==================== block 1
--- src/rtl/id_ex_pipe_reg.sv ---
// ID/EX pipeline register: operand forwarding mux, bubble/kill/hold control and front-end stalls.
// Optional bubble counter enabled by defining BUBBLE_CNT_EN.
module id_ex_pipe_reg #(
   parameter int unsigned XLEN    = 32,
   parameter int unsigned ALUOP_W = 4,
   parameter int unsigned CNT_W   = 16
) (
   input  logic               clk,
   input  logic               rst,
   input  logic               id_valid,
   input  logic [XLEN-1:0]    id_pc,
   input  logic [XLEN-1:0]    id_rd1,
   input  logic [XLEN-1:0]    id_rd2,
   input  logic [XLEN-1:0]    id_imm,
   input  logic [4:0]         id_wR,
   input  logic               id_rf_we,
   input  logic [1:0]         id_wd_sel,
   input  logic [ALUOP_W-1:0] id_alu_op,
   input  logic [6:0]         id_op,
   input  logic               risk_con1,
   input  logic               risk_con2,
   input  logic [XLEN-1:0]    risk_rd1,
   input  logic [XLEN-1:0]    risk_rd2,
   input  logic               Lu_pipeline_stop,
   input  logic               ex_flush,
   input  logic               mem_hold,
   output logic               EX_valid,
   output logic [XLEN-1:0]    EX_pc,
   output logic [XLEN-1:0]    EX_A,
   output logic [XLEN-1:0]    EX_B,
   output logic [XLEN-1:0]    EX_imm,
   output logic [4:0]         EX_wR,
   output logic               EX_rf_we,
   output logic [1:0]         EX_wd_sel,
   output logic [ALUOP_W-1:0] EX_alu_op,
   output logic [6:0]         EX_op,
`ifdef BUBBLE_CNT_EN
   output logic [CNT_W-1:0]   bubble_cnt,
`endif
   output logic               pc_stall,
   output logic               ifid_stall
);

   logic [XLEN-1:0]    w_a;
   logic [XLEN-1:0]    w_b;
   logic               w_bubble;

   logic               r_valid;
   logic [XLEN-1:0]    r_pc;
   logic [XLEN-1:0]    r_a;
   logic [XLEN-1:0]    r_b;
   logic [XLEN-1:0]    r_imm;
   logic [4:0]         r_wr;
   logic               r_rf_we;
   logic [1:0]         r_wd_sel;
   logic [ALUOP_W-1:0] r_alu_op;
   logic [6:0]         r_op;

   always_comb begin
      w_a      = risk_con1 ? risk_rd1 : id_rd1;
      w_b      = risk_con2 ? risk_rd2 : id_rd2;
      w_bubble = ex_flush | Lu_pipeline_stop;
      // A flushed instruction is dead, so its load-use stall must not freeze the front end.
      pc_stall   = mem_hold | (Lu_pipeline_stop & ~ex_flush);
      ifid_stall = mem_hold | (Lu_pipeline_stop & ~ex_flush);
   end

   always_ff @(posedge clk or posedge rst) begin
      if (rst) begin
         r_valid  <= 1'b0;
         r_pc     <= '0;
         r_a      <= '0;
         r_b      <= '0;
         r_imm    <= '0;
         r_wr     <= '0;
         r_rf_we  <= 1'b0;
         r_wd_sel <= '0;
         r_alu_op <= '0;
         r_op     <= '0;
      end else if (mem_hold) begin
         r_valid  <= r_valid;
      end else if (w_bubble) begin
         r_valid  <= 1'b0;
         r_pc     <= '0;
         r_a      <= '0;
         r_b      <= '0;
         r_imm    <= '0;
         r_wr     <= '0;
         r_rf_we  <= 1'b0;
         r_wd_sel <= '0;
         r_alu_op <= '0;
         r_op     <= '0;
      end else begin
         r_valid  <= id_valid;
         r_pc     <= id_pc;
         r_a      <= w_a;
         r_b      <= w_b;
         r_imm    <= id_imm;
         r_wr     <= id_wR;
         r_rf_we  <= id_rf_we & id_valid;
         r_wd_sel <= id_wd_sel;
         r_alu_op <= id_alu_op;
         r_op     <= id_op;
      end
   end

`ifdef BUBBLE_CNT_EN
   logic [CNT_W-1:0] r_bubble_cnt;

   always_ff @(posedge clk or posedge rst) begin
      if (rst) begin
         r_bubble_cnt <= '0;
      end else if (!mem_hold && w_bubble) begin
         r_bubble_cnt <= r_bubble_cnt + 1'b1;
      end
   end

   assign bubble_cnt = r_bubble_cnt;
`endif

   assign EX_valid  = r_valid;
   assign EX_pc     = r_pc;
   assign EX_A      = r_a;
   assign EX_B      = r_b;
   assign EX_imm    = r_imm;
   assign EX_wR     = r_wr;
   assign EX_rf_we  = r_rf_we;
   assign EX_wd_sel = r_wd_sel;
   assign EX_alu_op = r_alu_op;
   assign EX_op     = r_op;

endmodule

--- config.mk ---
export PLATFORM = sky130hd
export DESIGN_NAME = id_ex_pipe_reg
export DESIGN_NICKNAME = d
export VERILOG_FILES = /design/src/rtl/id_ex_pipe_reg.sv
export SDC_FILE = /design/constraint.sdc
export NUM_CORES = 1
export LEC_CHECK = 0
export ABC_AREA = 1
export CAP_MARGIN = 25
export CORE_ASPECT_RATIO = 2
export CORE_MARGIN = 4
export CORE_UTILIZATION = 35
export CTS_CLUSTER_DIAMETER = 120
export DETAILED_ROUTE_END_ITERATION = 16
export PLACE_DENSITY = 0.75
export SYNTH_ARGS = -nofsm -noshare
export SYNTH_HDL_FRONTEND = slang
export SYNTH_SLANG_ARGS = --single-unit
--- constraint.sdc ---
create_clock -name clk -period 4 [get_ports clk]
set_input_delay 0.4 -clock clk [delete_from_list [all_inputs] [get_ports clk]]
set_output_delay 0.4 -clock clk [all_outputs]
set_load 0.05 [all_outputs]
Block 1, supply network:
The bar under the picture is 20 um long. Pins as bars on the die edge. Tap cells in grey.
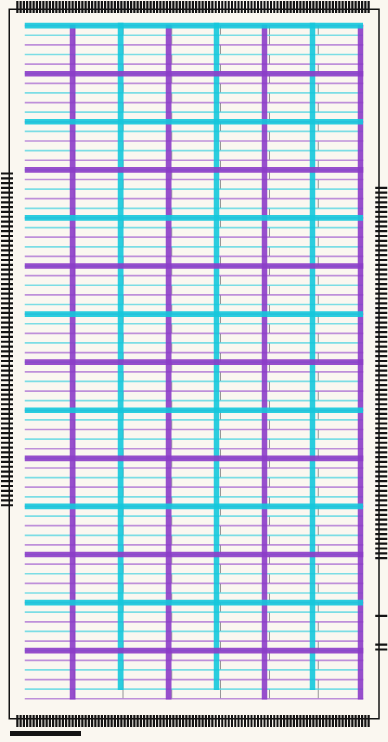
| colour | net |
|---|---|
| cyan | VDD |
| purple | VSS |
met5 straps: 14
signal pins: 369
horizontal die dimension: 104 um
Max rail drop VDD: 0.000236 V
CORE AREA: 0.0182 sq mm
vertical extent of the die: 200 um

Block 1, placed standard cells:
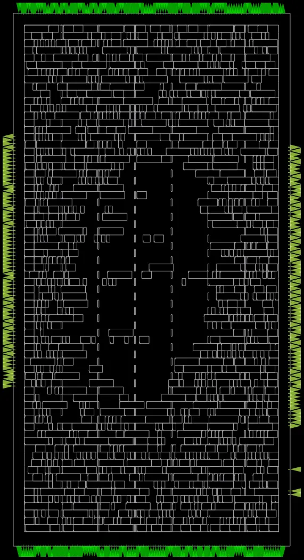
number of standard-cell rows in the floorplan: 70
Final Util: 59.2%

Block 1, local utilization:
The bar under the picture is 20 um long. The die is cut into 10 by 20 equal tiles; white is low, dark blue is high, 0 to 100% covered.
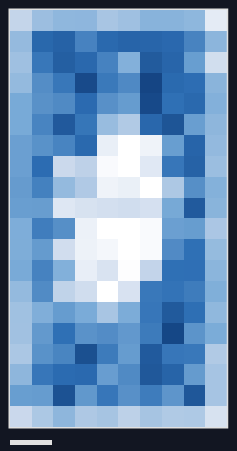
nearly empty tiles: 4.0%
mean over tiles: 50%
emptiest ninth of the die: middle

==> notes.md <==
Purpose: to document the outcome of synthesis and place and route.

Run status
The run finished with clean final reports.

Synth
A synthesized cell averages 7.68 sq um. The gate count after technology mapping is 842. Of all flip-flops after synthesis, the portion carrying an async set or reset was 100%. The synthesis log from Yosys contains 0 warnings. By area the synthesized netlist is led by sky130_fd_sc_hd__dfrtp_1 57%, sky130_fd_sc_hd__nand2_1 37%, sky130_fd_sc_hd__buf_6 1.9%, sky130_fd_sc_hd__buf_2 1.7%, sky130_fd_sc_hd__buf_4 1.2%.

Setup path
STA puts the critical path data required time at 3.60 ns. The buffer-and-inverter tally for the worst setup path is 3. The critical path capture point type is a primary output. The cell sequence reported for the critical path is buf_4, inv_1, o21ai_0, clkdlybuf4s50_1.

Route
The detailed router reports a met3 wire length of 1.25 mm. After detailed routing, no signal wire sits above met4.

Floorplan
The full die area is 0.0209 sq mm.

STA
Across all hold checks on the routed design, the worst slack comes to 0.471 ns. The count of endpoints failing setup in the final report is 0. The portion of the clock cycle consumed by the worst path in the final layout is 64.2%. For this run, the top clock speed supported by timing is 390 MHz.

Place
The total placed instance area is 0.0102 sq mm. The number of buffer cells added on primary ports is 368. The wire-length estimate of the detail-placed layout is 16.2 mm.

Clock network
The total of cells resized after clock tree synthesis is 0. After clock tree synthesis, the setup repair step added 0 buffers. The number of buffers inserted during clock tree synthesis is 17.

Finish
The final cell count without fillers is 1,416. Compared with the post-synthesis result, the final layout area differs by 66.7%.

Power and ir drop
The standby leakage power is 5.53 nW. The power report lists cell-internal power as 2.96 mW. Of the total power, registers draw 38.7%. The clock network power reported by the tool is 1.63 mW.

Flow run
In this run the tools logged warnings totalling 28.
==> logic make-up after synthesis <==
group,count (synthesis),synth area share [%]
AND-OR/OR-AND,1,0.0773
buffers and inverters,54,5.42
flip-flops,148,57.3
AND/OR/NAND/NOR,639,37.3
==> path summary, 6_finish.rpt <==
check / start / to
worst max-delay path: mem_hold / ifid_stall
max in group asynchronous: rst / EX_imm[2]
min in group clk: EX_B[1] / EX_B[1]
worst max register to register: EX_op[0] / EX_op[0]
worst min-delay path: rst / EX_pc[23]
worst min register to register: EX_B[1] / EX_B[1]
==> flip-flops by register name, summed over array words and instances (netlist names) <==
signal / flops
EX_op: 7
EX_imm: 32
EX_wR: 5
EX_pc: 32
EX_B: 32
EX_valid: 1
EX_wd_sel: 2
EX_rf_we: 1
EX_alu_op: 4
EX_A: 32
==> layout make-up <==
type | instances | area, sq um | area share, %
clock inverters | 12 | 156 | 1.45
repair buffers | 375 | 3770 | 35.0
diodes | 1 | 2.50 | 0.0232
clock buffers | 18 | 439 | 4.07
flip-flops and latches | 148 | 3700 | 34.3
multi-input cells | 640 | 2410 | 22.4
inverters | 6 | 26.3 | 0.244
well taps | 216 | 270 | 2.51

==================== block 2
Block 2, placed standard cells:
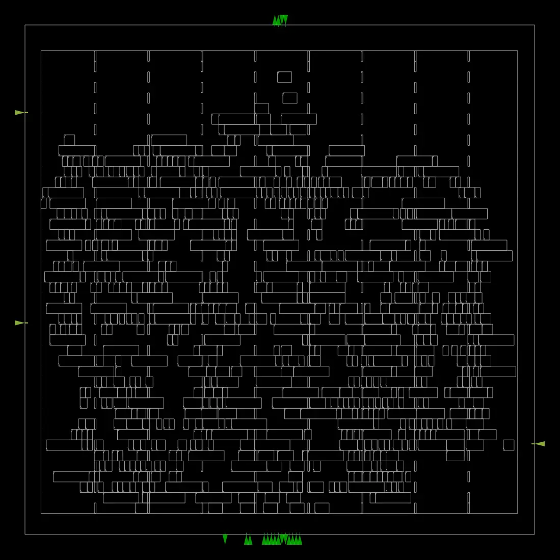
Block 2, supply network:
The bar under the picture is 50 um long. Pins as bars on the die edge. Tap cells in grey.
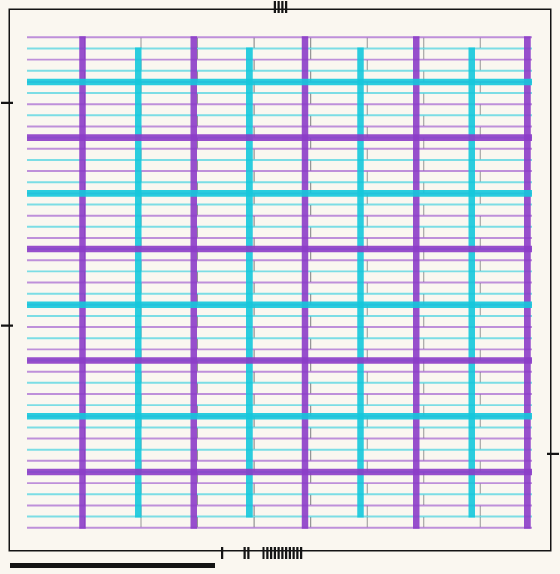
===== src/rtl/pbch_pkg.sv =====
// Shared constants, FSM state type and c_init helper for the PBCH DM-RS Gold generator.
package pbch_pkg;

    localparam int unsigned GOLD_LEN       = 31;
    localparam int unsigned NC_DEFAULT     = 1600;
    localparam int unsigned PBCH_DMRS_NSYM = 144;

    // Bit k of a mask selects register bit k (x(n+k)) into the recursion for x(n+31).
    localparam logic [GOLD_LEN-1:0] X1_TAPS = 31'h0000_0009;
    localparam logic [GOLD_LEN-1:0] X2_TAPS = 31'h0000_000F;

    typedef enum logic [1:0] {
        IDLE,
        INIT,
        WARM,
        RUN
    } state_t;

    function automatic logic [GOLD_LEN-1:0] calc_c_init(input logic [9:0] n_id,
                                                        input logic [2:0] i_ssb);
        logic [3:0]  ip1;
        logic [7:0]  np1;
        logic [11:0] prod;
        ip1  = {1'b0, i_ssb} + 4'd1;
        np1  = {1'b0, n_id[9:3], n_id[2]} + 8'd1;
        prod = 12'(ip1) * 12'(np1);
        return {8'd0, prod, 11'd0} + {21'd0, ip1, 6'd0} + {29'd0, n_id[1:0]};
    endfunction

endpackage


===== src/rtl/gold_lfsr2.sv =====
// 31-bit Fibonacci LFSR advancing two sequence positions per clock, taps set by mask.
module gold_lfsr2
    import pbch_pkg::*;
#(
    parameter logic [GOLD_LEN-1:0] TAPS = X1_TAPS
) (
    input  logic                clk,
    input  logic                rst,
    input  logic                load,
    input  logic [GOLD_LEN-1:0] seed,
    input  logic                advance,
    output logic [1:0]          out2
);

    logic [GOLD_LEN-1:0] q;
    logic                f0;
    logic                f1;

    // f1 uses the same taps shifted by one; every tap is below bit 5, so both
    // new bits come straight from the current register contents.
    always_comb begin
        f0 = ^(q & TAPS);
        f1 = ^((q >> 1) & TAPS);
    end

    always_ff @(posedge clk or negedge rst) begin
        if (!rst) begin
            q <= '0;
        end else if (load) begin
            q <= seed;
        end else if (advance) begin
            q <= {f1, f0, q[GOLD_LEN-1:2]};
        end
    end

    assign out2 = q[1:0];

endmodule


===== src/rtl/pbch_dmrs_gold_gen.sv =====
// PBCH DM-RS Gold sequence generator: latches cell/SSB index, warms up, streams NUM_SYM bit pairs.
module pbch_dmrs_gold_gen
    import pbch_pkg::*;
#(
    parameter int unsigned NUM_SYM = PBCH_DMRS_NSYM,
    parameter int unsigned NC      = NC_DEFAULT
) (
    input  logic       clk,
    input  logic       rst,
    input  logic       start,
    input  logic [9:0] n_id,
    input  logic [2:0] i_ssb,
    output logic [1:0] bits,
    output logic       out_valid,
    output logic       out_last,
    output logic       busy
);

    localparam int unsigned CMAX = (NC / 2 > NUM_SYM) ? NC / 2 : NUM_SYM;
    localparam int unsigned CW   = $clog2(CMAX + 1);
    localparam logic [CW-1:0] WARM_END = CW'(NC / 2 - 1);
    localparam logic [CW-1:0] RUN_END  = CW'(NUM_SYM - 1);

    state_t        state;
    logic [9:0]    n_id_q;
    logic [2:0]    i_ssb_q;
    logic [CW-1:0] cnt;
    logic          lfsr_load;
    logic          lfsr_adv;
    logic [1:0]    x1_lo;
    logic [1:0]    x2_lo;

    assign lfsr_load = (state == INIT);
    assign lfsr_adv  = (state == WARM) || (state == RUN);
    assign busy      = (state != IDLE);

    gold_lfsr2 #(.TAPS(X1_TAPS)) u_x1 (
        .clk     (clk),
        .rst     (rst),
        .load    (lfsr_load),
        .seed    (31'd1),
        .advance (lfsr_adv),
        .out2    (x1_lo)
    );

    gold_lfsr2 #(.TAPS(X2_TAPS)) u_x2 (
        .clk     (clk),
        .rst     (rst),
        .load    (lfsr_load),
        .seed    (calc_c_init(n_id_q, i_ssb_q)),
        .advance (lfsr_adv),
        .out2    (x2_lo)
    );

    // cnt counts warm-up cycles in WARM and emitted pairs in RUN.
    always_ff @(posedge clk or negedge rst) begin
        if (!rst) begin
            state     <= IDLE;
            n_id_q    <= '0;
            i_ssb_q   <= '0;
            cnt       <= '0;
            bits      <= '0;
            out_valid <= 1'b0;
            out_last  <= 1'b0;
        end else begin
            out_valid <= 1'b0;
            out_last  <= 1'b0;
            case (state)
                IDLE: begin
                    if (start) begin
                        n_id_q  <= n_id;
                        i_ssb_q <= i_ssb;
                        state   <= INIT;
                    end
                end
                INIT: begin
                    cnt   <= '0;
                    state <= WARM;
                end
                WARM: begin
                    if (cnt == WARM_END) begin
                        cnt   <= '0;
                        state <= RUN;
                    end else begin
                        cnt <= cnt + 1'b1;
                    end
                end
                RUN: begin
                    bits      <= x1_lo ^ x2_lo;
                    out_valid <= 1'b1;
                    if (cnt == RUN_END) begin
                        out_last <= 1'b1;
                        cnt      <= '0;
                        state    <= IDLE;
                    end else begin
                        cnt <= cnt + 1'b1;
                    end
                end
                default: state <= IDLE;
            endcase
        end
    end

endmodule


===== config.mk =====
export PLATFORM = sky130hd
export DESIGN_NAME = pbch_dmrs_gold_gen
export DESIGN_NICKNAME = d
export VERILOG_FILES = /design/src/rtl/pbch_pkg.sv /design/src/rtl/gold_lfsr2.sv /design/src/rtl/pbch_dmrs_gold_gen.sv
export SDC_FILE = /design/constraint.sdc
export NUM_CORES = 1
export LEC_CHECK = 0
export ABC_AREA = 1
export CORE_MARGIN = 4
export CORE_UTILIZATION = 36
export CTS_CLUSTER_DIAMETER = 200
export DETAILED_ROUTE_END_ITERATION = 16
export MAX_ROUTING_LAYER = met4
export PLACE_DENSITY = 0.57
export SYNTH_ARGS = -nofsm -noshare
export SYNTH_HDL_FRONTEND = slang
export SYNTH_HIERARCHICAL = 1
export SYNTH_SLANG_ARGS = --single-unit

===== constraint.sdc =====
create_clock -name clk -period 5.8 [get_ports clk]
set_input_delay 1.45 -clock clk [delete_from_list [all_inputs] [get_ports clk]]
set_output_delay 1.45 -clock clk [all_outputs]
set_load 0.02 [all_outputs]

==> notes.md <==
Purpose: to document the outcome of synthesis and place and route.

Setup path
The buffer-and-inverter tally for the worst setup path is 1. The data required time reported for the critical path is 6.04 ns. The critical path capture point type is a flip-flop. Across all register-to-register paths, the minimum setup slack is 2.00 ns. The critical path maximum fanout is 7. The startpoint of the worst-slack reg-to-reg timing path is i_ssb_q[0].

Clock network
The CTS tree is done. The registers of the reported paths see a clock transition of 0.07 ns.

Hold path
STA lists the startpoint of the worst hold path as u_x2/q[27]. Note that the worst hold path type here is reg2reg.

Route
The total routed wirelength is 11.4 mm. Using the TritonRoute via totals, the vias-per-cell ratio works out to 4.71.

Floorplan
According to the floorplan log, the row count is 44.

Place
The last weighted congestion value of the routability-driven placer is 0.870. The total placed instance area is 0.00599 sq mm.

Synth
The gate count after technology mapping is 702. Counting instances in the post-synthesis netlist gives the leading cell types as 270 x sky130_fd_sc_hd__nand2_1, 91 x sky130_fd_sc_hd__dfrtp_1, 71 x sky130_fd_sc_hd__inv_1. The most common cell in the synthesized netlist is sky130_fd_sc_hd__nand2_1.

Finish
The layout net count is 806. The final design utilization is 42.6%.

Global routing
The number of global-route vias before repair is 4,412. The largest net degree at the start of global routing is 67. The total global routing track utilization is 14.4%.

STA
The transition time recorded at the tightest slew-check pin is 0.757 ns. The clock skew is 0.0101 ns. In this run the tightest slew margin relative to its limit is 49.4%.

Run status
The run finished with clean final reports.
About 'placed standard cells' of block 2:
Non-Filler Instances: 943
tap cell instance count: 184
fill cell count: 1,475
CORE AREA: 0.0148 sq mm
Flops: 91

About 'supply network' of block 2:
| colour | net |
|---|---|
| cyan | VDD |
| purple | VSS |
met4 straps: 9
tap cells: 184
horizontal die dimension: 132 um
vertical extent of the die: 132 um

final cells by class:
class | instances | area, sq um | area share, %
clock inverter | 6 | 72.6 | 1.15
tap | 184 | 230 | 3.66
clock buffer | 10 | 229 | 3.64
timing repair buffer | 25 | 235 | 3.74
inverter | 75 | 282 | 4.47
multi-input combinational | 552 | 2970 | 47.1
sequential | 91 | 2280 | 36.2
kinds of logic (layout without fill, tap and decap cells):
group,Yosys count,in the layout,synth area share [%]
buffers and inverters,101,116,7.85
muxes,8,8,1.63
AOI/OAI and AO/OA,56,56,6.65
DFF,91,91,41.3
other,2,44,0.136
adders and majority gates,36,36,9.80
and+or+nand+nor,395,395,30.6
xor gates and xnor gates,13,13,2.06
per-layer routing:
metal / routed length [um] / vias to the layer above / global-route usage, %
met3: 303 / 15 / 3.70
li1: - / 2279 / -
met5: 0 / - / -
met1: 5320 / 2112 / 17.3
met2: 5630 / 39 / 24.0
met4: 149 / 0 / 3.97

==================== block 3
Block 3, supply network:
The bar under the picture is 20 um long. Pins as bars on the die edge. Tap cells in grey.
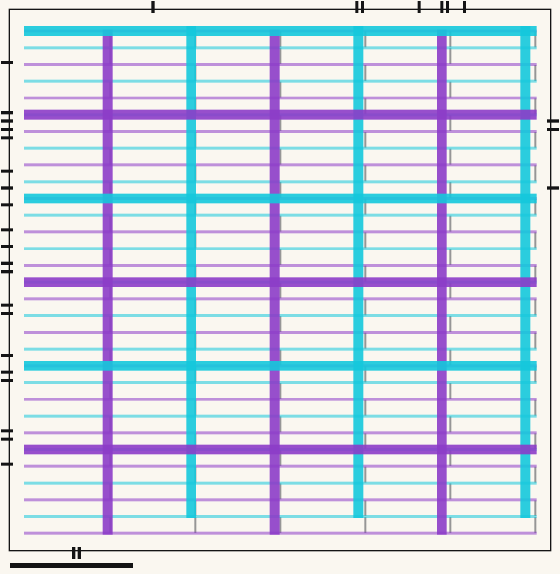
Block 3, local utilization:
The bar under the picture is 20 um long. The die is cut into 9 by 9 equal tiles; white is low, dark blue is high, 0 to 100% covered.
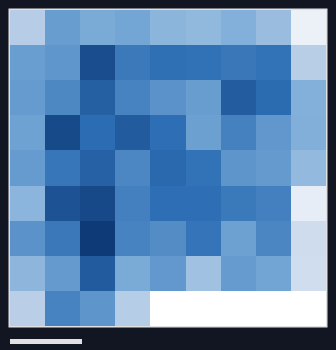
Block 3, nets reached from selected ports:
The bar under the picture is 20 um long.
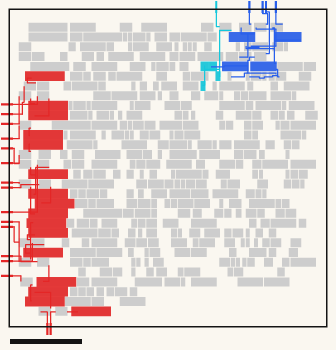
===== src/rtl/baud_pkg.sv =====
// Shared types and helpers for the fractional baud-rate generator.
// Divisor values are fixed point: integer cycles plus frac/2^FRAC_W of a cycle.
package baud_pkg;

    localparam int DVSR_INT_W   = 16;
    localparam int DVSR_FRAC_W  = 4;
    localparam int RST_INT_DEF  = 27;
    localparam int RST_FRAC_DEF = 2;

    typedef struct packed {
        logic [DVSR_INT_W-1:0]  int_part;
        logic [DVSR_FRAC_W-1:0] frac_part;
    } dvsr_t;

    // Rounded clk_hz / (baud * ovs) in the fixed-point divisor format.
    function automatic dvsr_t calc_dvsr(input longint unsigned clk_hz,
                                        input longint unsigned baud,
                                        input longint unsigned ovs);
        longint unsigned den;
        longint unsigned q;
        dvsr_t           d;
        den = baud * ovs;
        d   = '0;
        if (den != 0) begin
            q           = ((clk_hz << DVSR_FRAC_W) + den / 2) / den;
            d.int_part  = DVSR_INT_W'(q >> DVSR_FRAC_W);
            d.frac_part = DVSR_FRAC_W'(q);
        end
        return d;
    endfunction

endpackage


===== src/rtl/frac_accum.sv =====
// Fractional phase accumulator: adds frac once per period and registers the
// overflow as a carry that stretches the following period by one cycle.
module frac_accum #(
    parameter int FRAC_W = 4
) (
    input  logic              clk,
    input  logic              rst,
    input  logic              add_en,
    input  logic              clr,
    input  logic [FRAC_W-1:0] frac,
    output logic              carry,
    output logic [FRAC_W-1:0] acc
);

    always_ff @(posedge clk) begin
        if (rst || clr) begin
            carry <= 1'b0;
            acc   <= '0;
        end else if (add_en) begin
            {carry, acc} <= {1'b0, acc} + {1'b0, frac};
        end
    end

endmodule


===== src/rtl/baud_gen_frac.sv =====
// Fractional baud-rate generator: oversample tick, bit tick and phase index.
// Optional mid-bit tick output enabled by defining BAUD_GEN_MIDBIT_EN.
module baud_gen_frac
    import baud_pkg::*;
#(
    parameter int INT_W    = DVSR_INT_W,
    parameter int FRAC_W   = DVSR_FRAC_W,
    parameter int OVS      = 16,
    parameter int RST_INT  = RST_INT_DEF,
    parameter int RST_FRAC = RST_FRAC_DEF
) (
    input  logic                    clk,
    input  logic                    rst,
    input  logic                    en,
    input  logic                    resync,
    input  logic [INT_W-1:0]        dvsr_int,
    input  logic [FRAC_W-1:0]       dvsr_frac,
    input  logic                    dvsr_ld,
    output logic                    dvsr_pend,
    output logic                    tick_ovs,
    output logic                    tick_bit,
`ifdef BAUD_GEN_MIDBIT_EN
    output logic                    tick_mid,
`endif
    output logic [$clog2(OVS)-1:0]  ovs_idx
);

    localparam int IDX_W = $clog2(OVS);
    localparam logic [IDX_W-1:0] IDX_LAST    = IDX_W'(OVS - 1);
    localparam logic [IDX_W-1:0] IDX_MID_PRE = IDX_W'(OVS / 2 - 1);

    logic [INT_W-1:0]  act_int;
    logic [INT_W-1:0]  shd_int;
    logic [INT_W-1:0]  counter;
    logic [FRAC_W-1:0] act_frac;
    logic [FRAC_W-1:0] shd_frac;
    logic [FRAC_W-1:0] frac_acc;
    logic              carry;
    logic [INT_W:0]    period;
    logic              counting;
    logic              terminal;
    logic              apply;

    // >= rather than == so a smaller divisor applied while frozen cannot strand the counter.
    always_comb begin
        period   = {1'b0, act_int} + {{INT_W{1'b0}}, carry};
        counting = en && (act_int != '0);
        terminal = counting && ({1'b0, counter} >= (period - 1'b1));
        apply    = dvsr_pend && (terminal || resync || !en || (act_int == '0));
    end

    frac_accum #(
        .FRAC_W (FRAC_W)
    ) u_frac_accum (
        .clk    (clk),
        .rst    (rst),
        .add_en (terminal && !resync),
        .clr    (resync),
        .frac   (act_frac),
        .carry  (carry),
        .acc    (frac_acc)
    );

    // Shadow only matters once dvsr_pend is set, so it needs no reset.
    always_ff @(posedge clk) begin
        if (dvsr_ld) begin
            shd_int  <= dvsr_int;
            shd_frac <= dvsr_frac;
        end
    end

    always_ff @(posedge clk) begin
        if (rst) begin
            act_int   <= INT_W'(RST_INT);
            act_frac  <= FRAC_W'(RST_FRAC);
            counter   <= '0;
            ovs_idx   <= '0;
            dvsr_pend <= 1'b0;
            tick_ovs  <= 1'b0;
            tick_bit  <= 1'b0;
`ifdef BAUD_GEN_MIDBIT_EN
            tick_mid  <= 1'b0;
`endif
        end else begin
            if (apply) begin
                act_int  <= shd_int;
                act_frac <= shd_frac;
            end
            if (dvsr_ld) begin
                dvsr_pend <= 1'b1;
            end else if (apply) begin
                dvsr_pend <= 1'b0;
            end

            tick_ovs <= 1'b0;
            tick_bit <= 1'b0;
`ifdef BAUD_GEN_MIDBIT_EN
            tick_mid <= 1'b0;
`endif
            if (resync) begin
                counter <= '0;
                ovs_idx <= '0;
            end else if (terminal) begin
                counter  <= '0;
                ovs_idx  <= ovs_idx + 1'b1;
                tick_ovs <= 1'b1;
                tick_bit <= (ovs_idx == IDX_LAST);
`ifdef BAUD_GEN_MIDBIT_EN
                tick_mid <= (ovs_idx == IDX_MID_PRE);
`endif
            end else if (counting) begin
                counter <= counter + 1'b1;
            end else if (en) begin
                counter <= '0;
            end
        end
    end

`ifndef BAUD_GEN_MIDBIT_EN
    logic unused_mid;
    assign unused_mid = ^IDX_MID_PRE;
`endif

endmodule


===== config.mk =====
export PLATFORM = sky130hd
export DESIGN_NAME = baud_gen_frac
export DESIGN_NICKNAME = d
export VERILOG_FILES = /design/src/rtl/baud_pkg.sv /design/src/rtl/frac_accum.sv /design/src/rtl/baud_gen_frac.sv
export SDC_FILE = /design/constraint.sdc
export NUM_CORES = 1
export LEC_CHECK = 0
export CAP_MARGIN = 20
export CORE_MARGIN = 2
export CORE_UTILIZATION = 54
export CTS_BUF_LIST = sky130_fd_sc_hd__clkbuf_4 sky130_fd_sc_hd__clkbuf_8
export DETAILED_ROUTE_END_ITERATION = 8
export PLACE_DENSITY_LB_ADDON = 0.12
export RECOVER_POWER = 100
export SYNTH_ARGS = -nofsm -noshare
export SYNTH_HDL_FRONTEND = slang
export SYNTH_SLANG_ARGS = --single-unit

===== constraint.sdc =====
create_clock -name clk -period 3.9 [get_ports clk]
set_clock_uncertainty 0.05 [all_clocks]
set_input_delay 1.17 -clock clk [delete_from_list [all_inputs] [get_ports clk]]
set_output_delay 1.17 -clock clk [all_outputs]
set_load 0.02 [all_outputs]

==> notes.md <==
Purpose: to document the outcome of synthesis and place and route.

Route
For this block, the initial DRC count from the detailed router was 81. The first detailed-routing pass took 4 iterations. The total via count in the routed design is 2,769. The total routed wirelength is 7.11 mm. In this run the remaining antenna-violating nets after routing total 0.

Synth
The area share of and-or/or-and cells after synthesis is 12.7%. The share of synthesized cell area in and, or, nand and nor gates is 22.8%. In this run the cell area of the synthesized design comes to 0.00379 sq mm. The netlist uses 56 different library cells.

Global routing
The first global-routing pass estimated 12.4 mm of wire. The largest net degree at the start of global routing is 42.

Setup path
The kind of start point of the critical path is a flip-flop. Listed in order, past its start point the critical path passes inv_1, ha_1, ha_1, nor3b_1, nor3b_2, buf_4, nand3_1, xor2_1, ha_1, nand3_2, nor3_4, nand3_2, a22o_4, a31oi_4, buf_12, mux2i_1.

Run status
The run finished with clean final reports.

Hold path
The worst hold path passes through 2 cells.

Finish
The post-route cell area is 0.00442 sq mm.

STA
From the final report, the count of setup violators was given as 0.
## Picture notes: 'supply network' of block 3
| colour | net |
|---|---|
| purple | VSS |
| cyan | VDD |
met1 rails: 31
tap cells: 96
met4 straps: 6
CORE AREA: 0.00679 sq mm
Max rail drop VDD: 0.000296 V
vertical extent of the die: 87.7 um
horizontal die dimension: 87.7 um

## Picture notes: 'local utilization' of block 3
nearly empty tiles: 6.2%
mean over tiles: 56%
emptiest ninth of the die: bottom right
Pre-Place Util: 55.7%
Final Util: 65.1%

## Picture notes: 'nets reached from selected ports' of block 3
| colour | port | bits | direction | edge | end cells | buffers | wire |
|---|---|---|---|---|---|---|---|
| blue | `ovs_idx` | 4 | output | top | 4 | 4 | 133 um |
| cyan | `resync` | 1 | input | top | 4 | 1 | 31.5 um |
| red | `dvsr_int` | 16 | input | 14 left, 2 bottom | 16 | 16 | 229 um |
number of I/O port buffers: 31
top-level I/O count: 32

-- report_power, final --
part / switching [mW] / leakage, nW / internal [mW] / total, mW
Clock: 0.282 / 0.106 / 0.368 / 0.651
Sequential: 0.0207 / 0.585 / 0.758 / 0.779
Combinational: 0.0701 / 1.00 / 0.0696 / 0.140
-- flip-flops by register name, indices dropped and copies added, names as in the netlist --
name	flops
shd_frac	4
u_frac_accum.acc	4
act_frac	4
counter	16
tick_ovs	1
tick_bit	1
shd_int	16
ovs_idx	4
act_int	16
u_frac_accum.carry	1
dvsr_pend	1
-- per-layer routing --
| layer | track usage (%) | part of all wire (%) | wire, um |
|---|---|---|---|
| met5 | 0 | 0 | 0 |
| met4 | 7.69 | 1.5 | 106 |
| met3 | 6.41 | 3.4 | 243 |
| met2 | 32.6 | 46 | 3260 |
| met1 | 26.8 | 49 | 3510 |
-- layout make-up --
type                            count  area share [%]
Tap cell                           96            2.72
Inverter                           15            1.27
Clock buffer                       10            2.97
Sequential cell                    68            35.3
Multi-Input combinational cell    273            47.1
Timing Repair Buffer               39            8.57
Clock inverter                      6            2.01

==================== block 4
Block 4, where the registers sit:
The bar under the picture is 20 um long. Other sequential cells in the stronger grey, the rest of the logic in the fainter grey.
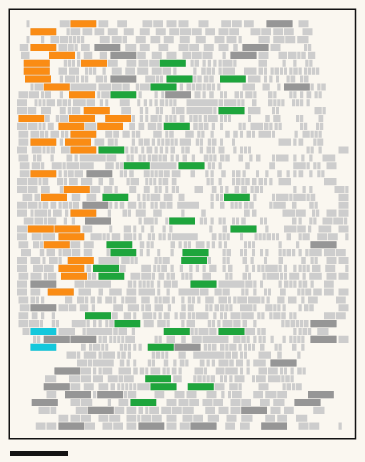
Block 4, nets reached from selected ports:
The bar under the picture is 20 um long.
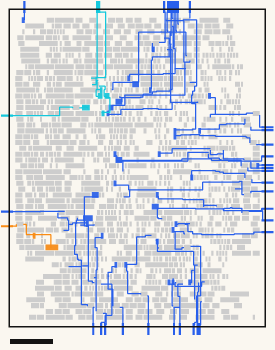
Block 4, supply network:
The bar under the picture is 20 um long. Pins as bars on the die edge. Tap cells in grey.
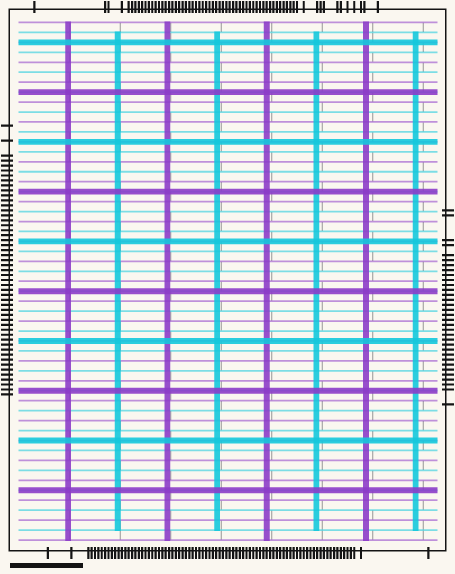
**src/rtl/cpu_pkg.sv**
```systemverilog
// Shared CPU definitions: next-PC select codes used by decoder and fetch,
// fetch FSM encoding and the default reset vector.
package cpu_pkg;

    localparam logic [2:0] PC_SEQ    = 3'b000;
    localparam logic [2:0] PC_JUMP   = 3'b001;
    localparam logic [2:0] PC_JREG   = 3'b010;
    localparam logic [2:0] PC_BRANCH = 3'b011;

    localparam logic [31:0] DEFAULT_RESET_PC = 32'h0000_0000;

    typedef enum logic [1:0] {
        ST_BOOT  = 2'd0,
        ST_FETCH = 2'd1,
        ST_EXEC  = 2'd2
    } fetch_state_t;

endpackage

```
**src/rtl/npc_calc.sv**
```systemverilog
// Combinational next-PC selection for the fetch stage, plus detection of a
// register jump whose target is not word aligned.
module npc_calc
    import cpu_pkg::*;
(
    input  logic [31:0] pc,
    input  logic [31:0] instr,
    input  logic [2:0]  pc_control,
    input  logic [31:0] jr_target,
    output logic [31:0] pc_plus4,
    output logic [31:0] next_pc,
    output logic        jr_misalign
);

    logic [31:0] branch_off;

    assign pc_plus4   = pc + 32'd4;
    assign branch_off = {{14{instr[15]}}, instr[15:0], 2'b00};

    // NOTE: next_pc gets a default before the case so no path leaves it
    // unassigned; otherwise synthesis infers a latch.
    always_comb begin
        next_pc     = pc_plus4;
        jr_misalign = 1'b0;
        case (pc_control)
            PC_JUMP:   next_pc = {pc_plus4[31:28], instr[25:0], 2'b00};
            PC_JREG: begin
                next_pc     = {jr_target[31:2], 2'b00};
                jr_misalign = |jr_target[1:0];
            end
            PC_BRANCH: next_pc = pc_plus4 + branch_off;
            default:   next_pc = pc_plus4;
        endcase
    end

endmodule

```
**src/rtl/fetch_unit.sv**
```systemverilog
// Instruction fetch stage: one instruction in flight, fetched over a
// req/ready handshake and presented to the decoder for one execute cycle.
module fetch_unit
    import cpu_pkg::*;
#(
    parameter logic [31:0] RESET_PC = DEFAULT_RESET_PC,
    parameter int          CNT_W    = 32
) (
    input  logic             clk,
    input  logic             rst,
    output logic             imem_req,
    output logic [31:0]      imem_addr,
    input  logic             imem_ready,
    input  logic [31:0]      imem_rdata,
    input  logic             exec_hold,
    input  logic [2:0]       pc_control,
    input  logic [31:0]      jr_target,
    output logic [31:0]      instr,
    output logic             instr_valid,
    output logic [31:0]      pc,
    output logic [31:0]      pc_plus4,
    output logic             misalign,
    output logic [CNT_W-1:0] retired
);

    fetch_state_t state, state_nxt;
    logic [31:0]  next_pc;
    logic         jr_misalign;
    logic         fetch_done;
    logic         exec_done;

    npc_calc u_npc_calc (
        .pc          (pc),
        .instr       (instr),
        .pc_control  (pc_control),
        .jr_target   (jr_target),
        .pc_plus4    (pc_plus4),
        .next_pc     (next_pc),
        .jr_misalign (jr_misalign)
    );

    // imem_ready only counts while a request is outstanding.
    assign fetch_done = (state == ST_FETCH) && imem_ready;
    assign exec_done  = (state == ST_EXEC) && !exec_hold;

    always_comb begin
        state_nxt   = state;
        imem_req    = 1'b0;
        instr_valid = 1'b0;
        case (state)
            ST_BOOT:  state_nxt = ST_FETCH;
            ST_FETCH: begin
                imem_req = 1'b1;
                if (imem_ready) state_nxt = ST_EXEC;
            end
            ST_EXEC: begin
                instr_valid = 1'b1;
                if (!exec_hold) state_nxt = ST_FETCH;
            end
            default:  state_nxt = ST_BOOT;
        endcase
    end

    assign imem_addr = pc;

    // NOTE: all state registers use non-blocking assignments so every
    // register samples pre-edge values regardless of statement order.
    always_ff @(posedge clk or posedge rst) begin
        if (rst) begin
            state    <= ST_BOOT;
            pc       <= RESET_PC;
            instr    <= 32'h0;
            misalign <= 1'b0;
            retired  <= '0;
        end else begin
            state <= state_nxt;
            if (fetch_done) instr <= imem_rdata;
            if (exec_done) begin
                pc      <= next_pc;
                retired <= retired + CNT_W'(1);
                if (jr_misalign) misalign <= 1'b1;
            end
        end
    end

endmodule

```
**config.mk**
```make
export PLATFORM = sky130hd
export DESIGN_NAME = fetch_unit
export DESIGN_NICKNAME = d
export VERILOG_FILES = /design/src/rtl/cpu_pkg.sv /design/src/rtl/npc_calc.sv /design/src/rtl/fetch_unit.sv
export SDC_FILE = /design/constraint.sdc
export NUM_CORES = 1
export LEC_CHECK = 0
export ABC_AREA = 1
export CAP_MARGIN = 20
export CORE_ASPECT_RATIO = 1.25
export CORE_MARGIN = 2
export CORE_UTILIZATION = 49
export CTS_CLUSTER_DIAMETER = 120
export DETAILED_ROUTE_END_ITERATION = 10
export HOLD_SLACK_MARGIN = 0.08
export PLACE_DENSITY = 0.82
export REMOVE_ABC_BUFFERS = 1
export SLEW_MARGIN = 10
export SYNTH_ARGS = -nofsm -noshare
export SYNTH_HDL_FRONTEND = slang
export SYNTH_SLANG_ARGS = --single-unit
export TNS_END_PERCENT = 10
```
**constraint.sdc**
```tcl
create_clock -name clk -period 4.07 [get_ports clk]
set_input_delay 0.814 -clock clk [delete_from_list [all_inputs] [get_ports clk]]
set_output_delay 0.814 -clock clk [all_outputs]
set_load 0.005 [all_outputs]
```
==> notes.md <==
Purpose: to document the outcome of synthesis and place and route.

STA
In the post-route analysis, the smallest setup slack over all paths is 0.530 ns. The flow reports an fmax of 282 MHz. The portion of the clock cycle consumed by the worst path in the final layout is 87.0%. Clock skew on the completed layout was measured at 0.0121 ns.

Route
After detailed routing, the wire length on met1 is 11.1 mm.

Clock network
The clock latency on the worst-skew pair is 0.36 ns.

Floorplan
The full die area is 0.0175 sq mm.

Synth
Of the total synthesized cell area, the portion taken by AND-OR and OR-AND cells is 9.08%. The total cell area reported by yosys after synthesis is 0.00808 sq mm. The synthesis stat section lists a flop and latch total of 97. The main area contributors are sky130_fd_sc_hd__dfrtp_1 30%, sky130_fd_sc_hd__nand2_1 17%, sky130_fd_sc_hd__inv_1 7.2%, sky130_fd_sc_hd__ha_1 6.0%, sky130_fd_sc_hd__nor2_1 4.4%.

Run status
The flow ran to the end, and the final reports show no timing, DRC or antenna violations.

Setup path
Traced cell by cell, the critical path runs through ha_1, inv_1, nor3_4, nand2_1, nor3_2, xor2_1, clkdlybuf4s50_1. The worst setup path is launched from a flip-flop.

Global routing
The busiest layer in global routing is met2. Global routing consumed, on the met3 layer, 4.94% of the routing resources. The number of global-route vias before repair is 8,358. The largest net degree at the start of global routing is 54.

Place
The last weighted congestion value of the routability-driven placer is 0.998.

Finish
The layout net count is 1,465. The most instantiated logic cell after routing is sky130_fd_sc_hd__nand2_1. Ranking logic cells in the layout by count gives the top entries 358 x sky130_fd_sc_hd__nand2_1, 227 x sky130_fd_sc_hd__clkdlybuf4s50_1, 154 x sky130_fd_sc_hd__inv_1.

Flow run
The stage-log warning count is 33.

Power and ir drop
The standby leakage power is 5.22 nW.
## Picture notes: 'where the registers sit' of block 4
| colour | name in the netlist | sequential cells |
|---|---|---|
| green | `imem_addr` | 30 |
| orange | `retired` | 32 |
| cyan | `state` | 2 |
not coloured: 33
sequential-cell power consumption: 1.82 mW
Final Util: 66.0%
sequential fraction of total cell area: 22.7%
register area: 0.00243 sq mm

## Picture notes: 'nets reached from selected ports' of block 4
| colour | port | bits | direction | edge | end cells | buffers | wire |
|---|---|---|---|---|---|---|---|
| orange | `exec_hold` | 1 | input | left | 2 | 1 | 28.0 um |
| cyan | `pc_control` | 3 | input | 2 top, 1 left | 6 | 3 | 149 um |
| blue | `pc_plus4` | 32 | output | 12 right, 10 bottom, 9 top, 1 left | 32 | 30 | 1,730 um |

## Picture notes: 'supply network' of block 4
| colour | net |
|---|---|
| purple | VSS |
| cyan | VDD |
met5 straps: 10
rows: 52
met4 straps: 8
met1 rails: 53
signal pins: 234
Max rail drop VDD: 0.000554 V
horizontal die dimension: 119 um

==> report_power, final <==
part	switching [mW]	leakage (nW)	total [mW]	internal, mW
Combinational	3.02	3.87	5.42	2.41
Sequential	0.529	1.18	1.82	1.29
Clock	0.414	0.167	0.991	0.577
==> stage by stage <==
step	hold WS (ns)	cell area [sq um]
6_report	0.484	10700
2_1_floorplan	0.465	7710
3_3_place_gp	0.470	10400
5_1_grt	0.496	10700
4_1_cts	0.487	10700
3_5_place_dp	0.468	10400
==> layout make-up <==
cell class	count	share of cell area [%]
Sequential cell	97	22.7
Clock inverter	5	0.772
Clock buffer	11	2.36
Multi-Input combinational cell	847	43.9
Timing Repair Buffer	237	22.1
Tap cell	216	2.53
Inverter	162	5.71
==> final timing paths <==
check                        startpoint            end  slack [ns]  cells past startpoint
setup / recovery           imem_addr[3]   pc_plus4[26]        0.53                      7
hold reg to reg             retired[31]    retired[31]        0.48                      1
setup reg to reg           imem_addr[3]  imem_addr[15]        0.66                     18
min in group asynchronous           rst      instr[27]        0.90                      2
max in group asynchronous           rst      instr[24]        2.45                      3
hold / removal              retired[31]    retired[31]        0.48                      1

==================== block 5
Block 5, where the registers sit:
The bar under the picture is 10 um long. Other sequential cells in the stronger grey, the rest of the logic in the fainter grey.
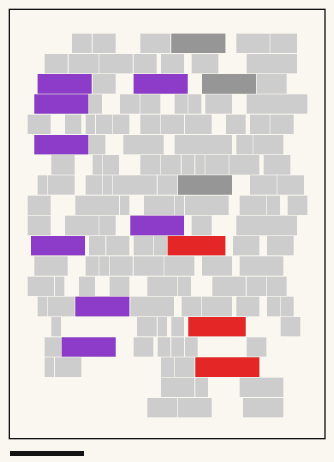
[src/rtl/vld_demux5_reg.sv]
// One-entry registered 1:5 valid/ready demux with a shared payload.
// Words with an out-of-range index are dropped and counted.
module vld_demux5_reg #(
  parameter int DW = 1
) (
  input  logic          hclk,
  input  logic          hresetn,
  input  logic          in_vld,
  input  logic [2:0]    in_sel,
  input  logic [DW-1:0] in_data,
  output logic          in_rdy,
  output logic [4:0]    out_vld,
  input  logic [4:0]    out_rdy,
  output logic [DW-1:0] out_data,
  output logic          err_o,
  output logic [7:0]    err_cnt
);

  typedef enum logic {
    EMPTY = 1'b0,
    FULL  = 1'b1
  } state_t;

  state_t        r_state;
  state_t        w_state_nxt;
  logic [DW-1:0] r_data;
  logic [2:0]    r_dst;
  logic          r_err;
  logic [7:0]    r_cnt;

  logic          w_dst_rdy;
  logic          w_drain;
  logic          w_acc;
  logic          w_legal;
  logic          w_load;
  logic          w_drop;
  logic [4:0]    w_onehot;

  always_comb begin
    w_dst_rdy = 1'b0;
    case (r_dst)
      3'd0:    w_dst_rdy = out_rdy[0];
      3'd1:    w_dst_rdy = out_rdy[1];
      3'd2:    w_dst_rdy = out_rdy[2];
      3'd3:    w_dst_rdy = out_rdy[3];
      3'd4:    w_dst_rdy = out_rdy[4];
      default: w_dst_rdy = 1'b0;
    endcase
  end

  always_comb begin
    w_onehot = 5'b0;
    case (r_dst)
      3'd0:    w_onehot = 5'b00001;
      3'd1:    w_onehot = 5'b00010;
      3'd2:    w_onehot = 5'b00100;
      3'd3:    w_onehot = 5'b01000;
      3'd4:    w_onehot = 5'b10000;
      default: w_onehot = 5'b0;
    endcase
  end

  assign w_drain = (r_state == FULL) & w_dst_rdy;
  assign in_rdy  = (r_state == EMPTY) | w_drain;
  assign w_acc   = in_vld & in_rdy;
  assign w_legal = (in_sel <= 3'd4);
  assign w_load  = w_acc & w_legal;
  assign w_drop  = w_acc & ~w_legal;

  // a legal load wins over a drain, keeping FULL for back-to-back words
  always_comb begin
    w_state_nxt = r_state;
    if (w_load) begin
      w_state_nxt = FULL;
    end else if (w_drain) begin
      w_state_nxt = EMPTY;
    end
  end

  always_ff @(posedge hclk) begin
    if (!hresetn) begin
      r_state <= EMPTY;
    end else begin
      r_state <= w_state_nxt;
    end
  end

  always_ff @(posedge hclk) begin
    if (!hresetn) begin
      r_data <= '0;
      r_dst  <= 3'd0;
    end else if (w_load) begin
      r_data <= in_data;
      r_dst  <= in_sel;
    end
  end

  always_ff @(posedge hclk) begin
    if (!hresetn) begin
      r_err <= 1'b0;
      r_cnt <= 8'd0;
    end else begin
      r_err <= w_drop;
      if (w_drop && (r_cnt != 8'hFF)) begin
        r_cnt <= r_cnt + 8'd1;
      end
    end
  end

  assign out_vld  = (r_state == FULL) ? w_onehot : 5'b0;
  assign out_data = r_data;
  assign err_o    = r_err;
  assign err_cnt  = r_cnt;

endmodule

[config.mk]
export PLATFORM = sky130hd
export DESIGN_NAME = vld_demux5_reg
export DESIGN_NICKNAME = d
export VERILOG_FILES = /design/src/rtl/vld_demux5_reg.sv
export SDC_FILE = /design/constraint.sdc
export NUM_CORES = 1
export LEC_CHECK = 0
export CAP_MARGIN = 30
export CORE_ASPECT_RATIO = 1.4
export CORE_MARGIN = 2
export CORE_UTILIZATION = 39
export CTS_BUF_LIST = sky130_fd_sc_hd__clkbuf_4 sky130_fd_sc_hd__clkbuf_8 sky130_fd_sc_hd__clkbuf_16
export DETAILED_ROUTE_END_ITERATION = 12
export GPL_TIMING_DRIVEN = 0
export PLACE_DENSITY = 0.74
export SYNTH_ARGS = -nofsm -noshare
export SYNTH_HDL_FRONTEND = slang
export SYNTH_SLANG_ARGS = --single-unit
[constraint.sdc]
create_clock -name hclk -period 1.8 [get_ports hclk]
set_clock_uncertainty 0.15 [all_clocks]
set_input_delay 0.36 -clock hclk [delete_from_list [all_inputs] [get_ports hclk]]
set_output_delay 0.36 -clock hclk [all_outputs]
set_load 0.02 [all_outputs]
==> notes.md <==
Purpose: to document the outcome of synthesis and place and route.

Run status
The run finished, with violations left. The checks that failed: negative setup slack.

Floorplan
The die span in x is 42.2 um.

Power and ir drop
Total power for the finished layout comes to 709 uW. The group drawing the most power is registers. The part of the total power dissipated in sequential elements is 46.3%.

Place
The wire-length estimate of the detail-placed layout is 1.48 mm. As logged by OpenROAD, the buffers inserted on ports number 27.

Hold path
The launch point of the worst hold path is in_sel[0].

Synth
After synthesis, the largest area contributor takes up 35.1% of total cell area. The net count after synthesis is 105.

STA
The count of endpoints failing setup in the final report is 16. Setup slack on the critical path of the routed design comes to -0.274 ns.

Clock network
Post-CTS repair changed the size of 45 cells. The later pin in the worst-skew pair is clocked with a latency of 0.29 ns.
About 'where the registers sit' of block 5:
| colour | name in the netlist | sequential cells |
|---|---|---|
| purple | `err_cnt` | 8 |
| red | `r_dst` | 3 |
not coloured: 3

==> sequential cells by signal, indices dropped and copies added, names as in the netlist <==
register / flops
r_dst: 3
err_cnt: 8
r_state: 1
err_o: 1
out_data: 1
==> critical path, stage by stage (launching register included) <==
cell and delay [ns]:
sky130_fd_sc_hd__dfxtp_2 0.34, sky130_fd_sc_hd__buf_8 0.13, sky130_fd_sc_hd__nand4bb_1 0.14, sky130_fd_sc_hd__nand2_2 0.10
sky130_fd_sc_hd__or3_4 0.42, sky130_fd_sc_hd__buf_6 0.14
==> cell type report <==
cell class / instances / area, sq um
Multi-Input combinational cell: 70 / 617
Timing Repair Buffer: 41 / 370
Fill cell: 159 / 574
Tap cell: 21 / 26.3
Clock buffer: 3 / 22.5
Inverter: 3 / 11.3
Sequential cell: 14 / 287
Buffer: 4 / 41.3
==> cell families after synthesis <==
| logic type | share of synthesized area [%] |
|---|---|
| AND-OR/OR-AND | 21.6 |
| AND/OR/NAND/NOR | 29.9 |
| adder cells (fa/ha/maj) | 1.57 |
| buffers and inverters | 5.48 |
| flip-flops | 35.1 |
| multiplexers | 6.27 |

==================== block 6
Block 6, where the registers sit:
The bar under the picture is 20 um long. Other sequential cells in the stronger grey, the rest of the logic in the fainter grey.
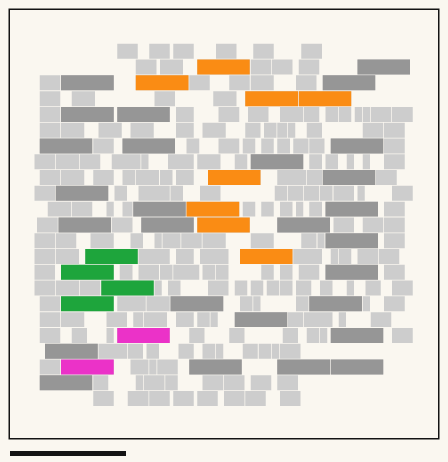
===== config.mk =====
export PLATFORM = sky130hd
export DESIGN_NAME = rf_access_ctrl
export DESIGN_NICKNAME = d
export VERILOG_FILES = /design/src/rtl/rf_access_ctrl.sv
export SDC_FILE = /design/constraint.sdc
export NUM_CORES = 1
export LEC_CHECK = 0
export CORE_MARGIN = 4
export CORE_UTILIZATION = 45
export DETAILED_ROUTE_END_ITERATION = 6
export PLACE_DENSITY = 0.84
export SLEW_MARGIN = 25
export SYNTH_ARGS = -nofsm -noshare
export SYNTH_HDL_FRONTEND = slang
export SYNTH_SLANG_ARGS = --single-unit

===== constraint.sdc =====
create_clock -name clk -period 3.53 [get_ports clk]
set_input_delay 0.706 -clock clk [delete_from_list [all_inputs] [get_ports clk]]
set_output_delay 0.706 -clock clk [all_outputs]
set_load 0.02 [all_outputs]

===== src/rtl/rf_access_ctrl.sv =====
// ---------------------------------------------------------------------------
// rf_access_ctrl
//   Initiator side of the register-file interface in the multicycle CPU.
//   Operand fetch: accepts a request (rs1/rs2), performs a one-cycle read of
//   the register file, and holds the captured pair on a valid/ready handshake
//   to the execute stage.
//   Writeback: every accepted result becomes a one-cycle write-enable pulse
//   in the following cycle. Consecutive accepts give consecutive pulses.
//   A write pulse that coincides with the read cycle is forwarded to the
//   operand capture when FWD_EN=1.
//
// Ports
//   clk, rst                  clock (rising edge), async active-high reset
//   issue_valid/ready         fetch request handshake
//   issue_rs1, issue_rs2      source register addresses
//   opnd_valid/ready          operand handshake to the consumer
//   opnd_a, opnd_b            captured operands
//   wb_valid/ready            writeback handshake (never backpressured)
//   wb_addr, wb_data          writeback destination and value
//   rf_mem_en                 register-file read enable (READ state only)
//   rf_read_addr1/2           register-file read addresses
//   rf_read_data1/2           register-file read data (combinational)
//   rf_writ_en/addr/data      register-file write port
//   busy                      read FSM active or write pulse in flight
// ---------------------------------------------------------------------------
module rf_access_ctrl #(
    parameter int DW     = 8,
    parameter int AW     = 4,
    parameter bit FWD_EN = 1'b1
) (
    input  logic          clk,
    input  logic          rst,
    input  logic          issue_valid,
    output logic          issue_ready,
    input  logic [AW-1:0] issue_rs1,
    input  logic [AW-1:0] issue_rs2,
    output logic          opnd_valid,
    input  logic          opnd_ready,
    output logic [DW-1:0] opnd_a,
    output logic [DW-1:0] opnd_b,
    input  logic          wb_valid,
    output logic          wb_ready,
    input  logic [AW-1:0] wb_addr,
    input  logic [DW-1:0] wb_data,
    output logic          rf_mem_en,
    output logic [AW-1:0] rf_read_addr1,
    output logic [AW-1:0] rf_read_addr2,
    input  logic [DW-1:0] rf_read_data1,
    input  logic [DW-1:0] rf_read_data2,
    output logic          rf_writ_en,
    output logic [AW-1:0] rf_writ_addr,
    output logic [DW-1:0] rf_writ_data,
    output logic          busy
);

    typedef enum logic [1:0] {
        IDLE = 2'd0,
        READ = 2'd1,
        HOLD = 2'd2
    } state_t;

    state_t state_reg;

    // A new request may be taken from IDLE, or from HOLD in the same cycle
    // the consumer takes the current pair (keeps 2-cycle throughput).
    logic issue_accept;
    assign issue_ready  = (state_reg == IDLE) || ((state_reg == HOLD) && opnd_ready);
    assign issue_accept = issue_valid && issue_ready;

    // -----------------------------------------------------------------------
    // Per-port operand source select: forwarded write data or raw RF data.
    // Only the write pulse already on the RF write port (i.e. accepted one
    // cycle earlier) is considered; a wb accept during READ lands later.
    // -----------------------------------------------------------------------
    logic [AW-1:0] rd_addr    [2];
    logic [DW-1:0] rd_data    [2];
    logic [DW-1:0] capture_val[2];

    assign rd_addr[0] = rf_read_addr1;
    assign rd_addr[1] = rf_read_addr2;
    assign rd_data[0] = rf_read_data1;
    assign rd_data[1] = rf_read_data2;

    generate
        for (genvar gi = 0; gi < 2; gi++) begin : g_port
            logic fwd_hit;
            assign fwd_hit         = FWD_EN && rf_writ_en && (rf_writ_addr == rd_addr[gi]);
            assign capture_val[gi] = fwd_hit ? rf_writ_data : rd_data[gi];
        end
    endgenerate

    // -----------------------------------------------------------------------
    // Read FSM with registered outputs.
    // -----------------------------------------------------------------------
    always_ff @(posedge clk or posedge rst) begin
        if (rst) begin
            state_reg     <= IDLE;
            opnd_valid    <= 1'b0;
            opnd_a        <= '0;
            opnd_b        <= '0;
            rf_mem_en     <= 1'b0;
            rf_read_addr1 <= '0;
            rf_read_addr2 <= '0;
        end else begin
            case (state_reg)
                IDLE: begin
                    if (issue_accept) begin
                        rf_read_addr1 <= issue_rs1;
                        rf_read_addr2 <= issue_rs2;
                        rf_mem_en     <= 1'b1;
                        state_reg     <= READ;
                    end
                end
                READ: begin
                    opnd_a     <= capture_val[0];
                    opnd_b     <= capture_val[1];
                    opnd_valid <= 1'b1;
                    rf_mem_en  <= 1'b0;
                    state_reg  <= HOLD;
                end
                HOLD: begin
                    if (opnd_ready) begin
                        opnd_valid <= 1'b0;
                        if (issue_valid) begin
                            rf_read_addr1 <= issue_rs1;
                            rf_read_addr2 <= issue_rs2;
                            rf_mem_en     <= 1'b1;
                            state_reg     <= READ;
                        end else begin
                            state_reg <= IDLE;
                        end
                    end
                end
                default: begin
                    opnd_valid <= 1'b0;
                    rf_mem_en  <= 1'b0;
                    state_reg  <= IDLE;
                end
            endcase
        end
    end

    // -----------------------------------------------------------------------
    // Writeback: always ready outside reset, so every wb_valid is an accept.
    // Address/data hold their last value when no pulse is active.
    // -----------------------------------------------------------------------
    assign wb_ready = ~rst;

    always_ff @(posedge clk or posedge rst) begin
        if (rst) begin
            rf_writ_en   <= 1'b0;
            rf_writ_addr <= '0;
            rf_writ_data <= '0;
        end else begin
            rf_writ_en <= wb_valid;
            if (wb_valid) begin
                rf_writ_addr <= wb_addr;
                rf_writ_data <= wb_data;
            end
        end
    end

    assign busy = (state_reg != IDLE) || rf_writ_en;

endmodule

==> notes.md <==
Purpose: to document the outcome of synthesis and place and route.

Route
Detailed-route iteration 0 reported a violation count of 87. The iteration count recorded for the first detailed-route pass is 6.

Global routing
The first global-routing pass estimated 8.09 mm of wire. The number of global-route vias before repair is 1,673. The met3 track demand over resource is 9.03%. Per the GRT log, the top usage layer is met2.

Hold path
The hold-critical path endpoint is opnd_valid.

Setup path
The startpoint of the worst-slack reg-to-reg timing path is rf_writ_addr[2]. The timing report shows the most common cell along the critical path to be sky130_fd_sc_hd__clkdlybuf4s50_1. The arrival time of data at the critical path endpoint is 2.02 ns. The required arrival time at the worst endpoint is 2.82 ns.

Clock network
The number of levels in the clock H-tree is 2.

STA
The total count of hold-check failures in the final report is 0.

Run status
The run finished with clean final reports.

Finish
The number of non-clock buffers is 83. The multi-input combinational gate total is 114.

Synth
The gate count after technology mapping is 170. The post-synthesis register bit count is 41. Summing the sequential cell areas from Yosys gives 52.7% of the chip area. The average instance in the mapped netlist occupies 11.4 sq um.

Power and ir drop
The analysis reports a worst IR drop on VDD of 0.000408 V.
About 'where the registers sit' of block 6:
| colour | name in the netlist | sequential cells |
|---|---|---|
| orange | `rf_writ_data` | 8 |
| magenta | `state_reg` | 2 |
| green | `rf_read_addr1` | 4 |
register area: 0.00103 sq mm
Final Util: 70.7%

kinds of logic (layout without fill, tap and decap cells):
family,Yosys count,after routing
compound gates,42,42
xor+xnor,4,4
buf+inv,15,97
flops,41,41
mux,19,19
simple gates,49,49
stage by stage:
step	hold WS (ns)	utilization (%)	area [sq um]
final	0.480	70.7	2890
after global routing	0.517	70.7	2890
after CTS	0.488	70.7	2890
after detailed placement	0.468	68.2	2790
after global placement	0.464	68.1	2780
after floorplan	0.538	-	1950
where the power goes:
part,internal (mW),switching (mW),leakage (nW)
sequential,0.595,0.101,0.468
combinational,0.378,0.411,0.593
clock,0.177,0.161,0.0542
cell usage after synthesis (all sizes together):
master	instances	area (sq um)
mux2	19	214
nand4	18	125
nor2	18	70.1
and2	1	6.26
nand2	1	3.75
buf	8	51.3
a31oi	16	100
inv	6	22.5
xor2	2	17.5
dfrtp	41	1030
o221ai	2	30.0
xnor2	2	17.5
o21ai	2	10.0
a21o	2	15.0
and4	2	17.5
nand2b	8	50.1
o21a	1	7.51
clkbuf	1	3.75
or3	1	6.26
o31ai	16	120
a21oi	1	8.76
o221a	2	22.5

==================== block 7
[config.mk]
export PLATFORM = sky130hd
export DESIGN_NAME = mem_access
export DESIGN_NICKNAME = d
export VERILOG_FILES = /design/src/rtl/mem_access_pkg.sv /design/src/rtl/mem_access_ld_ext.sv /design/src/rtl/mem_access.sv
export SDC_FILE = /design/constraint.sdc
export NUM_CORES = 1
export LEC_CHECK = 0
export CORE_MARGIN = 8
export CORE_UTILIZATION = 40
export CTS_BUF_LIST = sky130_fd_sc_hd__clkbuf_16
export DETAILED_ROUTE_END_ITERATION = 6
export HOLD_SLACK_MARGIN = 0.05
export MAX_ROUTING_LAYER = met4
export PLACE_DENSITY = 0.68
export RECOVER_POWER = 50
export SYNTH_ARGS = -nofsm -noshare
export SYNTH_HDL_FRONTEND = slang
export SYNTH_SLANG_ARGS = --single-unit
[constraint.sdc]
create_clock -name clk -period 2.7 [get_ports clk]
set_clock_uncertainty 0.05 [all_clocks]
set_input_delay 0.675 -clock clk [delete_from_list [all_inputs] [get_ports clk]]
set_output_delay 0.675 -clock clk [all_outputs]
set_load 0.01 [all_outputs]
[src/rtl/mem_access_pkg.sv]
// mem_access_pkg
//   Shared opcode encodings, FSM state encodings and small decode helpers
//   for the memory-access stage. Opcode values match the ex stage.
package mem_access_pkg;

  localparam int OpCodeLen = 4;
  typedef logic [OpCodeLen-1:0] op_t;

  localparam op_t MEM_NOP = 4'h0;
  localparam op_t EX_LB   = 4'h1;
  localparam op_t EX_LH   = 4'h2;
  localparam op_t EX_LW   = 4'h3;
  localparam op_t EX_LBU  = 4'h4;
  localparam op_t EX_LHU  = 4'h5;
  localparam op_t EX_SB   = 4'h6;
  localparam op_t EX_SH   = 4'h7;
  localparam op_t EX_SW   = 4'h8;

  localparam logic [1:0] MA_IDLE = 2'd0;
  localparam logic [1:0] MA_BUSY = 2'd1;
  localparam logic [1:0] MA_DONE = 2'd2;

  localparam logic        True  = 1'b1;
  localparam logic        False = 1'b0;
  localparam logic [31:0] Zero  = 32'h0;

  function automatic logic is_load(input op_t op);
    return (op == EX_LB) || (op == EX_LH) || (op == EX_LW) ||
           (op == EX_LBU) || (op == EX_LHU);
  endfunction

  function automatic logic is_store(input op_t op);
    return (op == EX_SB) || (op == EX_SH) || (op == EX_SW);
  endfunction

  // Index of the final byte of the access: 0/1/3 for byte/half/word.
  function automatic logic [1:0] op_last(input op_t op);
    case (op)
      EX_LH, EX_LHU, EX_SH: return 2'd1;
      EX_LW, EX_SW:         return 2'd3;
      default:              return 2'd0;
    endcase
  endfunction

endpackage

[src/rtl/mem_access_ld_ext.sv]
// ld_ext
//   Combinational load extension of the assembled little-endian buffer.
//   Ports: op (latched load opcode), raw (assembled bytes), value (result).
module ld_ext
  import mem_access_pkg::*;
(
  input  op_t         op,
  input  logic [31:0] raw,
  output logic [31:0] value
);

  always_comb begin
    value = raw;
    case (op)
      EX_LB:   value = {{24{raw[7]}}, raw[7:0]};
      EX_LBU:  value = {24'h0, raw[7:0]};
      EX_LH:   value = {{16{raw[15]}}, raw[15:0]};
      EX_LHU:  value = {16'h0, raw[15:0]};
      default: value = raw;
    endcase
  end

endmodule

[src/rtl/mem_access.sv]
// mem_access
//   Memory-access pipeline stage. Serialises loads/stores into byte
//   requests on the memory-controller port, stalling upstream for the
//   duration, then presents the write-back value to mem/wb.
//   Ports:
//     clk, rst_n                      clock, synchronous active-low reset
//     aluop_i/addr_i/data_i/rd_*_i    ex/mem latch contents
//     rd_addr_o/rd_enable_o/rd_data_o mem/wb write-back
//     stall_req                       holds ex/mem and upstream latches
//     mc_req/mc_we/mc_addr/mc_wdata   byte request to memory controller
//     mc_ack/mc_rdata                 byte completion and read data
//
//   state   | meaning
//   MA_IDLE | pass-through; memory op is captured on the edge
//   MA_BUSY | issuing byte idx of the access, waiting for mc_ack
//   MA_DONE | one cycle presenting the load result, stall released
module mem_access
  import mem_access_pkg::*;
(
  input  logic                 clk,
  input  logic                 rst_n,
  input  logic [OpCodeLen-1:0] aluop_i,
  input  logic [31:0]          addr_i,
  input  logic [31:0]          data_i,
  input  logic [4:0]           rd_addr_i,
  input  logic                 rd_enable_i,
  output logic [4:0]           rd_addr_o,
  output logic                 rd_enable_o,
  output logic [31:0]          rd_data_o,
  output logic                 stall_req,
  output logic                 mc_req,
  output logic                 mc_we,
  output logic [31:0]          mc_addr,
  output logic [7:0]           mc_wdata,
  input  logic                 mc_ack,
  input  logic [7:0]           mc_rdata
);

  logic [1:0]  state;
  op_t         op;
  logic [31:0] base;
  logic [31:0] wdata;
  logic [4:0]  rd;
  logic        rd_en;
  logic [1:0]  idx;
  logic [1:0]  last;
  logic [31:0] ld_buf;
  logic [31:0] ld_value;

  logic in_mem;
  assign in_mem = is_load(aluop_i) || is_store(aluop_i);

  ld_ext u_ld_ext (
    .op    (op),
    .raw   (ld_buf),
    .value (ld_value)
  );

  always_ff @(posedge clk) begin
    if (!rst_n) begin
      state  <= MA_IDLE;
      op     <= MEM_NOP;
      base   <= Zero;
      wdata  <= Zero;
      rd     <= 5'd0;
      rd_en  <= False;
      idx    <= 2'd0;
      last   <= 2'd0;
      ld_buf <= Zero;
    end else begin
      case (state)
        MA_IDLE: begin
          if (in_mem) begin
            op     <= aluop_i;
            base   <= addr_i;
            wdata  <= data_i;
            rd     <= rd_addr_i;
            rd_en  <= rd_enable_i;
            idx    <= 2'd0;
            last   <= op_last(aluop_i);
            ld_buf <= Zero;
            state  <= MA_BUSY;
          end
        end
        MA_BUSY: begin
          if (mc_ack) begin
            if (is_load(op)) begin
              ld_buf[{idx, 3'b000} +: 8] <= mc_rdata;
            end
            if (idx == last) begin
              state <= MA_DONE;
            end else begin
              idx <= idx + 2'd1;
            end
          end
        end
        MA_DONE: state <= MA_IDLE;
        default: state <= MA_IDLE;
      endcase
    end
  end

  // Request outputs are decoded from registered state only, so a
  // combinational mc_ack path from the controller cannot loop back.
  always_comb begin
    rd_addr_o   = 5'd0;
    rd_enable_o = False;
    rd_data_o   = Zero;
    stall_req   = False;
    mc_req      = False;
    mc_we       = False;
    mc_addr     = Zero;
    mc_wdata    = 8'h00;
    case (state)
      MA_IDLE: begin
        if (in_mem) begin
          stall_req = True;
        end else begin
          rd_addr_o   = rd_addr_i;
          rd_enable_o = rd_enable_i;
          rd_data_o   = data_i;
        end
      end
      MA_BUSY: begin
        stall_req = True;
        mc_req    = True;
        mc_we     = is_store(op);
        mc_addr   = base + {30'h0, idx};
        mc_wdata  = wdata[{idx, 3'b000} +: 8];
        rd_addr_o = rd;
      end
      MA_DONE: begin
        rd_addr_o = rd;
        if (is_load(op)) begin
          rd_enable_o = rd_en;
          rd_data_o   = ld_value;
        end
      end
      default: ;
    endcase
  end

endmodule

Block 7, local utilization:
The bar under the picture is 50 um long. The die is cut into 14 by 14 equal tiles; white is low, dark blue is high, 0 to 100% covered.
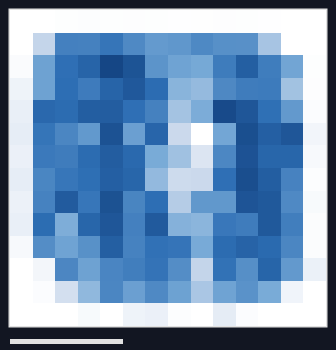
mean over tiles: 47%
nearly empty tiles: 19%
emptiest ninth of the die: bottom left
fullest tile: 91%
tiles over 75% full: 21%

==> notes.md <==
Purpose: to document the outcome of synthesis and place and route.

Run status
The flow ran to the end, but the final reports show violations. The checks that failed: negative setup slack.

Place
Per the detailed placement report, the placed cell area equals 0.00866 sq mm. Prior to clock tree synthesis, the placed netlist has a worst setup slack of -0.859 ns.

Clock network
For reference, the clock transition at the flip-flops on the worst setup and hold paths is 0.08 ns. The post-CTS hold buffer count recorded in the log is 0. The buffer cell driving the clock tree root is sky130_fd_sc_hd__clkbuf_16.

STA
The total count of hold-check failures in the final report is 0. The final max-slew violation count recorded for this run is 0. The count of endpoints failing setup in the final report is 99. The critical path in the final layout is reported with a setup slack of -0.287 ns. The worst-case hold slack is 0.405 ns.

Route
The total routed wirelength is 22.7 mm. The number of detailed-route iterations in the first pass is 6. The DRC violation count after routing is 0.

Synth
The post-synthesis adder-cell area fraction is 2.35%. The xor and xnor area share after synthesis is 2.12%. In this run the mean area of a mapped cell was 7.70 sq um.

Power and ir drop
The leakage component of the power was reported as 3.85 nW.

Setup path
The total stage count of the critical path is 8. The arrival time of data at the critical path endpoint is 2.26 ns. The required arrival time at the worst endpoint is 1.98 ns. In the setup report, the worst path falls into the class in2out.

Finish
For this run, the script counts the antenna cells in the layout as 0. The number of non-clock inverters in the layout is 14. The number of fill cells in the layout is 1,332.
Block 7, supply network:
The bar under the picture is 50 um long. Pins as bars on the die edge. Tap cells in grey.
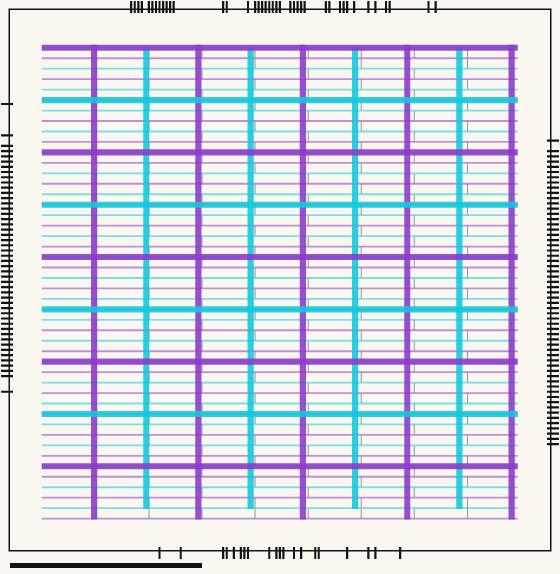
| colour | net |
|---|---|
| purple | VSS |
| cyan | VDD |
tap cells: 188
met5 straps: 9
met1 rails: 46
signal pins: 166
Max rail drop VDD: 0.000385 V
horizontal die dimension: 140 um
vertical extent of the die: 140 um
CORE AREA: 0.0151 sq mm

worst min-delay path by stage:
stage / startpoint / to / slack, ns
final: wdata[22] / wdata[22] / 0.40
after global routing: wdata[0] / wdata[0] / 0.42
after CTS: wdata[22] / wdata[22] / 0.41
after detailed placement: wdata[22] / wdata[22] / 0.40
after global placement: wdata[8] / wdata[8] / 0.39
after floorplan: wdata[16] / wdata[16] / 0.38
sequential cells by signal, indices dropped and copies added (netlist names):
signal / flops
state: 2
wdata: 32
base: 32
op: 4
rd: 5
ld_buf: 32
last: 2
idx: 2
rd_en: 1
where the power goes:
part | leakage (nW) | switching [mW] | internal (mW)
logic | 2.79 | 1.75 | 1.38
clock network | 0.144 | 0.690 | 0.654
registers | 0.920 | 0.178 | 1.89
total | 3.85 | 2.62 | 3.92
what timing repair did:
action	4_1_cts	5_1_grt
resized	415	46
cloned	3	1
pin swaps	50	32
endpoints found under the setup margin	80	78
setup buffers	20	6
per-layer routing:
metal / vias to the layer above / routed length, um / global-route usage (%)
met5: - / 0 / -
met4: 0 / 414 / 7.03
met3: 33 / 1430 / 4.01
met2: 274 / 10800 / 37.8
met1: 3143 / 10100 / 28.6
li1: 3249 / - / -

==================== block 8
--- config.mk ---
export PLATFORM = sky130hd
export DESIGN_NAME = display_scan_ctrl_flat
export DESIGN_NICKNAME = d
export VERILOG_FILES = /design/src/rtl/display_scan_ctrl_if.sv /design/src/rtl/display_scan_ctrl.sv /design/src/flat_wrapper.sv
export SDC_FILE = /design/constraint.sdc
export NUM_CORES = 1
export LEC_CHECK = 0
export CORE_MARGIN = 2
export CORE_UTILIZATION = 35
export DETAILED_ROUTE_END_ITERATION = 8
export GPL_TIMING_DRIVEN = 0
export PLACE_DENSITY = 0.52
export SKIP_LAST_GASP = 1
export SYNTH_ARGS = -nofsm -noshare
export SYNTH_HDL_FRONTEND = slang
export SYNTH_SLANG_ARGS = --single-unit
--- constraint.sdc ---
create_clock -name clk -period 3.8 [get_ports clk]
set_clock_uncertainty 0.1 [all_clocks]
set_input_delay 0.38 -clock clk [delete_from_list [all_inputs] [get_ports clk]]
set_output_delay 0.38 -clock clk [all_outputs]
set_load 0.01 [all_outputs]
--- src/rtl/display_scan_ctrl_if.sv ---
// Host-side write/commit bus for the display scan controller.
interface display_scan_ctrl_if;
    logic       wr_en;
    logic [2:0] wr_idx;
    logic [4:0] wr_code;
    logic       commit_req;
    logic       commit_ack;

    modport master (
        output wr_en,
        output wr_idx,
        output wr_code,
        output commit_req,
        input  commit_ack
    );

    modport slave (
        input  wr_en,
        input  wr_idx,
        input  wr_code,
        input  commit_req,
        output commit_ack
    );
endinterface

--- src/rtl/display_scan_ctrl.sv ---
// Time-multiplexed scan controller for a 5-input/7-segment decoder.
// Digits are lit round-robin with a blanking gap before each slot. Host writes land in
// shadow registers and are copied to the active set only at a frame boundary (or while idle).
module display_scan_ctrl #(
    parameter int unsigned N_DIGITS     = 4,
    parameter int unsigned SHOW_CYCLES  = 8,
    parameter int unsigned BLANK_CYCLES = 2
) (
    input  logic                   clk,
    input  logic                   rst_n,
    input  logic                   enable,
    display_scan_ctrl_if.slave     bus,
    output logic [4:0]             code_out,
    output logic [N_DIGITS-1:0]    digit_en,
    output logic                   blank,
    output logic                   frame_done
);

    localparam int unsigned MaxCyc = (SHOW_CYCLES > BLANK_CYCLES) ? SHOW_CYCLES : BLANK_CYCLES;
    localparam int unsigned CntW   = $clog2(MaxCyc + 1);
    localparam int unsigned IdxW   = (N_DIGITS > 1) ? $clog2(N_DIGITS) : 1;

    localparam logic [CntW-1:0] ShowLast  = CntW'(SHOW_CYCLES - 1);
    localparam logic [CntW-1:0] BlankLast = CntW'(BLANK_CYCLES - 1);
    localparam logic [IdxW-1:0] IdxLast   = IdxW'(N_DIGITS - 1);

    typedef enum logic [1:0] {StIdle, StBlank, StShow} state_e;

    state_e            state_q, state_d;
    logic [IdxW-1:0]   idx_q, idx_d;
    logic [CntW-1:0]   cnt_q, cnt_d;
    logic              pending_q, pending_d;
    logic [4:0]        shadow_q [N_DIGITS];
    logic [4:0]        shadow_d [N_DIGITS];
    logic [4:0]        active_q [N_DIGITS];
    logic [4:0]        active_d [N_DIGITS];

    logic [4:0]          code_out_q, code_out_d;
    logic [N_DIGITS-1:0] digit_en_q, digit_en_d;
    logic                blank_q, blank_d;
    logic                frame_done_q, frame_done_d;
    logic                commit_ack_q;
    logic                copy;

    // Scan sequencing: idle -> (blank -> show) per digit, wrapping at the last digit.
    always_comb begin
        state_d = state_q;
        idx_d   = idx_q;
        cnt_d   = cnt_q;
        if (!enable) begin
            state_d = StIdle;
            idx_d   = '0;
            cnt_d   = '0;
        end else begin
            case (state_q)
                StIdle: begin
                    state_d = StBlank;
                    idx_d   = '0;
                    cnt_d   = '0;
                end
                StBlank: begin
                    if (cnt_q == BlankLast) begin
                        state_d = StShow;
                        cnt_d   = '0;
                    end else begin
                        cnt_d = cnt_q + CntW'(1);
                    end
                end
                StShow: begin
                    if (cnt_q == ShowLast) begin
                        state_d = StBlank;
                        cnt_d   = '0;
                        idx_d   = (idx_q == IdxLast) ? '0 : idx_q + IdxW'(1);
                    end else begin
                        cnt_d = cnt_q + CntW'(1);
                    end
                end
                default: begin
                    state_d = StIdle;
                    idx_d   = '0;
                    cnt_d   = '0;
                end
            endcase
        end
    end

    // Shadow writes, commit tracking and the shadow->active copy.
    // The copy is taken on the edge that enters the last show clock of a frame, so the
    // write and request sampled on that edge are folded into it.
    always_comb begin
        frame_done_d = (state_d == StShow) && (idx_d == IdxLast) && (cnt_d == ShowLast);
        copy         = (frame_done_d && (pending_q || bus.commit_req)) ||
                       ((state_q == StIdle) && pending_q);
        for (int i = 0; i < N_DIGITS; i++) begin
            shadow_d[i] = shadow_q[i];
            if (bus.wr_en && (bus.wr_idx == 3'(i))) begin
                shadow_d[i] = bus.wr_code;
            end
            active_d[i] = copy ? shadow_d[i] : active_q[i];
        end
        pending_d = copy ? 1'b0 : (pending_q || bus.commit_req);
    end

    // Registered outputs follow the next state; code uses the pre-copy active set so the
    // last show clock of a frame keeps its old code.
    always_comb begin
        code_out_d = (state_d == StIdle) ? 5'd0 : active_q[idx_d];
        blank_d    = (state_d != StShow);
        for (int i = 0; i < N_DIGITS; i++) begin
            digit_en_d[i] = (state_d == StShow) && (idx_d == IdxW'(i));
        end
    end

    // FSM state register.
    always_ff @(posedge clk or negedge rst_n) begin
        if (!rst_n) begin
            state_q   <= StIdle;
            idx_q     <= '0;
            cnt_q     <= '0;
            pending_q <= 1'b0;
        end else begin
            state_q   <= state_d;
            idx_q     <= idx_d;
            cnt_q     <= cnt_d;
            pending_q <= pending_d;
        end
    end

    // Shadow and active code storage.
    always_ff @(posedge clk or negedge rst_n) begin
        if (!rst_n) begin
            for (int i = 0; i < N_DIGITS; i++) begin
                shadow_q[i] <= 5'd0;
                active_q[i] <= 5'd0;
            end
        end else begin
            for (int i = 0; i < N_DIGITS; i++) begin
                shadow_q[i] <= shadow_d[i];
                active_q[i] <= active_d[i];
            end
        end
    end

    // Output registers.
    always_ff @(posedge clk or negedge rst_n) begin
        if (!rst_n) begin
            code_out_q   <= 5'd0;
            digit_en_q   <= '0;
            blank_q      <= 1'b1;
            frame_done_q <= 1'b0;
            commit_ack_q <= 1'b0;
        end else begin
            code_out_q   <= code_out_d;
            digit_en_q   <= digit_en_d;
            blank_q      <= blank_d;
            frame_done_q <= frame_done_d;
            commit_ack_q <= copy;
        end
    end

    assign code_out       = code_out_q;
    assign digit_en       = digit_en_q;
    assign blank          = blank_q;
    assign frame_done     = frame_done_q;
    assign bus.commit_ack = commit_ack_q;

endmodule

--- src/flat_wrapper.sv ---
// flat-port wrapper written by rule: the top's interface ports become plain ports
module display_scan_ctrl_flat 
#(
    parameter int unsigned N_DIGITS     = 4,
    parameter int unsigned SHOW_CYCLES  = 8,
    parameter int unsigned BLANK_CYCLES = 2
)
  (clk, rst_n, enable, code_out, digit_en, blank, frame_done, bus_wr_en, bus_wr_idx, bus_wr_code, bus_commit_req, bus_commit_ack);
  display_scan_ctrl_if bus_i ();
  input  logic clk;
  input  logic rst_n;
  input  logic enable;
  output logic [4:0] code_out;
  output logic [N_DIGITS-1:0] digit_en;
  output logic blank;
  output logic frame_done;
  input wire logic [$bits(bus_i.wr_en)-1:0] bus_wr_en;
  input wire logic [$bits(bus_i.wr_idx)-1:0] bus_wr_idx;
  input wire logic [$bits(bus_i.wr_code)-1:0] bus_wr_code;
  input wire logic [$bits(bus_i.commit_req)-1:0] bus_commit_req;
  output wire logic [$bits(bus_i.commit_ack)-1:0] bus_commit_ack;
  assign bus_i.wr_en = bus_wr_en;
  assign bus_i.wr_idx = bus_wr_idx;
  assign bus_i.wr_code = bus_wr_code;
  assign bus_i.commit_req = bus_commit_req;
  assign bus_commit_ack = bus_i.commit_ack;
  display_scan_ctrl #(.N_DIGITS(N_DIGITS), .SHOW_CYCLES(SHOW_CYCLES), .BLANK_CYCLES(BLANK_CYCLES)) u_core (.clk(clk), .rst_n(rst_n), .enable(enable), .bus(bus_i), .code_out(code_out), .digit_en(digit_en), .blank(blank), .frame_done(frame_done));
endmodule
Block 8, placed standard cells:
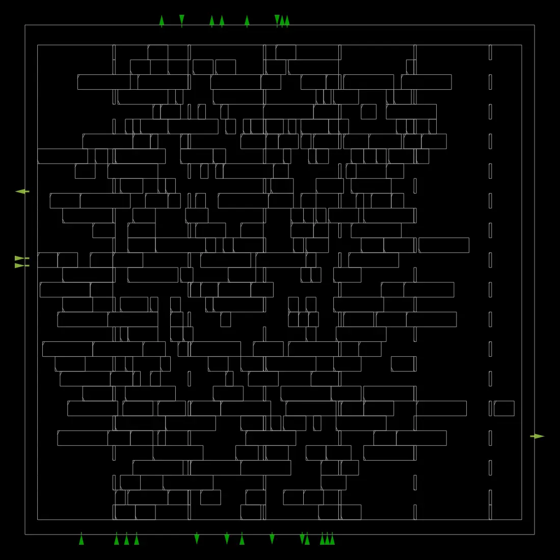
Final Util: 43.6%
number of standard-cell rows in the floorplan: 32
CORE AREA: 0.00773 sq mm
fill cell count: 719

==> notes.md <==
Purpose: to document the outcome of synthesis and place and route.

Run status
The run finished with clean final reports.

Clock network
Post-CTS repair ended up resizing 0 cells. The maximum count of clock buffers along a single path is 2.

Route
The DRC violation count after routing is 0. Detailed routing placed a total of 2.42 mm of wire on met2.

Global routing
Global routing consumed, on the met3 layer, 2.66% of the routing resources. The met1 track utilization from global routing is 20.9%.

Setup path
The category of the most critical setup path is reg2reg. The startpoint of the worst-slack reg-to-reg timing path is u_core.state_q[0].

STA
The worst slew margin relative to its limit is 57.9%. After layout, the worst path uses 77.8% of the clock period.

Synth
The number of distinct library cell variants in the gate-level netlist after synthesis is 45. The total cell area reported by yosys after synthesis is 0.00280 sq mm. Yosys reported that registers with async set or reset make up 100%. The area of the mapped netlist is 0.00280 sq mm.

Place
The total placed instance area is 0.00318 sq mm. The instance count after placement with tap cells included is 335.

Finish
The final report gives the standard cell area, fillers excluded, as 0.00337 sq mm.
[worst max-delay path, delay by kind of cell (launching register included)]
family / cells / cell delay, ns
muxes: 1 / 0.31
buffers and inverters: 5 / 0.77
DFF: 1 / 0.40
adders and majority gates: 1 / 0.15
AOI/OAI and AO/OA: 2 / 0.46
and+or+nand+nor: 2 / 0.65
[registers in the layout (all words and copies together) (netlist names)]
register               cells
u_core.blank               1
u_core.bus.commit_ack      1
u_core.shadow_q           20
u_core.pending_q           1
u_core.frame_done          1
u_core.active_q           20
u_core.cnt_q               4
u_core.code_out            5
u_core.state_q             2
u_core.digit_en            4
u_core.idx_q               2
[worst paths after layout]
kind | to | slack, ns | cells past startpoint
min in group asynchronous | u_core.code_out[2] | 0.46 | 2
hold reg to reg | u_core.shadow_q[15] | 0.40 | 1
setup reg to reg | u_core.active_q[9] | 0.84 | 11
setup / recovery | u_core.active_q[9] | 0.84 | 11
hold / removal | u_core.shadow_q[15] | 0.40 | 1
max in group asynchronous | u_core.blank | 2.48 | 3
[where the power goes]
part / internal (mW) / total, mW / switching, mW
Sequential: 0.821 / 0.902 / 0.0816
Combinational: 0.273 / 0.432 / 0.160
Clock: 0.271 / 0.512 / 0.241
Total: 1.36 / 1.85 / 0.483

==================== block 9
Block 9, supply network:
The bar under the picture is 20 um long. Pins as bars on the die edge. Tap cells in grey.
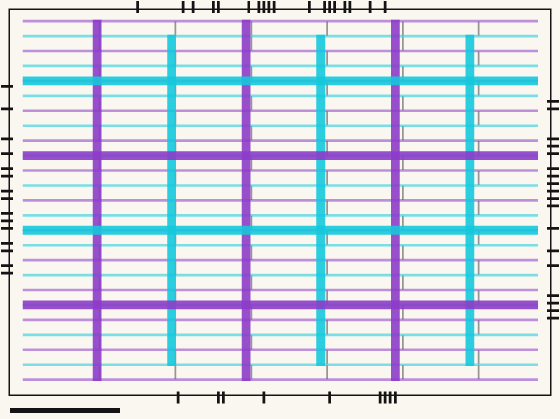
--- src/rtl/uart_frame_pkg.sv ---
// uart_frame_pkg: shared FSM encoding and tag/beat helpers for the tagged frame decoder
package uart_frame_pkg;
    typedef enum logic {COLLECT = 1'b0, VALID = 1'b1} state_t;

    function automatic int beats(input int nb_operand, input int nb_payload);
        return nb_operand / nb_payload;
    endfunction

    function automatic int tag_opcode(input int n_operands);
        return n_operands;
    endfunction

    function automatic int tag_clear(input int nb_tag);
        return (1 << nb_tag) - 1;
    endfunction
endpackage

--- src/rtl/operand_assembler.sv ---
// operand_assembler: builds one multi-beat operand LSB-first with a beat counter and ready flag
module operand_assembler
    import uart_frame_pkg::*;
#(
    parameter int NB_PAYLOAD = 8,
    parameter int NB_OPERAND = 16
) (
    input  logic                  clk,
    input  logic                  rst,
    input  logic                  wr,
    input  logic                  abort,
    input  logic                  clear,
    input  logic [NB_PAYLOAD-1:0] payload,
    output logic [NB_OPERAND-1:0] operand,
    output logic                  ready,
    output logic                  ready_nxt,
    output logic                  partial
);
    localparam int BEATS = beats(NB_OPERAND, NB_PAYLOAD);
    localparam int BW = BEATS > 1 ? $clog2(BEATS) : 1;

    logic [BW-1:0] beat;
    logic last;

    assign last = beat == BW'(BEATS - 1);
    // a write at beat 0 drops ready, so only the final beat can raise it
    assign ready_nxt = clear ? 1'b0 : wr ? last : ready;
    assign partial = beat != '0;

    always_ff @(posedge clk) begin
        if (rst) begin
            operand <= '0;
            beat <= '0;
            ready <= 1'b0;
        end else begin
            ready <= ready_nxt;
            if (clear || abort) begin
                beat <= '0;
            end else if (wr) begin
                operand[int'(beat)*NB_PAYLOAD +: NB_PAYLOAD] <= payload;
                beat <= last ? '0 : beat + 1'b1;
            end
        end
    end
endmodule

--- src/rtl/uart_tagged_frame_decoder.sv ---
// uart_tagged_frame_decoder: turns tagged UART frames into an operand/opcode set for the ALU
module uart_tagged_frame_decoder
    import uart_frame_pkg::*;
#(
    parameter int NB_PAYLOAD = 8,
    parameter int NB_TAG     = 2,
    parameter int NB_OPERAND = 16,
    parameter int NB_OPCODE  = 6,
    parameter int N_OPERANDS = 2
) (
    input  logic                             i_clk,
    input  logic                             i_reset,
    input  logic                             i_rx_done,
    input  logic [NB_PAYLOAD+NB_TAG-1:0]     i_rx_data,
    input  logic                             i_frame_err,
    input  logic                             i_result_ack,
    output logic [N_OPERANDS*NB_OPERAND-1:0] o_operands,
    output logic [NB_OPCODE-1:0]             o_opcode,
    output logic [N_OPERANDS-1:0]            o_operand_ready,
    output logic                             o_opcode_ready,
    output logic                             o_data_valid,
    output logic                             o_err_seq,
    output logic                             o_err_busy,
    output logic                             o_frame_err
);
    localparam logic [NB_TAG-1:0] TAG_OPC = NB_TAG'(tag_opcode(N_OPERANDS));
    localparam logic [NB_TAG-1:0] TAG_CLR = NB_TAG'(tag_clear(NB_TAG));

    logic [NB_TAG-1:0] tag;
    logic [NB_PAYLOAD-1:0] payload;
    logic frame, clear, wr_opc, opc_rdy_nxt, go_valid;
    logic err_seq_nxt, err_busy_nxt, ferr_nxt;
    logic [N_OPERANDS-1:0] wr, abort, partial, rdy_nxt;
    state_t state, state_nxt;

    assign tag = i_rx_data[NB_PAYLOAD+NB_TAG-1 -: NB_TAG];
    assign payload = i_rx_data[NB_PAYLOAD-1:0];
    assign frame = i_rx_done & ~i_frame_err;
    assign o_data_valid = state == VALID;
    assign opc_rdy_nxt = clear ? 1'b0 : wr_opc ? 1'b1 : o_opcode_ready;
    assign go_valid = state == COLLECT && frame && (&rdy_nxt) && opc_rdy_nxt;

    always_comb begin
        wr = '0;
        abort = '0;
        clear = 1'b0;
        wr_opc = 1'b0;
        err_seq_nxt = 1'b0;
        err_busy_nxt = 1'b0;
        ferr_nxt = o_frame_err | (i_rx_done & i_frame_err);
        if (state == VALID) begin
            clear = i_result_ack | (frame & tag == TAG_CLR);
            err_busy_nxt = frame & (i_result_ack | tag != TAG_CLR);
            ferr_nxt = (!i_result_ack && frame && tag == TAG_CLR) ? 1'b0 : ferr_nxt;
        end else if (frame) begin
            // any frame not for the partial channel abandons that channel's beats
            for (int k = 0; k < N_OPERANDS; k++) begin
                wr[k] = tag == NB_TAG'(k);
                abort[k] = !wr[k] && partial[k];
            end
            wr_opc = tag == TAG_OPC;
            clear = tag == TAG_CLR;
            ferr_nxt = clear ? 1'b0 : ferr_nxt;
            err_seq_nxt = (|abort) | (!(|wr) && !wr_opc && !clear);
        end
    end

    always_comb begin
        state_nxt = state;
        if (state == VALID && clear)
            state_nxt = COLLECT;
        else if (go_valid)
            state_nxt = VALID;
    end

    always_ff @(posedge i_clk) begin
        if (i_reset)
            state <= COLLECT;
        else
            state <= state_nxt;
    end

    always_ff @(posedge i_clk) begin
        if (i_reset) begin
            o_opcode <= '0;
            o_opcode_ready <= 1'b0;
            o_err_seq <= 1'b0;
            o_err_busy <= 1'b0;
            o_frame_err <= 1'b0;
        end else begin
            if (wr_opc)
                o_opcode <= payload[NB_OPCODE-1:0];
            o_opcode_ready <= opc_rdy_nxt;
            o_err_seq <= err_seq_nxt;
            o_err_busy <= err_busy_nxt;
            o_frame_err <= ferr_nxt;
        end
    end

    for (genvar k = 0; k < N_OPERANDS; k++) begin : g_asm
        operand_assembler #(
            .NB_PAYLOAD(NB_PAYLOAD),
            .NB_OPERAND(NB_OPERAND)
        ) u_asm (
            .clk      (i_clk),
            .rst      (i_reset),
            .wr       (wr[k]),
            .abort    (abort[k]),
            .clear    (clear),
            .payload  (payload),
            .operand  (o_operands[k*NB_OPERAND +: NB_OPERAND]),
            .ready    (o_operand_ready[k]),
            .ready_nxt(rdy_nxt[k]),
            .partial  (partial[k])
        );
    end
endmodule
--- config.mk ---
export PLATFORM = sky130hd
export DESIGN_NAME = uart_tagged_frame_decoder
export DESIGN_NICKNAME = d
export VERILOG_FILES = /design/src/rtl/uart_frame_pkg.sv /design/src/rtl/operand_assembler.sv /design/src/rtl/uart_tagged_frame_decoder.sv
export SDC_FILE = /design/constraint.sdc
export NUM_CORES = 1
export LEC_CHECK = 0
export CELL_PAD_IN_SITES_DETAIL_PLACEMENT = 0
export CELL_PAD_IN_SITES_GLOBAL_PLACEMENT = 1
export CORE_ASPECT_RATIO = 0.7
export CORE_MARGIN = 2
export CORE_UTILIZATION = 31
export DETAILED_ROUTE_END_ITERATION = 10
export HOLD_SLACK_MARGIN = 0.02
export MAX_ROUTING_LAYER = met4
export PLACE_DENSITY = 0.84
export SYNTH_ARGS = -nofsm -noshare
export SYNTH_HDL_FRONTEND = slang
export SYNTH_SLANG_ARGS = --single-unit
--- constraint.sdc ---
create_clock -name i_clk -period 1.4 [get_ports i_clk]
set_input_delay 0.28 -clock i_clk [delete_from_list [all_inputs] [get_ports i_clk]]
set_output_delay 0.28 -clock i_clk [all_outputs]
set_load 0.05 [all_outputs]
==> notes.md <==
Purpose: to document the outcome of synthesis and place and route.

Route
TritonRoute reported its final design rule violation total as 0. The routed design has 5.01 mm of wire.

Synth
In this run, synthesis inferred 0 flip-flops with an integrated enable. The combinational family with the most area after synthesis is simple AND/OR/NAND/NOR gates. Per the synthesis report, the AND-OR/OR-AND share of the synthesized area is 8.10%.

Run status
The run finished, with violations left. The final reports fail on negative setup slack.

Power and ir drop
The net switching power figure is 666 uW. The power density normalized to cell area is 799 mW/mm^2. The fraction of power spent switching nets is 24.5%.

STA
The final worst-path setup slack is -0.0649 ns. The transition time at the pin with the least slew margin is 0.331 ns. The final timing report counts setup violations totalling 15.

Finish
The number of antenna diodes in the final layout is 0. The post-route cell area is 0.00340 sq mm.

Clock network
Clock latency on the worst-skew pair, taken at its later pin, is 0.30 ns.

Setup path
The library cell contributing the largest single delay on the critical path is sky130_fd_sc_hd__or3_4. The worst setup path is captured at a flip-flop. The buffer-and-inverter tally for the worst setup path is 0.

Place
The last weighted congestion value of the routability-driven placer is 0.799.
## Picture notes: 'supply network' of block 9
| colour | net |
|---|---|
| purple | VSS |
| cyan | VDD |
met4 straps: 6
signal pins: 60
met1 rails: 25
vertical extent of the die: 70.0 um
CORE AREA: 0.00613 sq mm
Max rail drop VDD: 0.000402 V
horizontal die dimension: 98.3 um

==> layout make-up <==
cell class	instances	area [sq um]	area share, %
multi-input cells	131	966	28.4
flip-flops and latches	47	945	27.8
clock buffers	7	108	3.16
clock inverters	1	5.00	0.147
repair buffers	84	1270	37.4
well taps	78	97.6	2.87
inverters	2	7.51	0.221
==> path summary, 6_finish.rpt <==
kind,from,endpoint,slack [ns]
max,o_data_valid,g_asm[1].u_asm.operand[2],-0.06
min,i_frame_err,o_err_busy,0.49
max reg2reg,o_data_valid,g_asm[1].u_asm.operand[2],-0.06
min reg2reg,g_asm[0].u_asm.operand[1],g_asm[0].u_asm.operand[1],0.52
==> power groups by stage <==
| stage | registers (mW) | clock network (mW) | logic [mW] |
|---|---|---|---|
| global placement | 1.41 | 0 | 0.363 |
| CTS | 1.38 | 0.999 | 0.367 |
| floorplan | 1.46 | 0 | 0.110 |
| global route | 1.38 | 1.05 | 0.395 |
| finish | 1.38 | 0.970 | 0.372 |
| detailed placement | 1.41 | 0 | 0.365 |
==> layer usage <==
layer	vias up	GRT usage (%)	share of wire (%)
li1	813	-	-
met1	765	23.4	52
met2	48	22.4	41
met3	5	4.10	5.8
met4	0	5.02	0.92
met5	-	-	0

==================== block 10
[src/rtl/target_pool.sv]
// Pool of NUM_TARGETS target slots plus an interval spawn scheduler, clocked by the 100 Hz game tick.
// Optional macro TARGET_SPEEDUP_EN: flying speed rises by one every 16 kills (max +3).
module target_pool #(
   parameter int unsigned NUM_TARGETS    = 4,
   parameter int unsigned LANE_BITS      = 3,
   parameter int unsigned LANE_BASE      = 48,
   parameter int unsigned LANE_PITCH     = 40,
   parameter int unsigned INIT_X_OFFSET  = 674,
   parameter int unsigned VX_FLY         = 3,
   parameter int unsigned VX_DIE         = 2,
   parameter int unsigned Y_FLOOR        = 400,
   parameter int unsigned SPAWN_INTERVAL = 64
) (
   input  logic                       clk_100Hz,
   input  logic                       rst,
   input  logic                       start,
   input  logic [LANE_BITS-1:0]       din,
   input  logic [NUM_TARGETS-1:0]     shot,
   output logic [10*NUM_TARGETS-1:0]  x_flat,
   output logic [9*NUM_TARGETS-1:0]   y_flat,
   output logic [2*NUM_TARGETS-1:0]   state_flat,
   output logic [2*NUM_TARGETS-1:0]   anim_flat,
   output logic [NUM_TARGETS-1:0]     kill,
   output logic [15:0]                kill_count,
   output logic [1:0]                 speed_level
);
   localparam int unsigned CNT_W = $clog2(SPAWN_INTERVAL);
   localparam int unsigned HIT_W = $clog2(NUM_TARGETS + 1);
   localparam logic [CNT_W-1:0] CNT_LAST = CNT_W'(SPAWN_INTERVAL - 1);
   localparam logic [9:0] XO_INIT  = 10'(INIT_X_OFFSET);
   localparam logic [9:0] X_BIAS   = 10'd34;
   localparam logic [9:0] VDIE     = 10'(VX_DIE);
   localparam logic [8:0] YFLOOR   = 9'(Y_FLOOR);

   typedef enum logic [1:0] {ST_IDLE = 2'd0, ST_FLY = 2'd1, ST_DIE = 2'd2} slot_st_e;

   slot_st_e                r_state [NUM_TARGETS];
   logic [9:0]              r_xo    [NUM_TARGETS];
   logic [8:0]              r_y     [NUM_TARGETS];
   logic [4:0]              r_anim  [NUM_TARGETS];
   logic [7:0]              r_vy    [NUM_TARGETS];
   logic                    r_running;
   logic [CNT_W-1:0]        r_cnt;
   logic [NUM_TARGETS-1:0]  r_kill;
   logic [15:0]             r_kill_count;
   logic [1:0]              r_speed;

   slot_st_e                w_state_nxt [NUM_TARGETS];
   logic [9:0]              w_xo_nxt    [NUM_TARGETS];
   logic [8:0]              w_y_nxt     [NUM_TARGETS];
   logic [4:0]              w_anim_nxt  [NUM_TARGETS];
   logic [7:0]              w_vy_nxt    [NUM_TARGETS];
   logic                    w_running_nxt;
   logic [CNT_W-1:0]        w_cnt_nxt;
   logic [NUM_TARGETS-1:0]  w_kill_nxt;
   logic [15:0]             w_kill_count_nxt;
   logic [1:0]              w_speed_nxt;
   logic [NUM_TARGETS-1:0]  w_idle;
   logic [NUM_TARGETS-1:0]  w_spawn_oh;
   logic                    w_spawn;
   logic [HIT_W-1:0]        w_hits;
   logic [16:0]             w_kc_sum;
   logic [9:0]              w_vfly;
   logic [8:0]              w_lane_y;

   assign w_vfly   = 10'(VX_FLY) + 10'(r_speed);
   assign w_lane_y = 9'(LANE_BASE + LANE_PITCH * 32'(din));

   // State register: rst wins over everything, including slots in flight or falling.
   always_ff @(posedge clk_100Hz) begin
      if (rst) begin
         r_running    <= 1'b0;
         r_cnt        <= '0;
         r_kill       <= '0;
         r_kill_count <= '0;
         r_speed      <= '0;
         for (int i = 0; i < int'(NUM_TARGETS); i++) begin
            r_state[i] <= ST_IDLE;
            r_xo[i]    <= XO_INIT;
            r_y[i]     <= '0;
            r_anim[i]  <= '0;
            r_vy[i]    <= '0;
         end
      end else begin
         r_running    <= w_running_nxt;
         r_cnt        <= w_cnt_nxt;
         r_kill       <= w_kill_nxt;
         r_kill_count <= w_kill_count_nxt;
         r_speed      <= w_speed_nxt;
         for (int i = 0; i < int'(NUM_TARGETS); i++) begin
            r_state[i] <= w_state_nxt[i];
            r_xo[i]    <= w_xo_nxt[i];
            r_y[i]     <= w_y_nxt[i];
            r_anim[i]  <= w_anim_nxt[i];
            r_vy[i]    <= w_vy_nxt[i];
         end
      end
   end

   // Next state: scheduler, per-slot motion, kill accounting.
   always_comb begin
      w_running_nxt = r_running;
      w_cnt_nxt     = r_cnt;
      w_kill_nxt    = '0;
      w_speed_nxt   = r_speed;
      w_hits        = '0;
      w_spawn       = 1'b0;
      w_idle        = '0;
      for (int i = 0; i < int'(NUM_TARGETS); i++) begin
         w_idle[i]      = (r_state[i] == ST_IDLE);
         w_state_nxt[i] = r_state[i];
         w_xo_nxt[i]    = r_xo[i];
         w_y_nxt[i]     = r_y[i];
         w_anim_nxt[i]  = r_anim[i];
         w_vy_nxt[i]    = r_vy[i];
      end
      // Lowest-index registered idle slot; same-edge retirees are not eligible.
      w_spawn_oh = w_idle & (~w_idle + NUM_TARGETS'(1));

      if (!r_running) begin
         if (start) begin
            w_running_nxt = 1'b1;
            w_cnt_nxt     = '0;
         end
      end else if (r_cnt == CNT_LAST) begin
         if (|w_idle) begin
            w_cnt_nxt = '0;
            w_spawn   = 1'b1;
         end
      end else begin
         w_cnt_nxt = r_cnt + CNT_W'(1);
      end

      for (int i = 0; i < int'(NUM_TARGETS); i++) begin
         unique case (r_state[i])
            ST_FLY: begin
               if (r_xo[i] <= w_vfly) begin
                  w_state_nxt[i] = ST_IDLE;
               end else if (shot[i]) begin
                  w_state_nxt[i] = ST_DIE;
                  w_kill_nxt[i]  = 1'b1;
                  w_hits         = w_hits + HIT_W'(1);
               end else begin
                  w_xo_nxt[i]   = r_xo[i] - w_vfly;
                  w_anim_nxt[i] = r_anim[i] + 5'd1;
               end
            end
            ST_DIE: begin
               if (r_y[i] >= YFLOOR || r_xo[i] <= VDIE) begin
                  w_state_nxt[i] = ST_IDLE;
               end else begin
                  w_y_nxt[i]  = r_y[i] + 9'(r_vy[i] / 8'd10);
                  w_vy_nxt[i] = (r_vy[i] == 8'hFF) ? 8'hFF : r_vy[i] + 8'd1;
                  w_xo_nxt[i] = r_xo[i] - VDIE;
               end
            end
            default: ;
         endcase
         if (w_spawn && w_spawn_oh[i]) begin
            w_state_nxt[i] = ST_FLY;
            w_xo_nxt[i]    = XO_INIT;
            w_y_nxt[i]     = w_lane_y;
            w_anim_nxt[i]  = '0;
            w_vy_nxt[i]    = '0;
         end
      end

      w_kc_sum         = 17'(r_kill_count) + 17'(w_hits);
      w_kill_count_nxt = w_kc_sum[16] ? 16'hFFFF : w_kc_sum[15:0];
`ifdef TARGET_SPEEDUP_EN
      // At most NUM_TARGETS<=8 kills per tick, so one multiple of 16 is crossed at most.
      if (w_kill_count_nxt[15:4] != r_kill_count[15:4] && r_speed != 2'd3)
         w_speed_nxt = r_speed + 2'd1;
`else
      w_speed_nxt = 2'd0;
`endif
   end

   // Outputs decoded straight from registered state.
   always_comb begin
      x_flat      = '0;
      y_flat      = '0;
      state_flat  = '0;
      anim_flat   = '0;
      for (int i = 0; i < int'(NUM_TARGETS); i++) begin
         x_flat[10*i +: 10]   = r_xo[i] - X_BIAS;
         y_flat[9*i +: 9]     = r_y[i];
         state_flat[2*i +: 2] = r_state[i];
         if (r_state[i] == ST_DIE)
            anim_flat[2*i +: 2] = 2'd3;
         else if (r_anim[i][4:3] == 2'd3)
            anim_flat[2*i +: 2] = 2'd1;
         else
            anim_flat[2*i +: 2] = r_anim[i][4:3];
      end
      kill        = r_kill;
      kill_count  = r_kill_count;
      speed_level = r_speed;
   end

endmodule

[config.mk]
export PLATFORM = sky130hd
export DESIGN_NAME = target_pool
export DESIGN_NICKNAME = d
export VERILOG_FILES = /design/src/rtl/target_pool.sv
export SDC_FILE = /design/constraint.sdc
export NUM_CORES = 1
export LEC_CHECK = 0
export ABC_AREA = 1
export CAP_MARGIN = 10
export CORE_UTILIZATION = 55
export CTS_CLUSTER_SIZE = 8
export DETAILED_ROUTE_END_ITERATION = 7
export GPL_ROUTABILITY_DRIVEN = 0
export GPL_TIMING_DRIVEN = 0
export HOLD_SLACK_MARGIN = 0.15
export PLACE_DENSITY_LB_ADDON = 0.2
export SLEW_MARGIN = 25
export SYNTH_ARGS = -nofsm -noshare
export SYNTH_HDL_FRONTEND = slang
export SYNTH_SLANG_ARGS = --single-unit
export TNS_END_PERCENT = 5
[constraint.sdc]
create_clock -name clk_100Hz -period 4.8 [get_ports clk_100Hz]
set_input_delay 0.96 -clock clk_100Hz [delete_from_list [all_inputs] [get_ports clk_100Hz]]
set_output_delay 0.96 -clock clk_100Hz [all_outputs]
set_load 0.02 [all_outputs]
Block 10, placed standard cells:
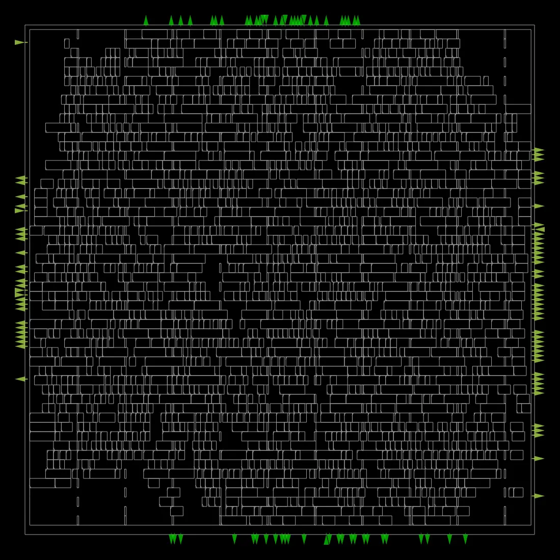
sequential fraction of total cell area: 23.5%
fill cell count: 1,848
Final Util: 66.2%
Flops: 163
number of standard-cell rows in the floorplan: 53

Block 10, local utilization:
The bar under the picture is 50 um long. The die is cut into 15 by 15 equal tiles; white is low, dark blue is high, 0 to 100% covered.
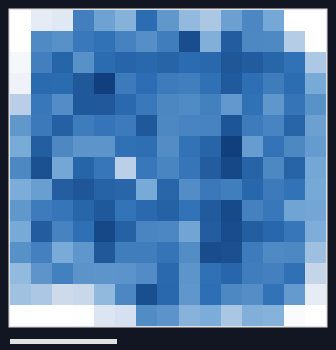
tiles over 75% full: 28%
fullest tile: 94%
emptiest ninth of the die: bottom left
CORE AREA: 0.0210 sq mm
Pre-Place Util: 55.9%

Block 10, supply network:
The bar under the picture is 50 um long. Pins as bars on the die edge. Tap cells in grey.
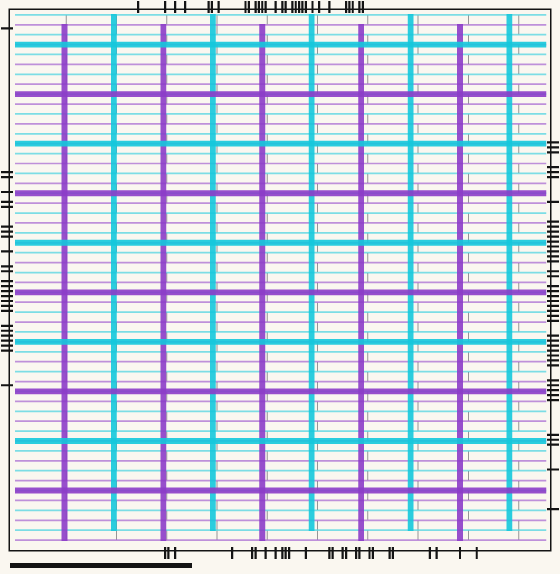
| colour | net |
|---|---|
| cyan | VDD |
| purple | VSS |
met1 rails: 54
rows: 53

[worst max path at each step]
stage	start	end	slack, ns	cells after the start
floorplan	shot[0]	kill_count[0]	1.02	22
global placement	shot[0]	kill_count[11]	0.06	23
detailed placement	shot[0]	kill_count[1]	0.05	23
CTS	shot[0]	kill_count[11]	0.46	23
global route	shot[0]	kill_count[15]	0.15	23
finish	shot[0]	kill_count[11]	0.48	23
[per-stage QoR]
| step | hold WS [ns] | cell area [sq um] |
|---|---|---|
| 2_1_floorplan | 0.434 | 11800 |
| 4_1_cts | 0.465 | 13900 |
| 6_report | 0.465 | 13900 |
| 3_3_place_gp | 0.444 | 13300 |
| 3_5_place_dp | 0.457 | 13300 |
| 5_1_grt | 0.482 | 13900 |
[flip-flops by register name, summed over array words and instances, names as in the netlist, 4 cells and up]
register / flops
r_anim: 20
r_state: 8
r_xo: 40
r_y: 36
kill: 4
r_vy: 32
r_cnt: 6
kill_count: 16
[per-layer routing]
metal  GRT usage [%]  up-vias
li1                -     5967
met5               0        -
met2            47.7      349
met4            11.0        0
met3            4.88       67
met1            35.3     5350
==> notes.md <==
Purpose: to document the outcome of synthesis and place and route.

Finish
The fraction of area in clock buffers and inverters is 4.26%. In the final layout, excluding clock inverters the inverter count is 255. The layout net count is 1,961. The post-route netlist has 10.8% of its cells at a drive strength greater than 1.

Synth
The synthesized design spends more area on one cell type than any other, namely sky130_fd_sc_hd__dfxtp_1.

STA
The final worst-path setup slack is 0.485 ns.

Place
The instance count after placement with tap cells included is 2,135. Timing analysis after detailed placement gives a worst setup slack of 0.0468 ns.

Power and ir drop
The fraction of power spent switching nets is 29.0%. The internal portion of total power is 2.37 mW.

Setup path
The worst setup path is launched from an input pin. The cell that appears most often on the critical path is sky130_fd_sc_hd__nand2_1.

Clock network
The number of buffers inserted during clock tree synthesis is 17.

Route
The residual antenna-violating net count after detailed routing is 0.

Run status
The run finished with clean final reports.

==================== block 11
Block 11, nets reached from selected ports:
The bar under the picture is 20 um long.
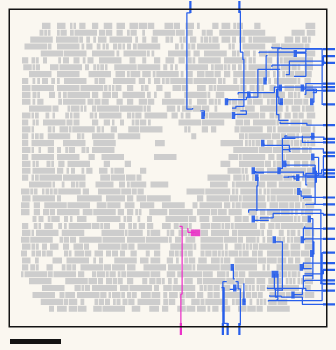
Block 11, local utilization:
The bar under the picture is 20 um long. The die is cut into 12 by 12 equal tiles; white is low, dark blue is high, 0 to 100% covered.
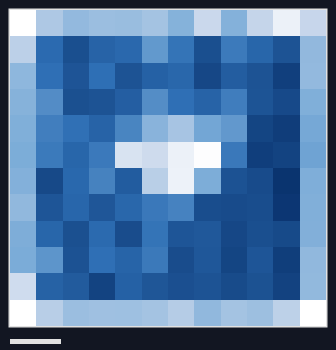
[config.mk]
export PLATFORM = sky130hd
export DESIGN_NAME = dp_cache_responder
export DESIGN_NICKNAME = d
export VERILOG_FILES = /design/src/rtl/dp_cache_responder.sv
export SDC_FILE = /design/constraint.sdc
export NUM_CORES = 1
export LEC_CHECK = 0
export ABC_AREA = 1
export ABC_CLOCK_PERIOD_IN_PS = 1550
export CORE_MARGIN = 4
export CORE_UTILIZATION = 41
export CTS_BUF_LIST = sky130_fd_sc_hd__clkbuf_4 sky130_fd_sc_hd__clkbuf_8 sky130_fd_sc_hd__clkbuf_16
export DETAILED_ROUTE_END_ITERATION = 12
export GPL_TIMING_DRIVEN = 0
export PLACE_DENSITY = 0.81
export SLEW_MARGIN = 20
export SYNTH_ARGS = -nofsm -noshare
export SYNTH_HDL_FRONTEND = slang
export SYNTH_SLANG_ARGS = --single-unit
[constraint.sdc]
create_clock -name CLK -period 1.55 [get_ports CLK]
set_input_delay 0.3875 -clock CLK [delete_from_list [all_inputs] [get_ports CLK]]
set_output_delay 0.3875 -clock CLK [all_outputs]
set_load 0.1 [all_outputs]
[src/rtl/dp_cache_responder.sv]
// Stand-in cache for the pipelined datapath: serialises instruction fetches and
// data accesses onto one single-ported RAM and answers each with a hit pulse.
module dp_cache_responder #(
  parameter int WORD_W = 32
) (
  input  logic              CLK,
  input  logic              nRST,
  input  logic              halt,
  input  logic              imemREN,
  input  logic [WORD_W-1:0] imemaddr,
  input  logic              dmemREN,
  input  logic              dmemWEN,
  input  logic [WORD_W-1:0] dmemaddr,
  input  logic [WORD_W-1:0] dmemstore,
  output logic              ihit,
  output logic [WORD_W-1:0] imemload,
  output logic              dhit,
  output logic [WORD_W-1:0] dmemload,
  output logic              ramREN,
  output logic              ramWEN,
  output logic [WORD_W-1:0] ramaddr,
  output logic [WORD_W-1:0] ramstore,
  input  logic [WORD_W-1:0] ramload,
  input  logic              ram_ready
);

  typedef enum logic [2:0] {
    IDLE  = 3'd0,
    DACC  = 3'd1,
    IACC  = 3'd2,
    DRESP = 3'd3,
    IRESP = 3'd4
  } state_t;

  state_t            state_reg;
  state_t            state_next;
  logic [WORD_W-1:0] addr_reg;
  logic [WORD_W-1:0] store_reg;
  logic              write_reg;
  logic [WORD_W-1:0] imemload_reg;
  logic [WORD_W-1:0] dmemload_reg;
  logic              latch_d;
  logic              latch_i;

  always_ff @(posedge CLK or negedge nRST) begin
    if (!nRST) begin
      state_reg <= IDLE;
    end else begin
      state_reg <= state_next;
    end
  end

  // Strobes and hits decode from the state register alone, so an asynchronous
  // reset drops them immediately and the datapath never sees a partial hit.
  always_comb begin
    state_next = state_reg;
    latch_d    = 1'b0;
    latch_i    = 1'b0;
    ramREN     = 1'b0;
    ramWEN     = 1'b0;
    ihit       = 1'b0;
    dhit       = 1'b0;
    case (state_reg)
      IDLE: begin
        if (dmemREN || dmemWEN) begin
          latch_d    = 1'b1;
          state_next = DACC;
        end else if (imemREN && !halt) begin
          latch_i    = 1'b1;
          state_next = IACC;
        end
      end
      DACC: begin
        ramREN = !write_reg;
        ramWEN = write_reg;
        if (ram_ready) state_next = DRESP;
      end
      IACC: begin
        ramREN = 1'b1;
        if (ram_ready) state_next = IRESP;
      end
      DRESP: begin
        dhit       = 1'b1;
        state_next = IDLE;
      end
      IRESP: begin
        ihit       = 1'b1;
        state_next = IDLE;
      end
      default: state_next = IDLE;
    endcase
  end

  // Write wins when both data strobes are raised; the fetch leaves store_reg alone.
  always_ff @(posedge CLK or negedge nRST) begin
    if (!nRST) begin
      addr_reg     <= '0;
      store_reg    <= '0;
      write_reg    <= 1'b0;
      imemload_reg <= '0;
      dmemload_reg <= '0;
    end else begin
      if (latch_d) begin
        addr_reg  <= dmemaddr;
        store_reg <= dmemstore;
        write_reg <= dmemWEN;
      end else if (latch_i) begin
        addr_reg  <= imemaddr;
        write_reg <= 1'b0;
      end
      if (state_reg == DACC && ram_ready && !write_reg) dmemload_reg <= ramload;
      if (state_reg == IACC && ram_ready) imemload_reg <= ramload;
    end
  end

  assign ramaddr  = addr_reg;
  assign ramstore = store_reg;
  assign imemload = imemload_reg;
  assign dmemload = dmemload_reg;

endmodule

==> notes.md <==
Purpose: to document the outcome of synthesis and place and route.

Route
The uppermost layer routed is met4. The detail route stage leaves a number of antenna-violating nets equal to 0. In the final routed layout, each cell accounts on average for 17.3 um.

Synth
The synthesis run identifies the leading combinational cell family as simple AND/OR/NAND/NOR gates. The area recorded from the Yosys report for this design is 0.00557 sq mm. Yosys reports that the leading cell type by area covers 59.3% of the netlist area. Ranked by instance count, the synthesized netlist is headed by 236 x sky130_fd_sc_hd__nand2_1, 132 x sky130_fd_sc_hd__dfrtp_1, 100 x sky130_fd_sc_hd__nor2_1.

Finish
The layout has 950 filler cells. The final cell count without fillers is 1,195. The multi-input combinational gate total is 444. The most instantiated logic cell after routing is sky130_fd_sc_hd__buf_4.

STA
In the post-route analysis, the smallest setup slack over all paths is -0.277 ns. The worst slew margin relative to its limit is 65.9%. The final-layout setup total negative slack is -8.43 ns. The clock skew is 0.00710 ns. Of the available clock period, the critical path in the final layout requires 118%. The last timing report of the flow puts the setup violation total at 70.

Setup path
The category of the most critical setup path is reg2out.

Global routing
Global routing used 28.4% of the available met1 tracks. The initial antenna violation count was 0. In the global route stage, met2 resource usage came out at 42.7%.

Run status
The flow ran to the end, but the final reports show violations. The final reports fail on negative setup slack.

Clock network
The clock transition at the registers of the reported paths is 0.06 ns. The number of levels in the clock H-tree is 4.

Floorplan
The die is 125 um tall.
About 'nets reached from selected ports' of block 11:
| colour | port | bits | direction | edge | end cells | buffers | wire |
|---|---|---|---|---|---|---|---|
| blue | `dmemaddr` | 32 | input | 27 right, 3 bottom, 2 top | 32 | 32 | 1,070 um |
| magenta | `dmemWEN` | 1 | input | bottom | 2 | 1 | 44.8 um |

About 'local utilization' of block 11:
mean over tiles: 64%
nearly empty tiles: 2.8%
densest ninth of the die: right middle
tiles over 75% full: 47%
fullest tile: 99%

[through the flow]
stage / setup slack [ns] / utilization (%)
floorplan: -0.109 / -
global placement: -5.78 / 64.0
detailed placement: -0.886 / 64.2
CTS: -0.280 / 72.1
global route: -0.345 / 76.2
finish: -0.277 / 76.2
[worst max-delay path, stage by stage (launching register included)]
cell                      delay [ns]
sky130_fd_sc_hd__dfrtp_1        0.43
sky130_fd_sc_hd__nor2_4         0.15
sky130_fd_sc_hd__nand2_4        0.09
sky130_fd_sc_hd__o21ai_4        0.15
sky130_fd_sc_hd__buf_12         0.19
[final timing paths]
kind,endpoint,cells after the start,slack (ns),start
setup / recovery,ramREN,4,-0.28,state_reg[2]
hold / removal,ramaddr[24],2,0.46,nRST
setup reg to reg,ramaddr[6],11,-0.15,state_reg[2]
hold reg to reg,ramstore[24],2,0.48,ramstore[24]
max in group asynchronous,state_reg[0],3,0.32,nRST
min in group CLK,ramstore[24],2,0.48,ramstore[24]

==================== block 12
Block 12, where the registers sit:
The bar under the picture is 20 um long. Other sequential cells in the stronger grey, the rest of the logic in the fainter grey.
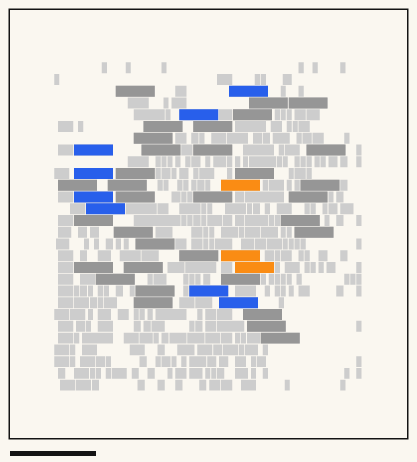
Block 12, local utilization:
The bar under the picture is 20 um long. The die is cut into 9 by 10 equal tiles; white is low, dark blue is high, 0 to 100% covered.
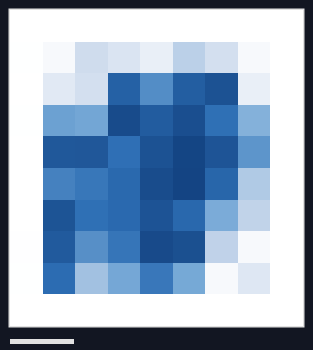
**src/rtl/gpio_port.sv**
```systemverilog
// rtl/gpio_port.sv - memory-mapped GPIO: LED register, debounced switches, sticky change flag (optional LED toggle via GPIO_TOGGLE_EN)
`timescale 1ns/1ps

module gpio_port #(
  parameter int          LED_WIDTH       = 8,
  parameter int          SW_WIDTH        = 8,
  parameter logic [31:0] LED_ADDR        = 32'h1001_0024,
  parameter logic [31:0] SW_ADDR         = 32'h1001_0028,
  parameter logic [31:0] TOGGLE_ADDR     = 32'h1001_002C,
  parameter int          DEBOUNCE_CYCLES = 4
) (
  input  logic                 clk,
  input  logic                 reset,
  input  logic                 selector_gpio_i,
  input  logic [31:0]          Address_i,
  input  logic                 Mem_write_i,
  input  logic                 Mem_read_i,
  input  logic [31:0]          Write_data_i,
  input  logic [SW_WIDTH-1:0]  Switches_i,
  output logic [LED_WIDTH-1:0] Leds_o,
  output logic [31:0]          Read_data_o,
  output logic                 Change_flag_o
);

  localparam int CNT_W = $clog2(DEBOUNCE_CYCLES) + 1;
  localparam logic [CNT_W-1:0] CNT_MAX = CNT_W'(DEBOUNCE_CYCLES - 1);

  logic [SW_WIDTH-1:0] sync_meta;
  logic [SW_WIDTH-1:0] sync_s;
  logic [SW_WIDTH-1:0] candidate;
  logic [SW_WIDTH-1:0] debounced;
  logic [CNT_W-1:0]    counter;

  logic led_write_hit;
  logic sw_read_hit;
  logic stable;
  logic accept;
  logic debounced_change;

  // Only the low LED_WIDTH data bits reach the LEDs; the rest is intentionally dropped.
  logic unused_wdata;
  assign unused_wdata = ^Write_data_i;

  assign led_write_hit = selector_gpio_i && Mem_write_i && (Address_i == LED_ADDR);
  assign sw_read_hit   = selector_gpio_i && Mem_read_i  && (Address_i == SW_ADDR);

  // The candidate has been seen unchanged long enough to become the debounced value.
  assign stable           = (sync_s == candidate);
  assign accept           = stable && (counter == CNT_MAX);
  assign debounced_change = accept && (candidate != debounced);

`ifdef GPIO_TOGGLE_EN
  logic led_toggle_hit;
  assign led_toggle_hit = selector_gpio_i && Mem_write_i && (Address_i == TOGGLE_ADDR);
`endif

  // LED register: plain store, or XOR toggle when the toggle address is enabled.
  always_ff @(posedge clk or posedge reset) begin
    if (reset) begin
      Leds_o <= '0;
    end else if (led_write_hit) begin
      Leds_o <= Write_data_i[LED_WIDTH-1:0];
`ifdef GPIO_TOGGLE_EN
    end else if (led_toggle_hit) begin
      Leds_o <= Leds_o ^ Write_data_i[LED_WIDTH-1:0];
`endif
    end
  end

  // Two-flop synchronizer; the raw pins feed nothing else.
  always_ff @(posedge clk or posedge reset) begin
    if (reset) begin
      sync_meta <= '0;
      sync_s    <= '0;
    end else begin
      sync_meta <= Switches_i;
      sync_s    <= sync_meta;
    end
  end

  // Debounce: restart on any change, accept once the candidate has stayed put long enough.
  always_ff @(posedge clk or posedge reset) begin
    if (reset) begin
      candidate <= '0;
      counter   <= '0;
      debounced <= '0;
    end else if (!stable) begin
      candidate <= sync_s;
      counter   <= '0;
    end else if (accept) begin
      debounced <= candidate;
    end else begin
      counter <= counter + CNT_W'(1);
    end
  end

  // Sticky change flag: a new debounced value beats a simultaneous clearing read.
  always_ff @(posedge clk or posedge reset) begin
    if (reset) begin
      Change_flag_o <= 1'b0;
    end else if (debounced_change) begin
      Change_flag_o <= 1'b1;
    end else if (sw_read_hit) begin
      Change_flag_o <= 1'b0;
    end
  end

  // Single-cycle read path from registered state only; the flag rides in bit 31 when free.
  always_comb begin
    Read_data_o = '0;
    if (sw_read_hit) begin
      Read_data_o[SW_WIDTH-1:0] = debounced;
      if (SW_WIDTH < 32) begin
        Read_data_o[31] = Change_flag_o;
      end
    end
  end

endmodule

```
**config.mk**
```make
export PLATFORM = sky130hd
export DESIGN_NAME = gpio_port
export DESIGN_NICKNAME = d
export VERILOG_FILES = /design/src/rtl/gpio_port.sv
export SDC_FILE = /design/constraint.sdc
export NUM_CORES = 1
export LEC_CHECK = 0
export ABC_AREA = 1
export CORE_ASPECT_RATIO = 1.1
export CORE_MARGIN = 10
export CORE_UTILIZATION = 39
export DETAILED_ROUTE_END_ITERATION = 10
export PLACE_DENSITY = 0.8
export SETUP_SLACK_MARGIN = 0.3
export SLEW_MARGIN = 0
export SYNTH_ARGS = -nofsm -noshare
export SYNTH_HDL_FRONTEND = slang
export SYNTH_SLANG_ARGS = --single-unit
```
**constraint.sdc**
```tcl
create_clock -name clk -period 1.5 [get_ports clk]
set_input_delay 0.15 -clock clk [delete_from_list [all_inputs] [get_ports clk]]
set_output_delay 0.15 -clock clk [all_outputs]
set_load 0.01 [all_outputs]
```
==> notes.md <==
Purpose: to document the outcome of synthesis and place and route.

Finish
Registers take 0.00110 sq mm. In the final layout, the fill cell count is 468. After layout, the clock buffer instance count stands at 7.

Synth
Of the total synthesized cell area, the portion taken by AND, OR, NAND and NOR gates is 31.5%. The xor and xnor area share after synthesis is 1.58%.

Setup path
In the setup report, the worst path falls into the class in2out. The kind of cell adding the most delay to the critical path is simple AND/OR/NAND/NOR gates. Along the critical path, the tally of buffer and inverter instances is 2.

STA
The transition time at the pin with the least slew margin is 0.492 ns. Clock skew on the completed layout was measured at 0.00912 ns.

Place
The estimated wirelength of the detail-placed design is 4.08 mm.

Floorplan
The fraction of the core area occupied by cells at floorplan is 40.8%.

Global routing
The number of global-route vias before repair is 2,041. The initial antenna violation count is 0.

Route
The number of detailed-route iterations in the first pass is 4. The post-detailed-route via-to-cell ratio is 4.31.

Run status
The flow ran to the end, and the final reports show no timing, DRC or antenna violations.

Flow run
The stage-log warning count is 52.
Notes on 'where the registers sit' of block 12 above:
| colour | name in the netlist | sequential cells |
|---|---|---|
| blue | `sync_meta` | 8 |
| orange | `counter` | 3 |

Notes on 'local utilization' of block 12 above:
tiles over 75% full: 26%
emptiest ninth of the die: bottom right
mean over tiles: 36%
nearly empty tiles: 38%
densest ninth of the die: middle
fullest tile: 92%

-- path summary, 6_finish.rpt --
check,to,slack [ns],cells after the start
min in group clk,sync_meta[4],0.27,1
worst min register to register,sync_s[1],0.35,0
worst min-delay path,sync_meta[6],0.12,2
worst max register to register,debounced[4],0.16,9
worst max-delay path,Read_data_o[2],0.15,7
max in group asynchronous,candidate[6],0.97,3
-- through the flow --
stage | setup TNS [ns] | power [mW] | util [%]
3_5_place_dp | -5.78 | 1.54 | 54.7
3_3_place_gp | -5.22 | 1.54 | 54.7
4_1_cts | 0 | 2.53 | 60.0
5_1_grt | 0 | 2.64 | 61.7
6_report | 0 | 2.53 | 61.7
2_1_floorplan | 0 | 1.42 | -
-- Yosys cell counts (all sizes together) --
cell type / count / share of area, %
nand2: 87 / 16
nand4: 3 / 0.85
inv: 34 / 5.8
conb: 1 / 0.17
o21ai: 1 / 0.23
a21oi: 1 / 0.23
ha: 2 / 1.1
or2: 1 / 0.28
mux2i: 1 / 0.45
clkbuf: 9 / 1.5
xnor2: 3 / 1.2
nand3: 21 / 5.2
buf: 23 / 7.8
xor2: 1 / 0.40
dfrtp: 44 / 50
nor2: 41 / 9.5


==> notes/layouts.md <==
Pictures saved along the way, in no particular order.

Where the registers sit.
panel A
The bar under the picture is 50 um long. Other sequential cells in the stronger grey, the rest of the logic in the fainter grey.
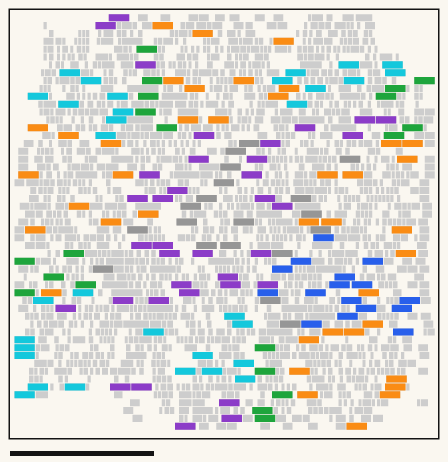
panel B
The bar under the picture is 50 um long. Other sequential cells in the stronger grey, the rest of the logic in the fainter grey.
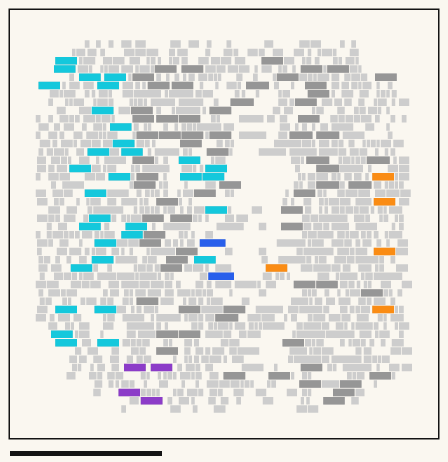
panel C
The bar under the picture is 20 um long. Other sequential cells in the stronger grey, the rest of the logic in the fainter grey.
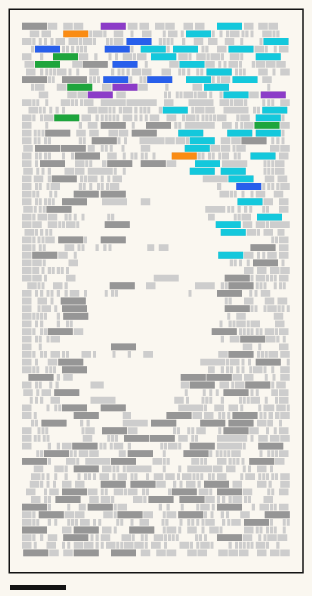
panel D
The bar under the picture is 50 um long. Other sequential cells in the stronger grey, the rest of the logic in the fainter grey.
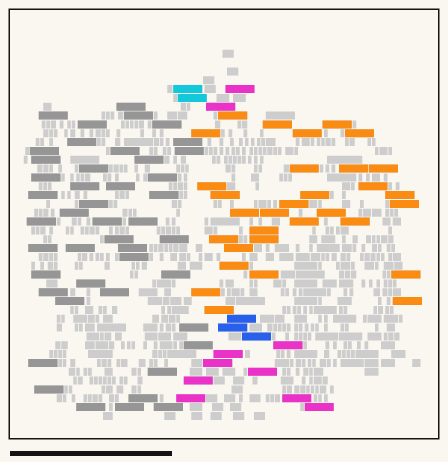
panel E
The bar under the picture is 20 um long. Other sequential cells in the stronger grey, the rest of the logic in the fainter grey.
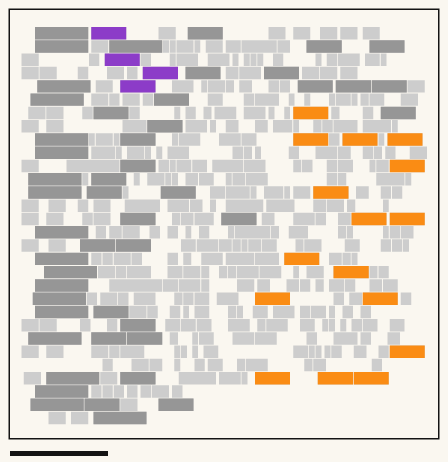
panel F
The bar under the picture is 20 um long. Other sequential cells in the stronger grey, the rest of the logic in the fainter grey.
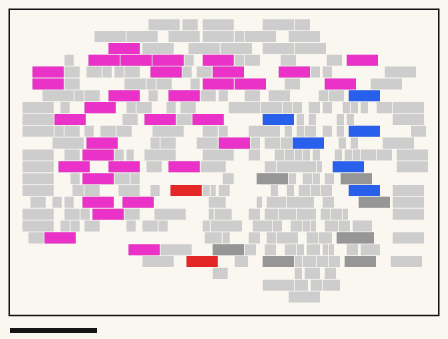
Of these, most cells: panel A
Of these, fewest sequential cells: panel F
block 1: panel C
block 3: panel E
block 9: panel F
block 10: panel A
block 2: panel D
block 7: panel B

Key to panel F:
| colour | name in the netlist | sequential cells |
|---|---|---|
| magenta | `g_asm.u_asm.operand` | 32 |
| blue | `o_opcode` | 6 |
| red | `g_asm.u_asm.partial` | 2 |


==> screenshots <==
Placed standard cells.
(a)
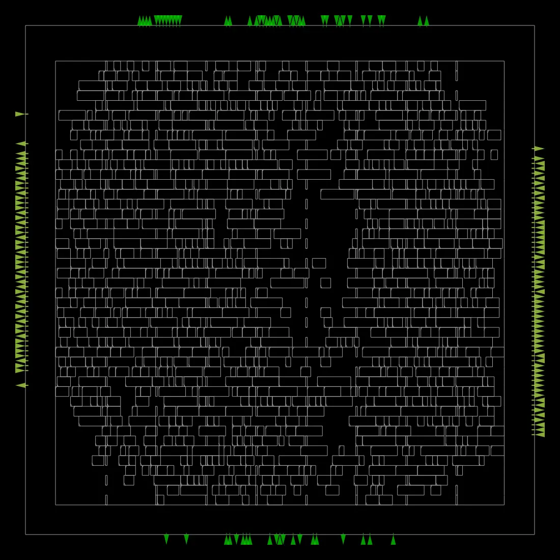
(b)
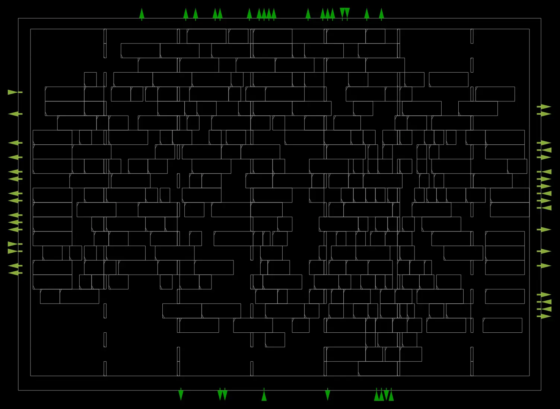
(c)
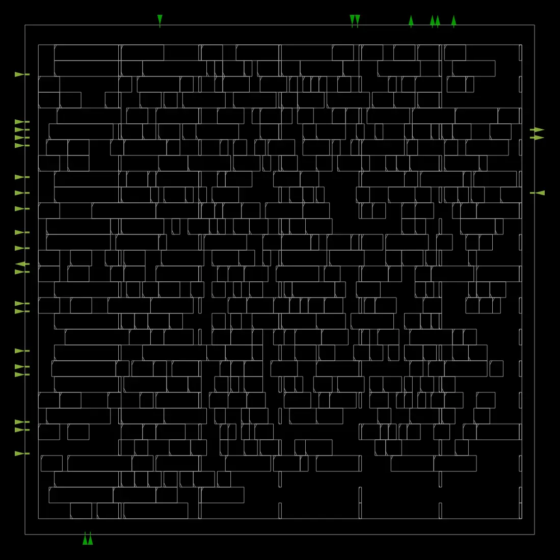
(d)
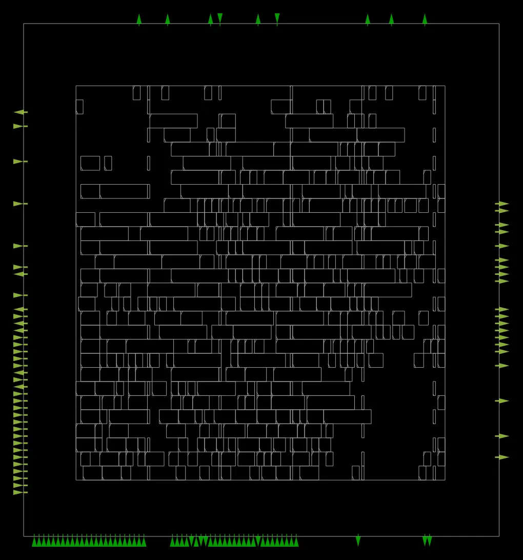
(e)
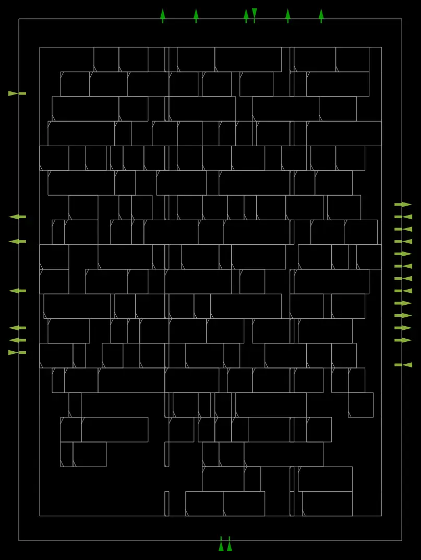
(f)
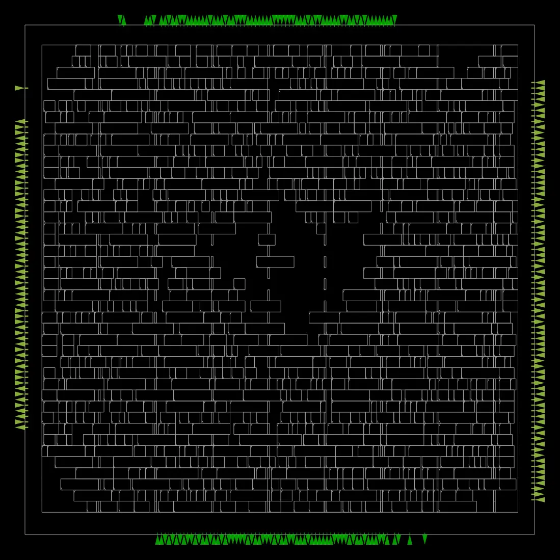
For block 7, see (a).
For block 9, see (b).
For block 12, see (d).
For block 5, see (e).
For block 11, see (f).
For block 3, see (c).
The one with the fewest cells is (e).
The one with the most sequential cells is (f).

Power figures rest on the tool's default switching activity, not on a simulated workload.
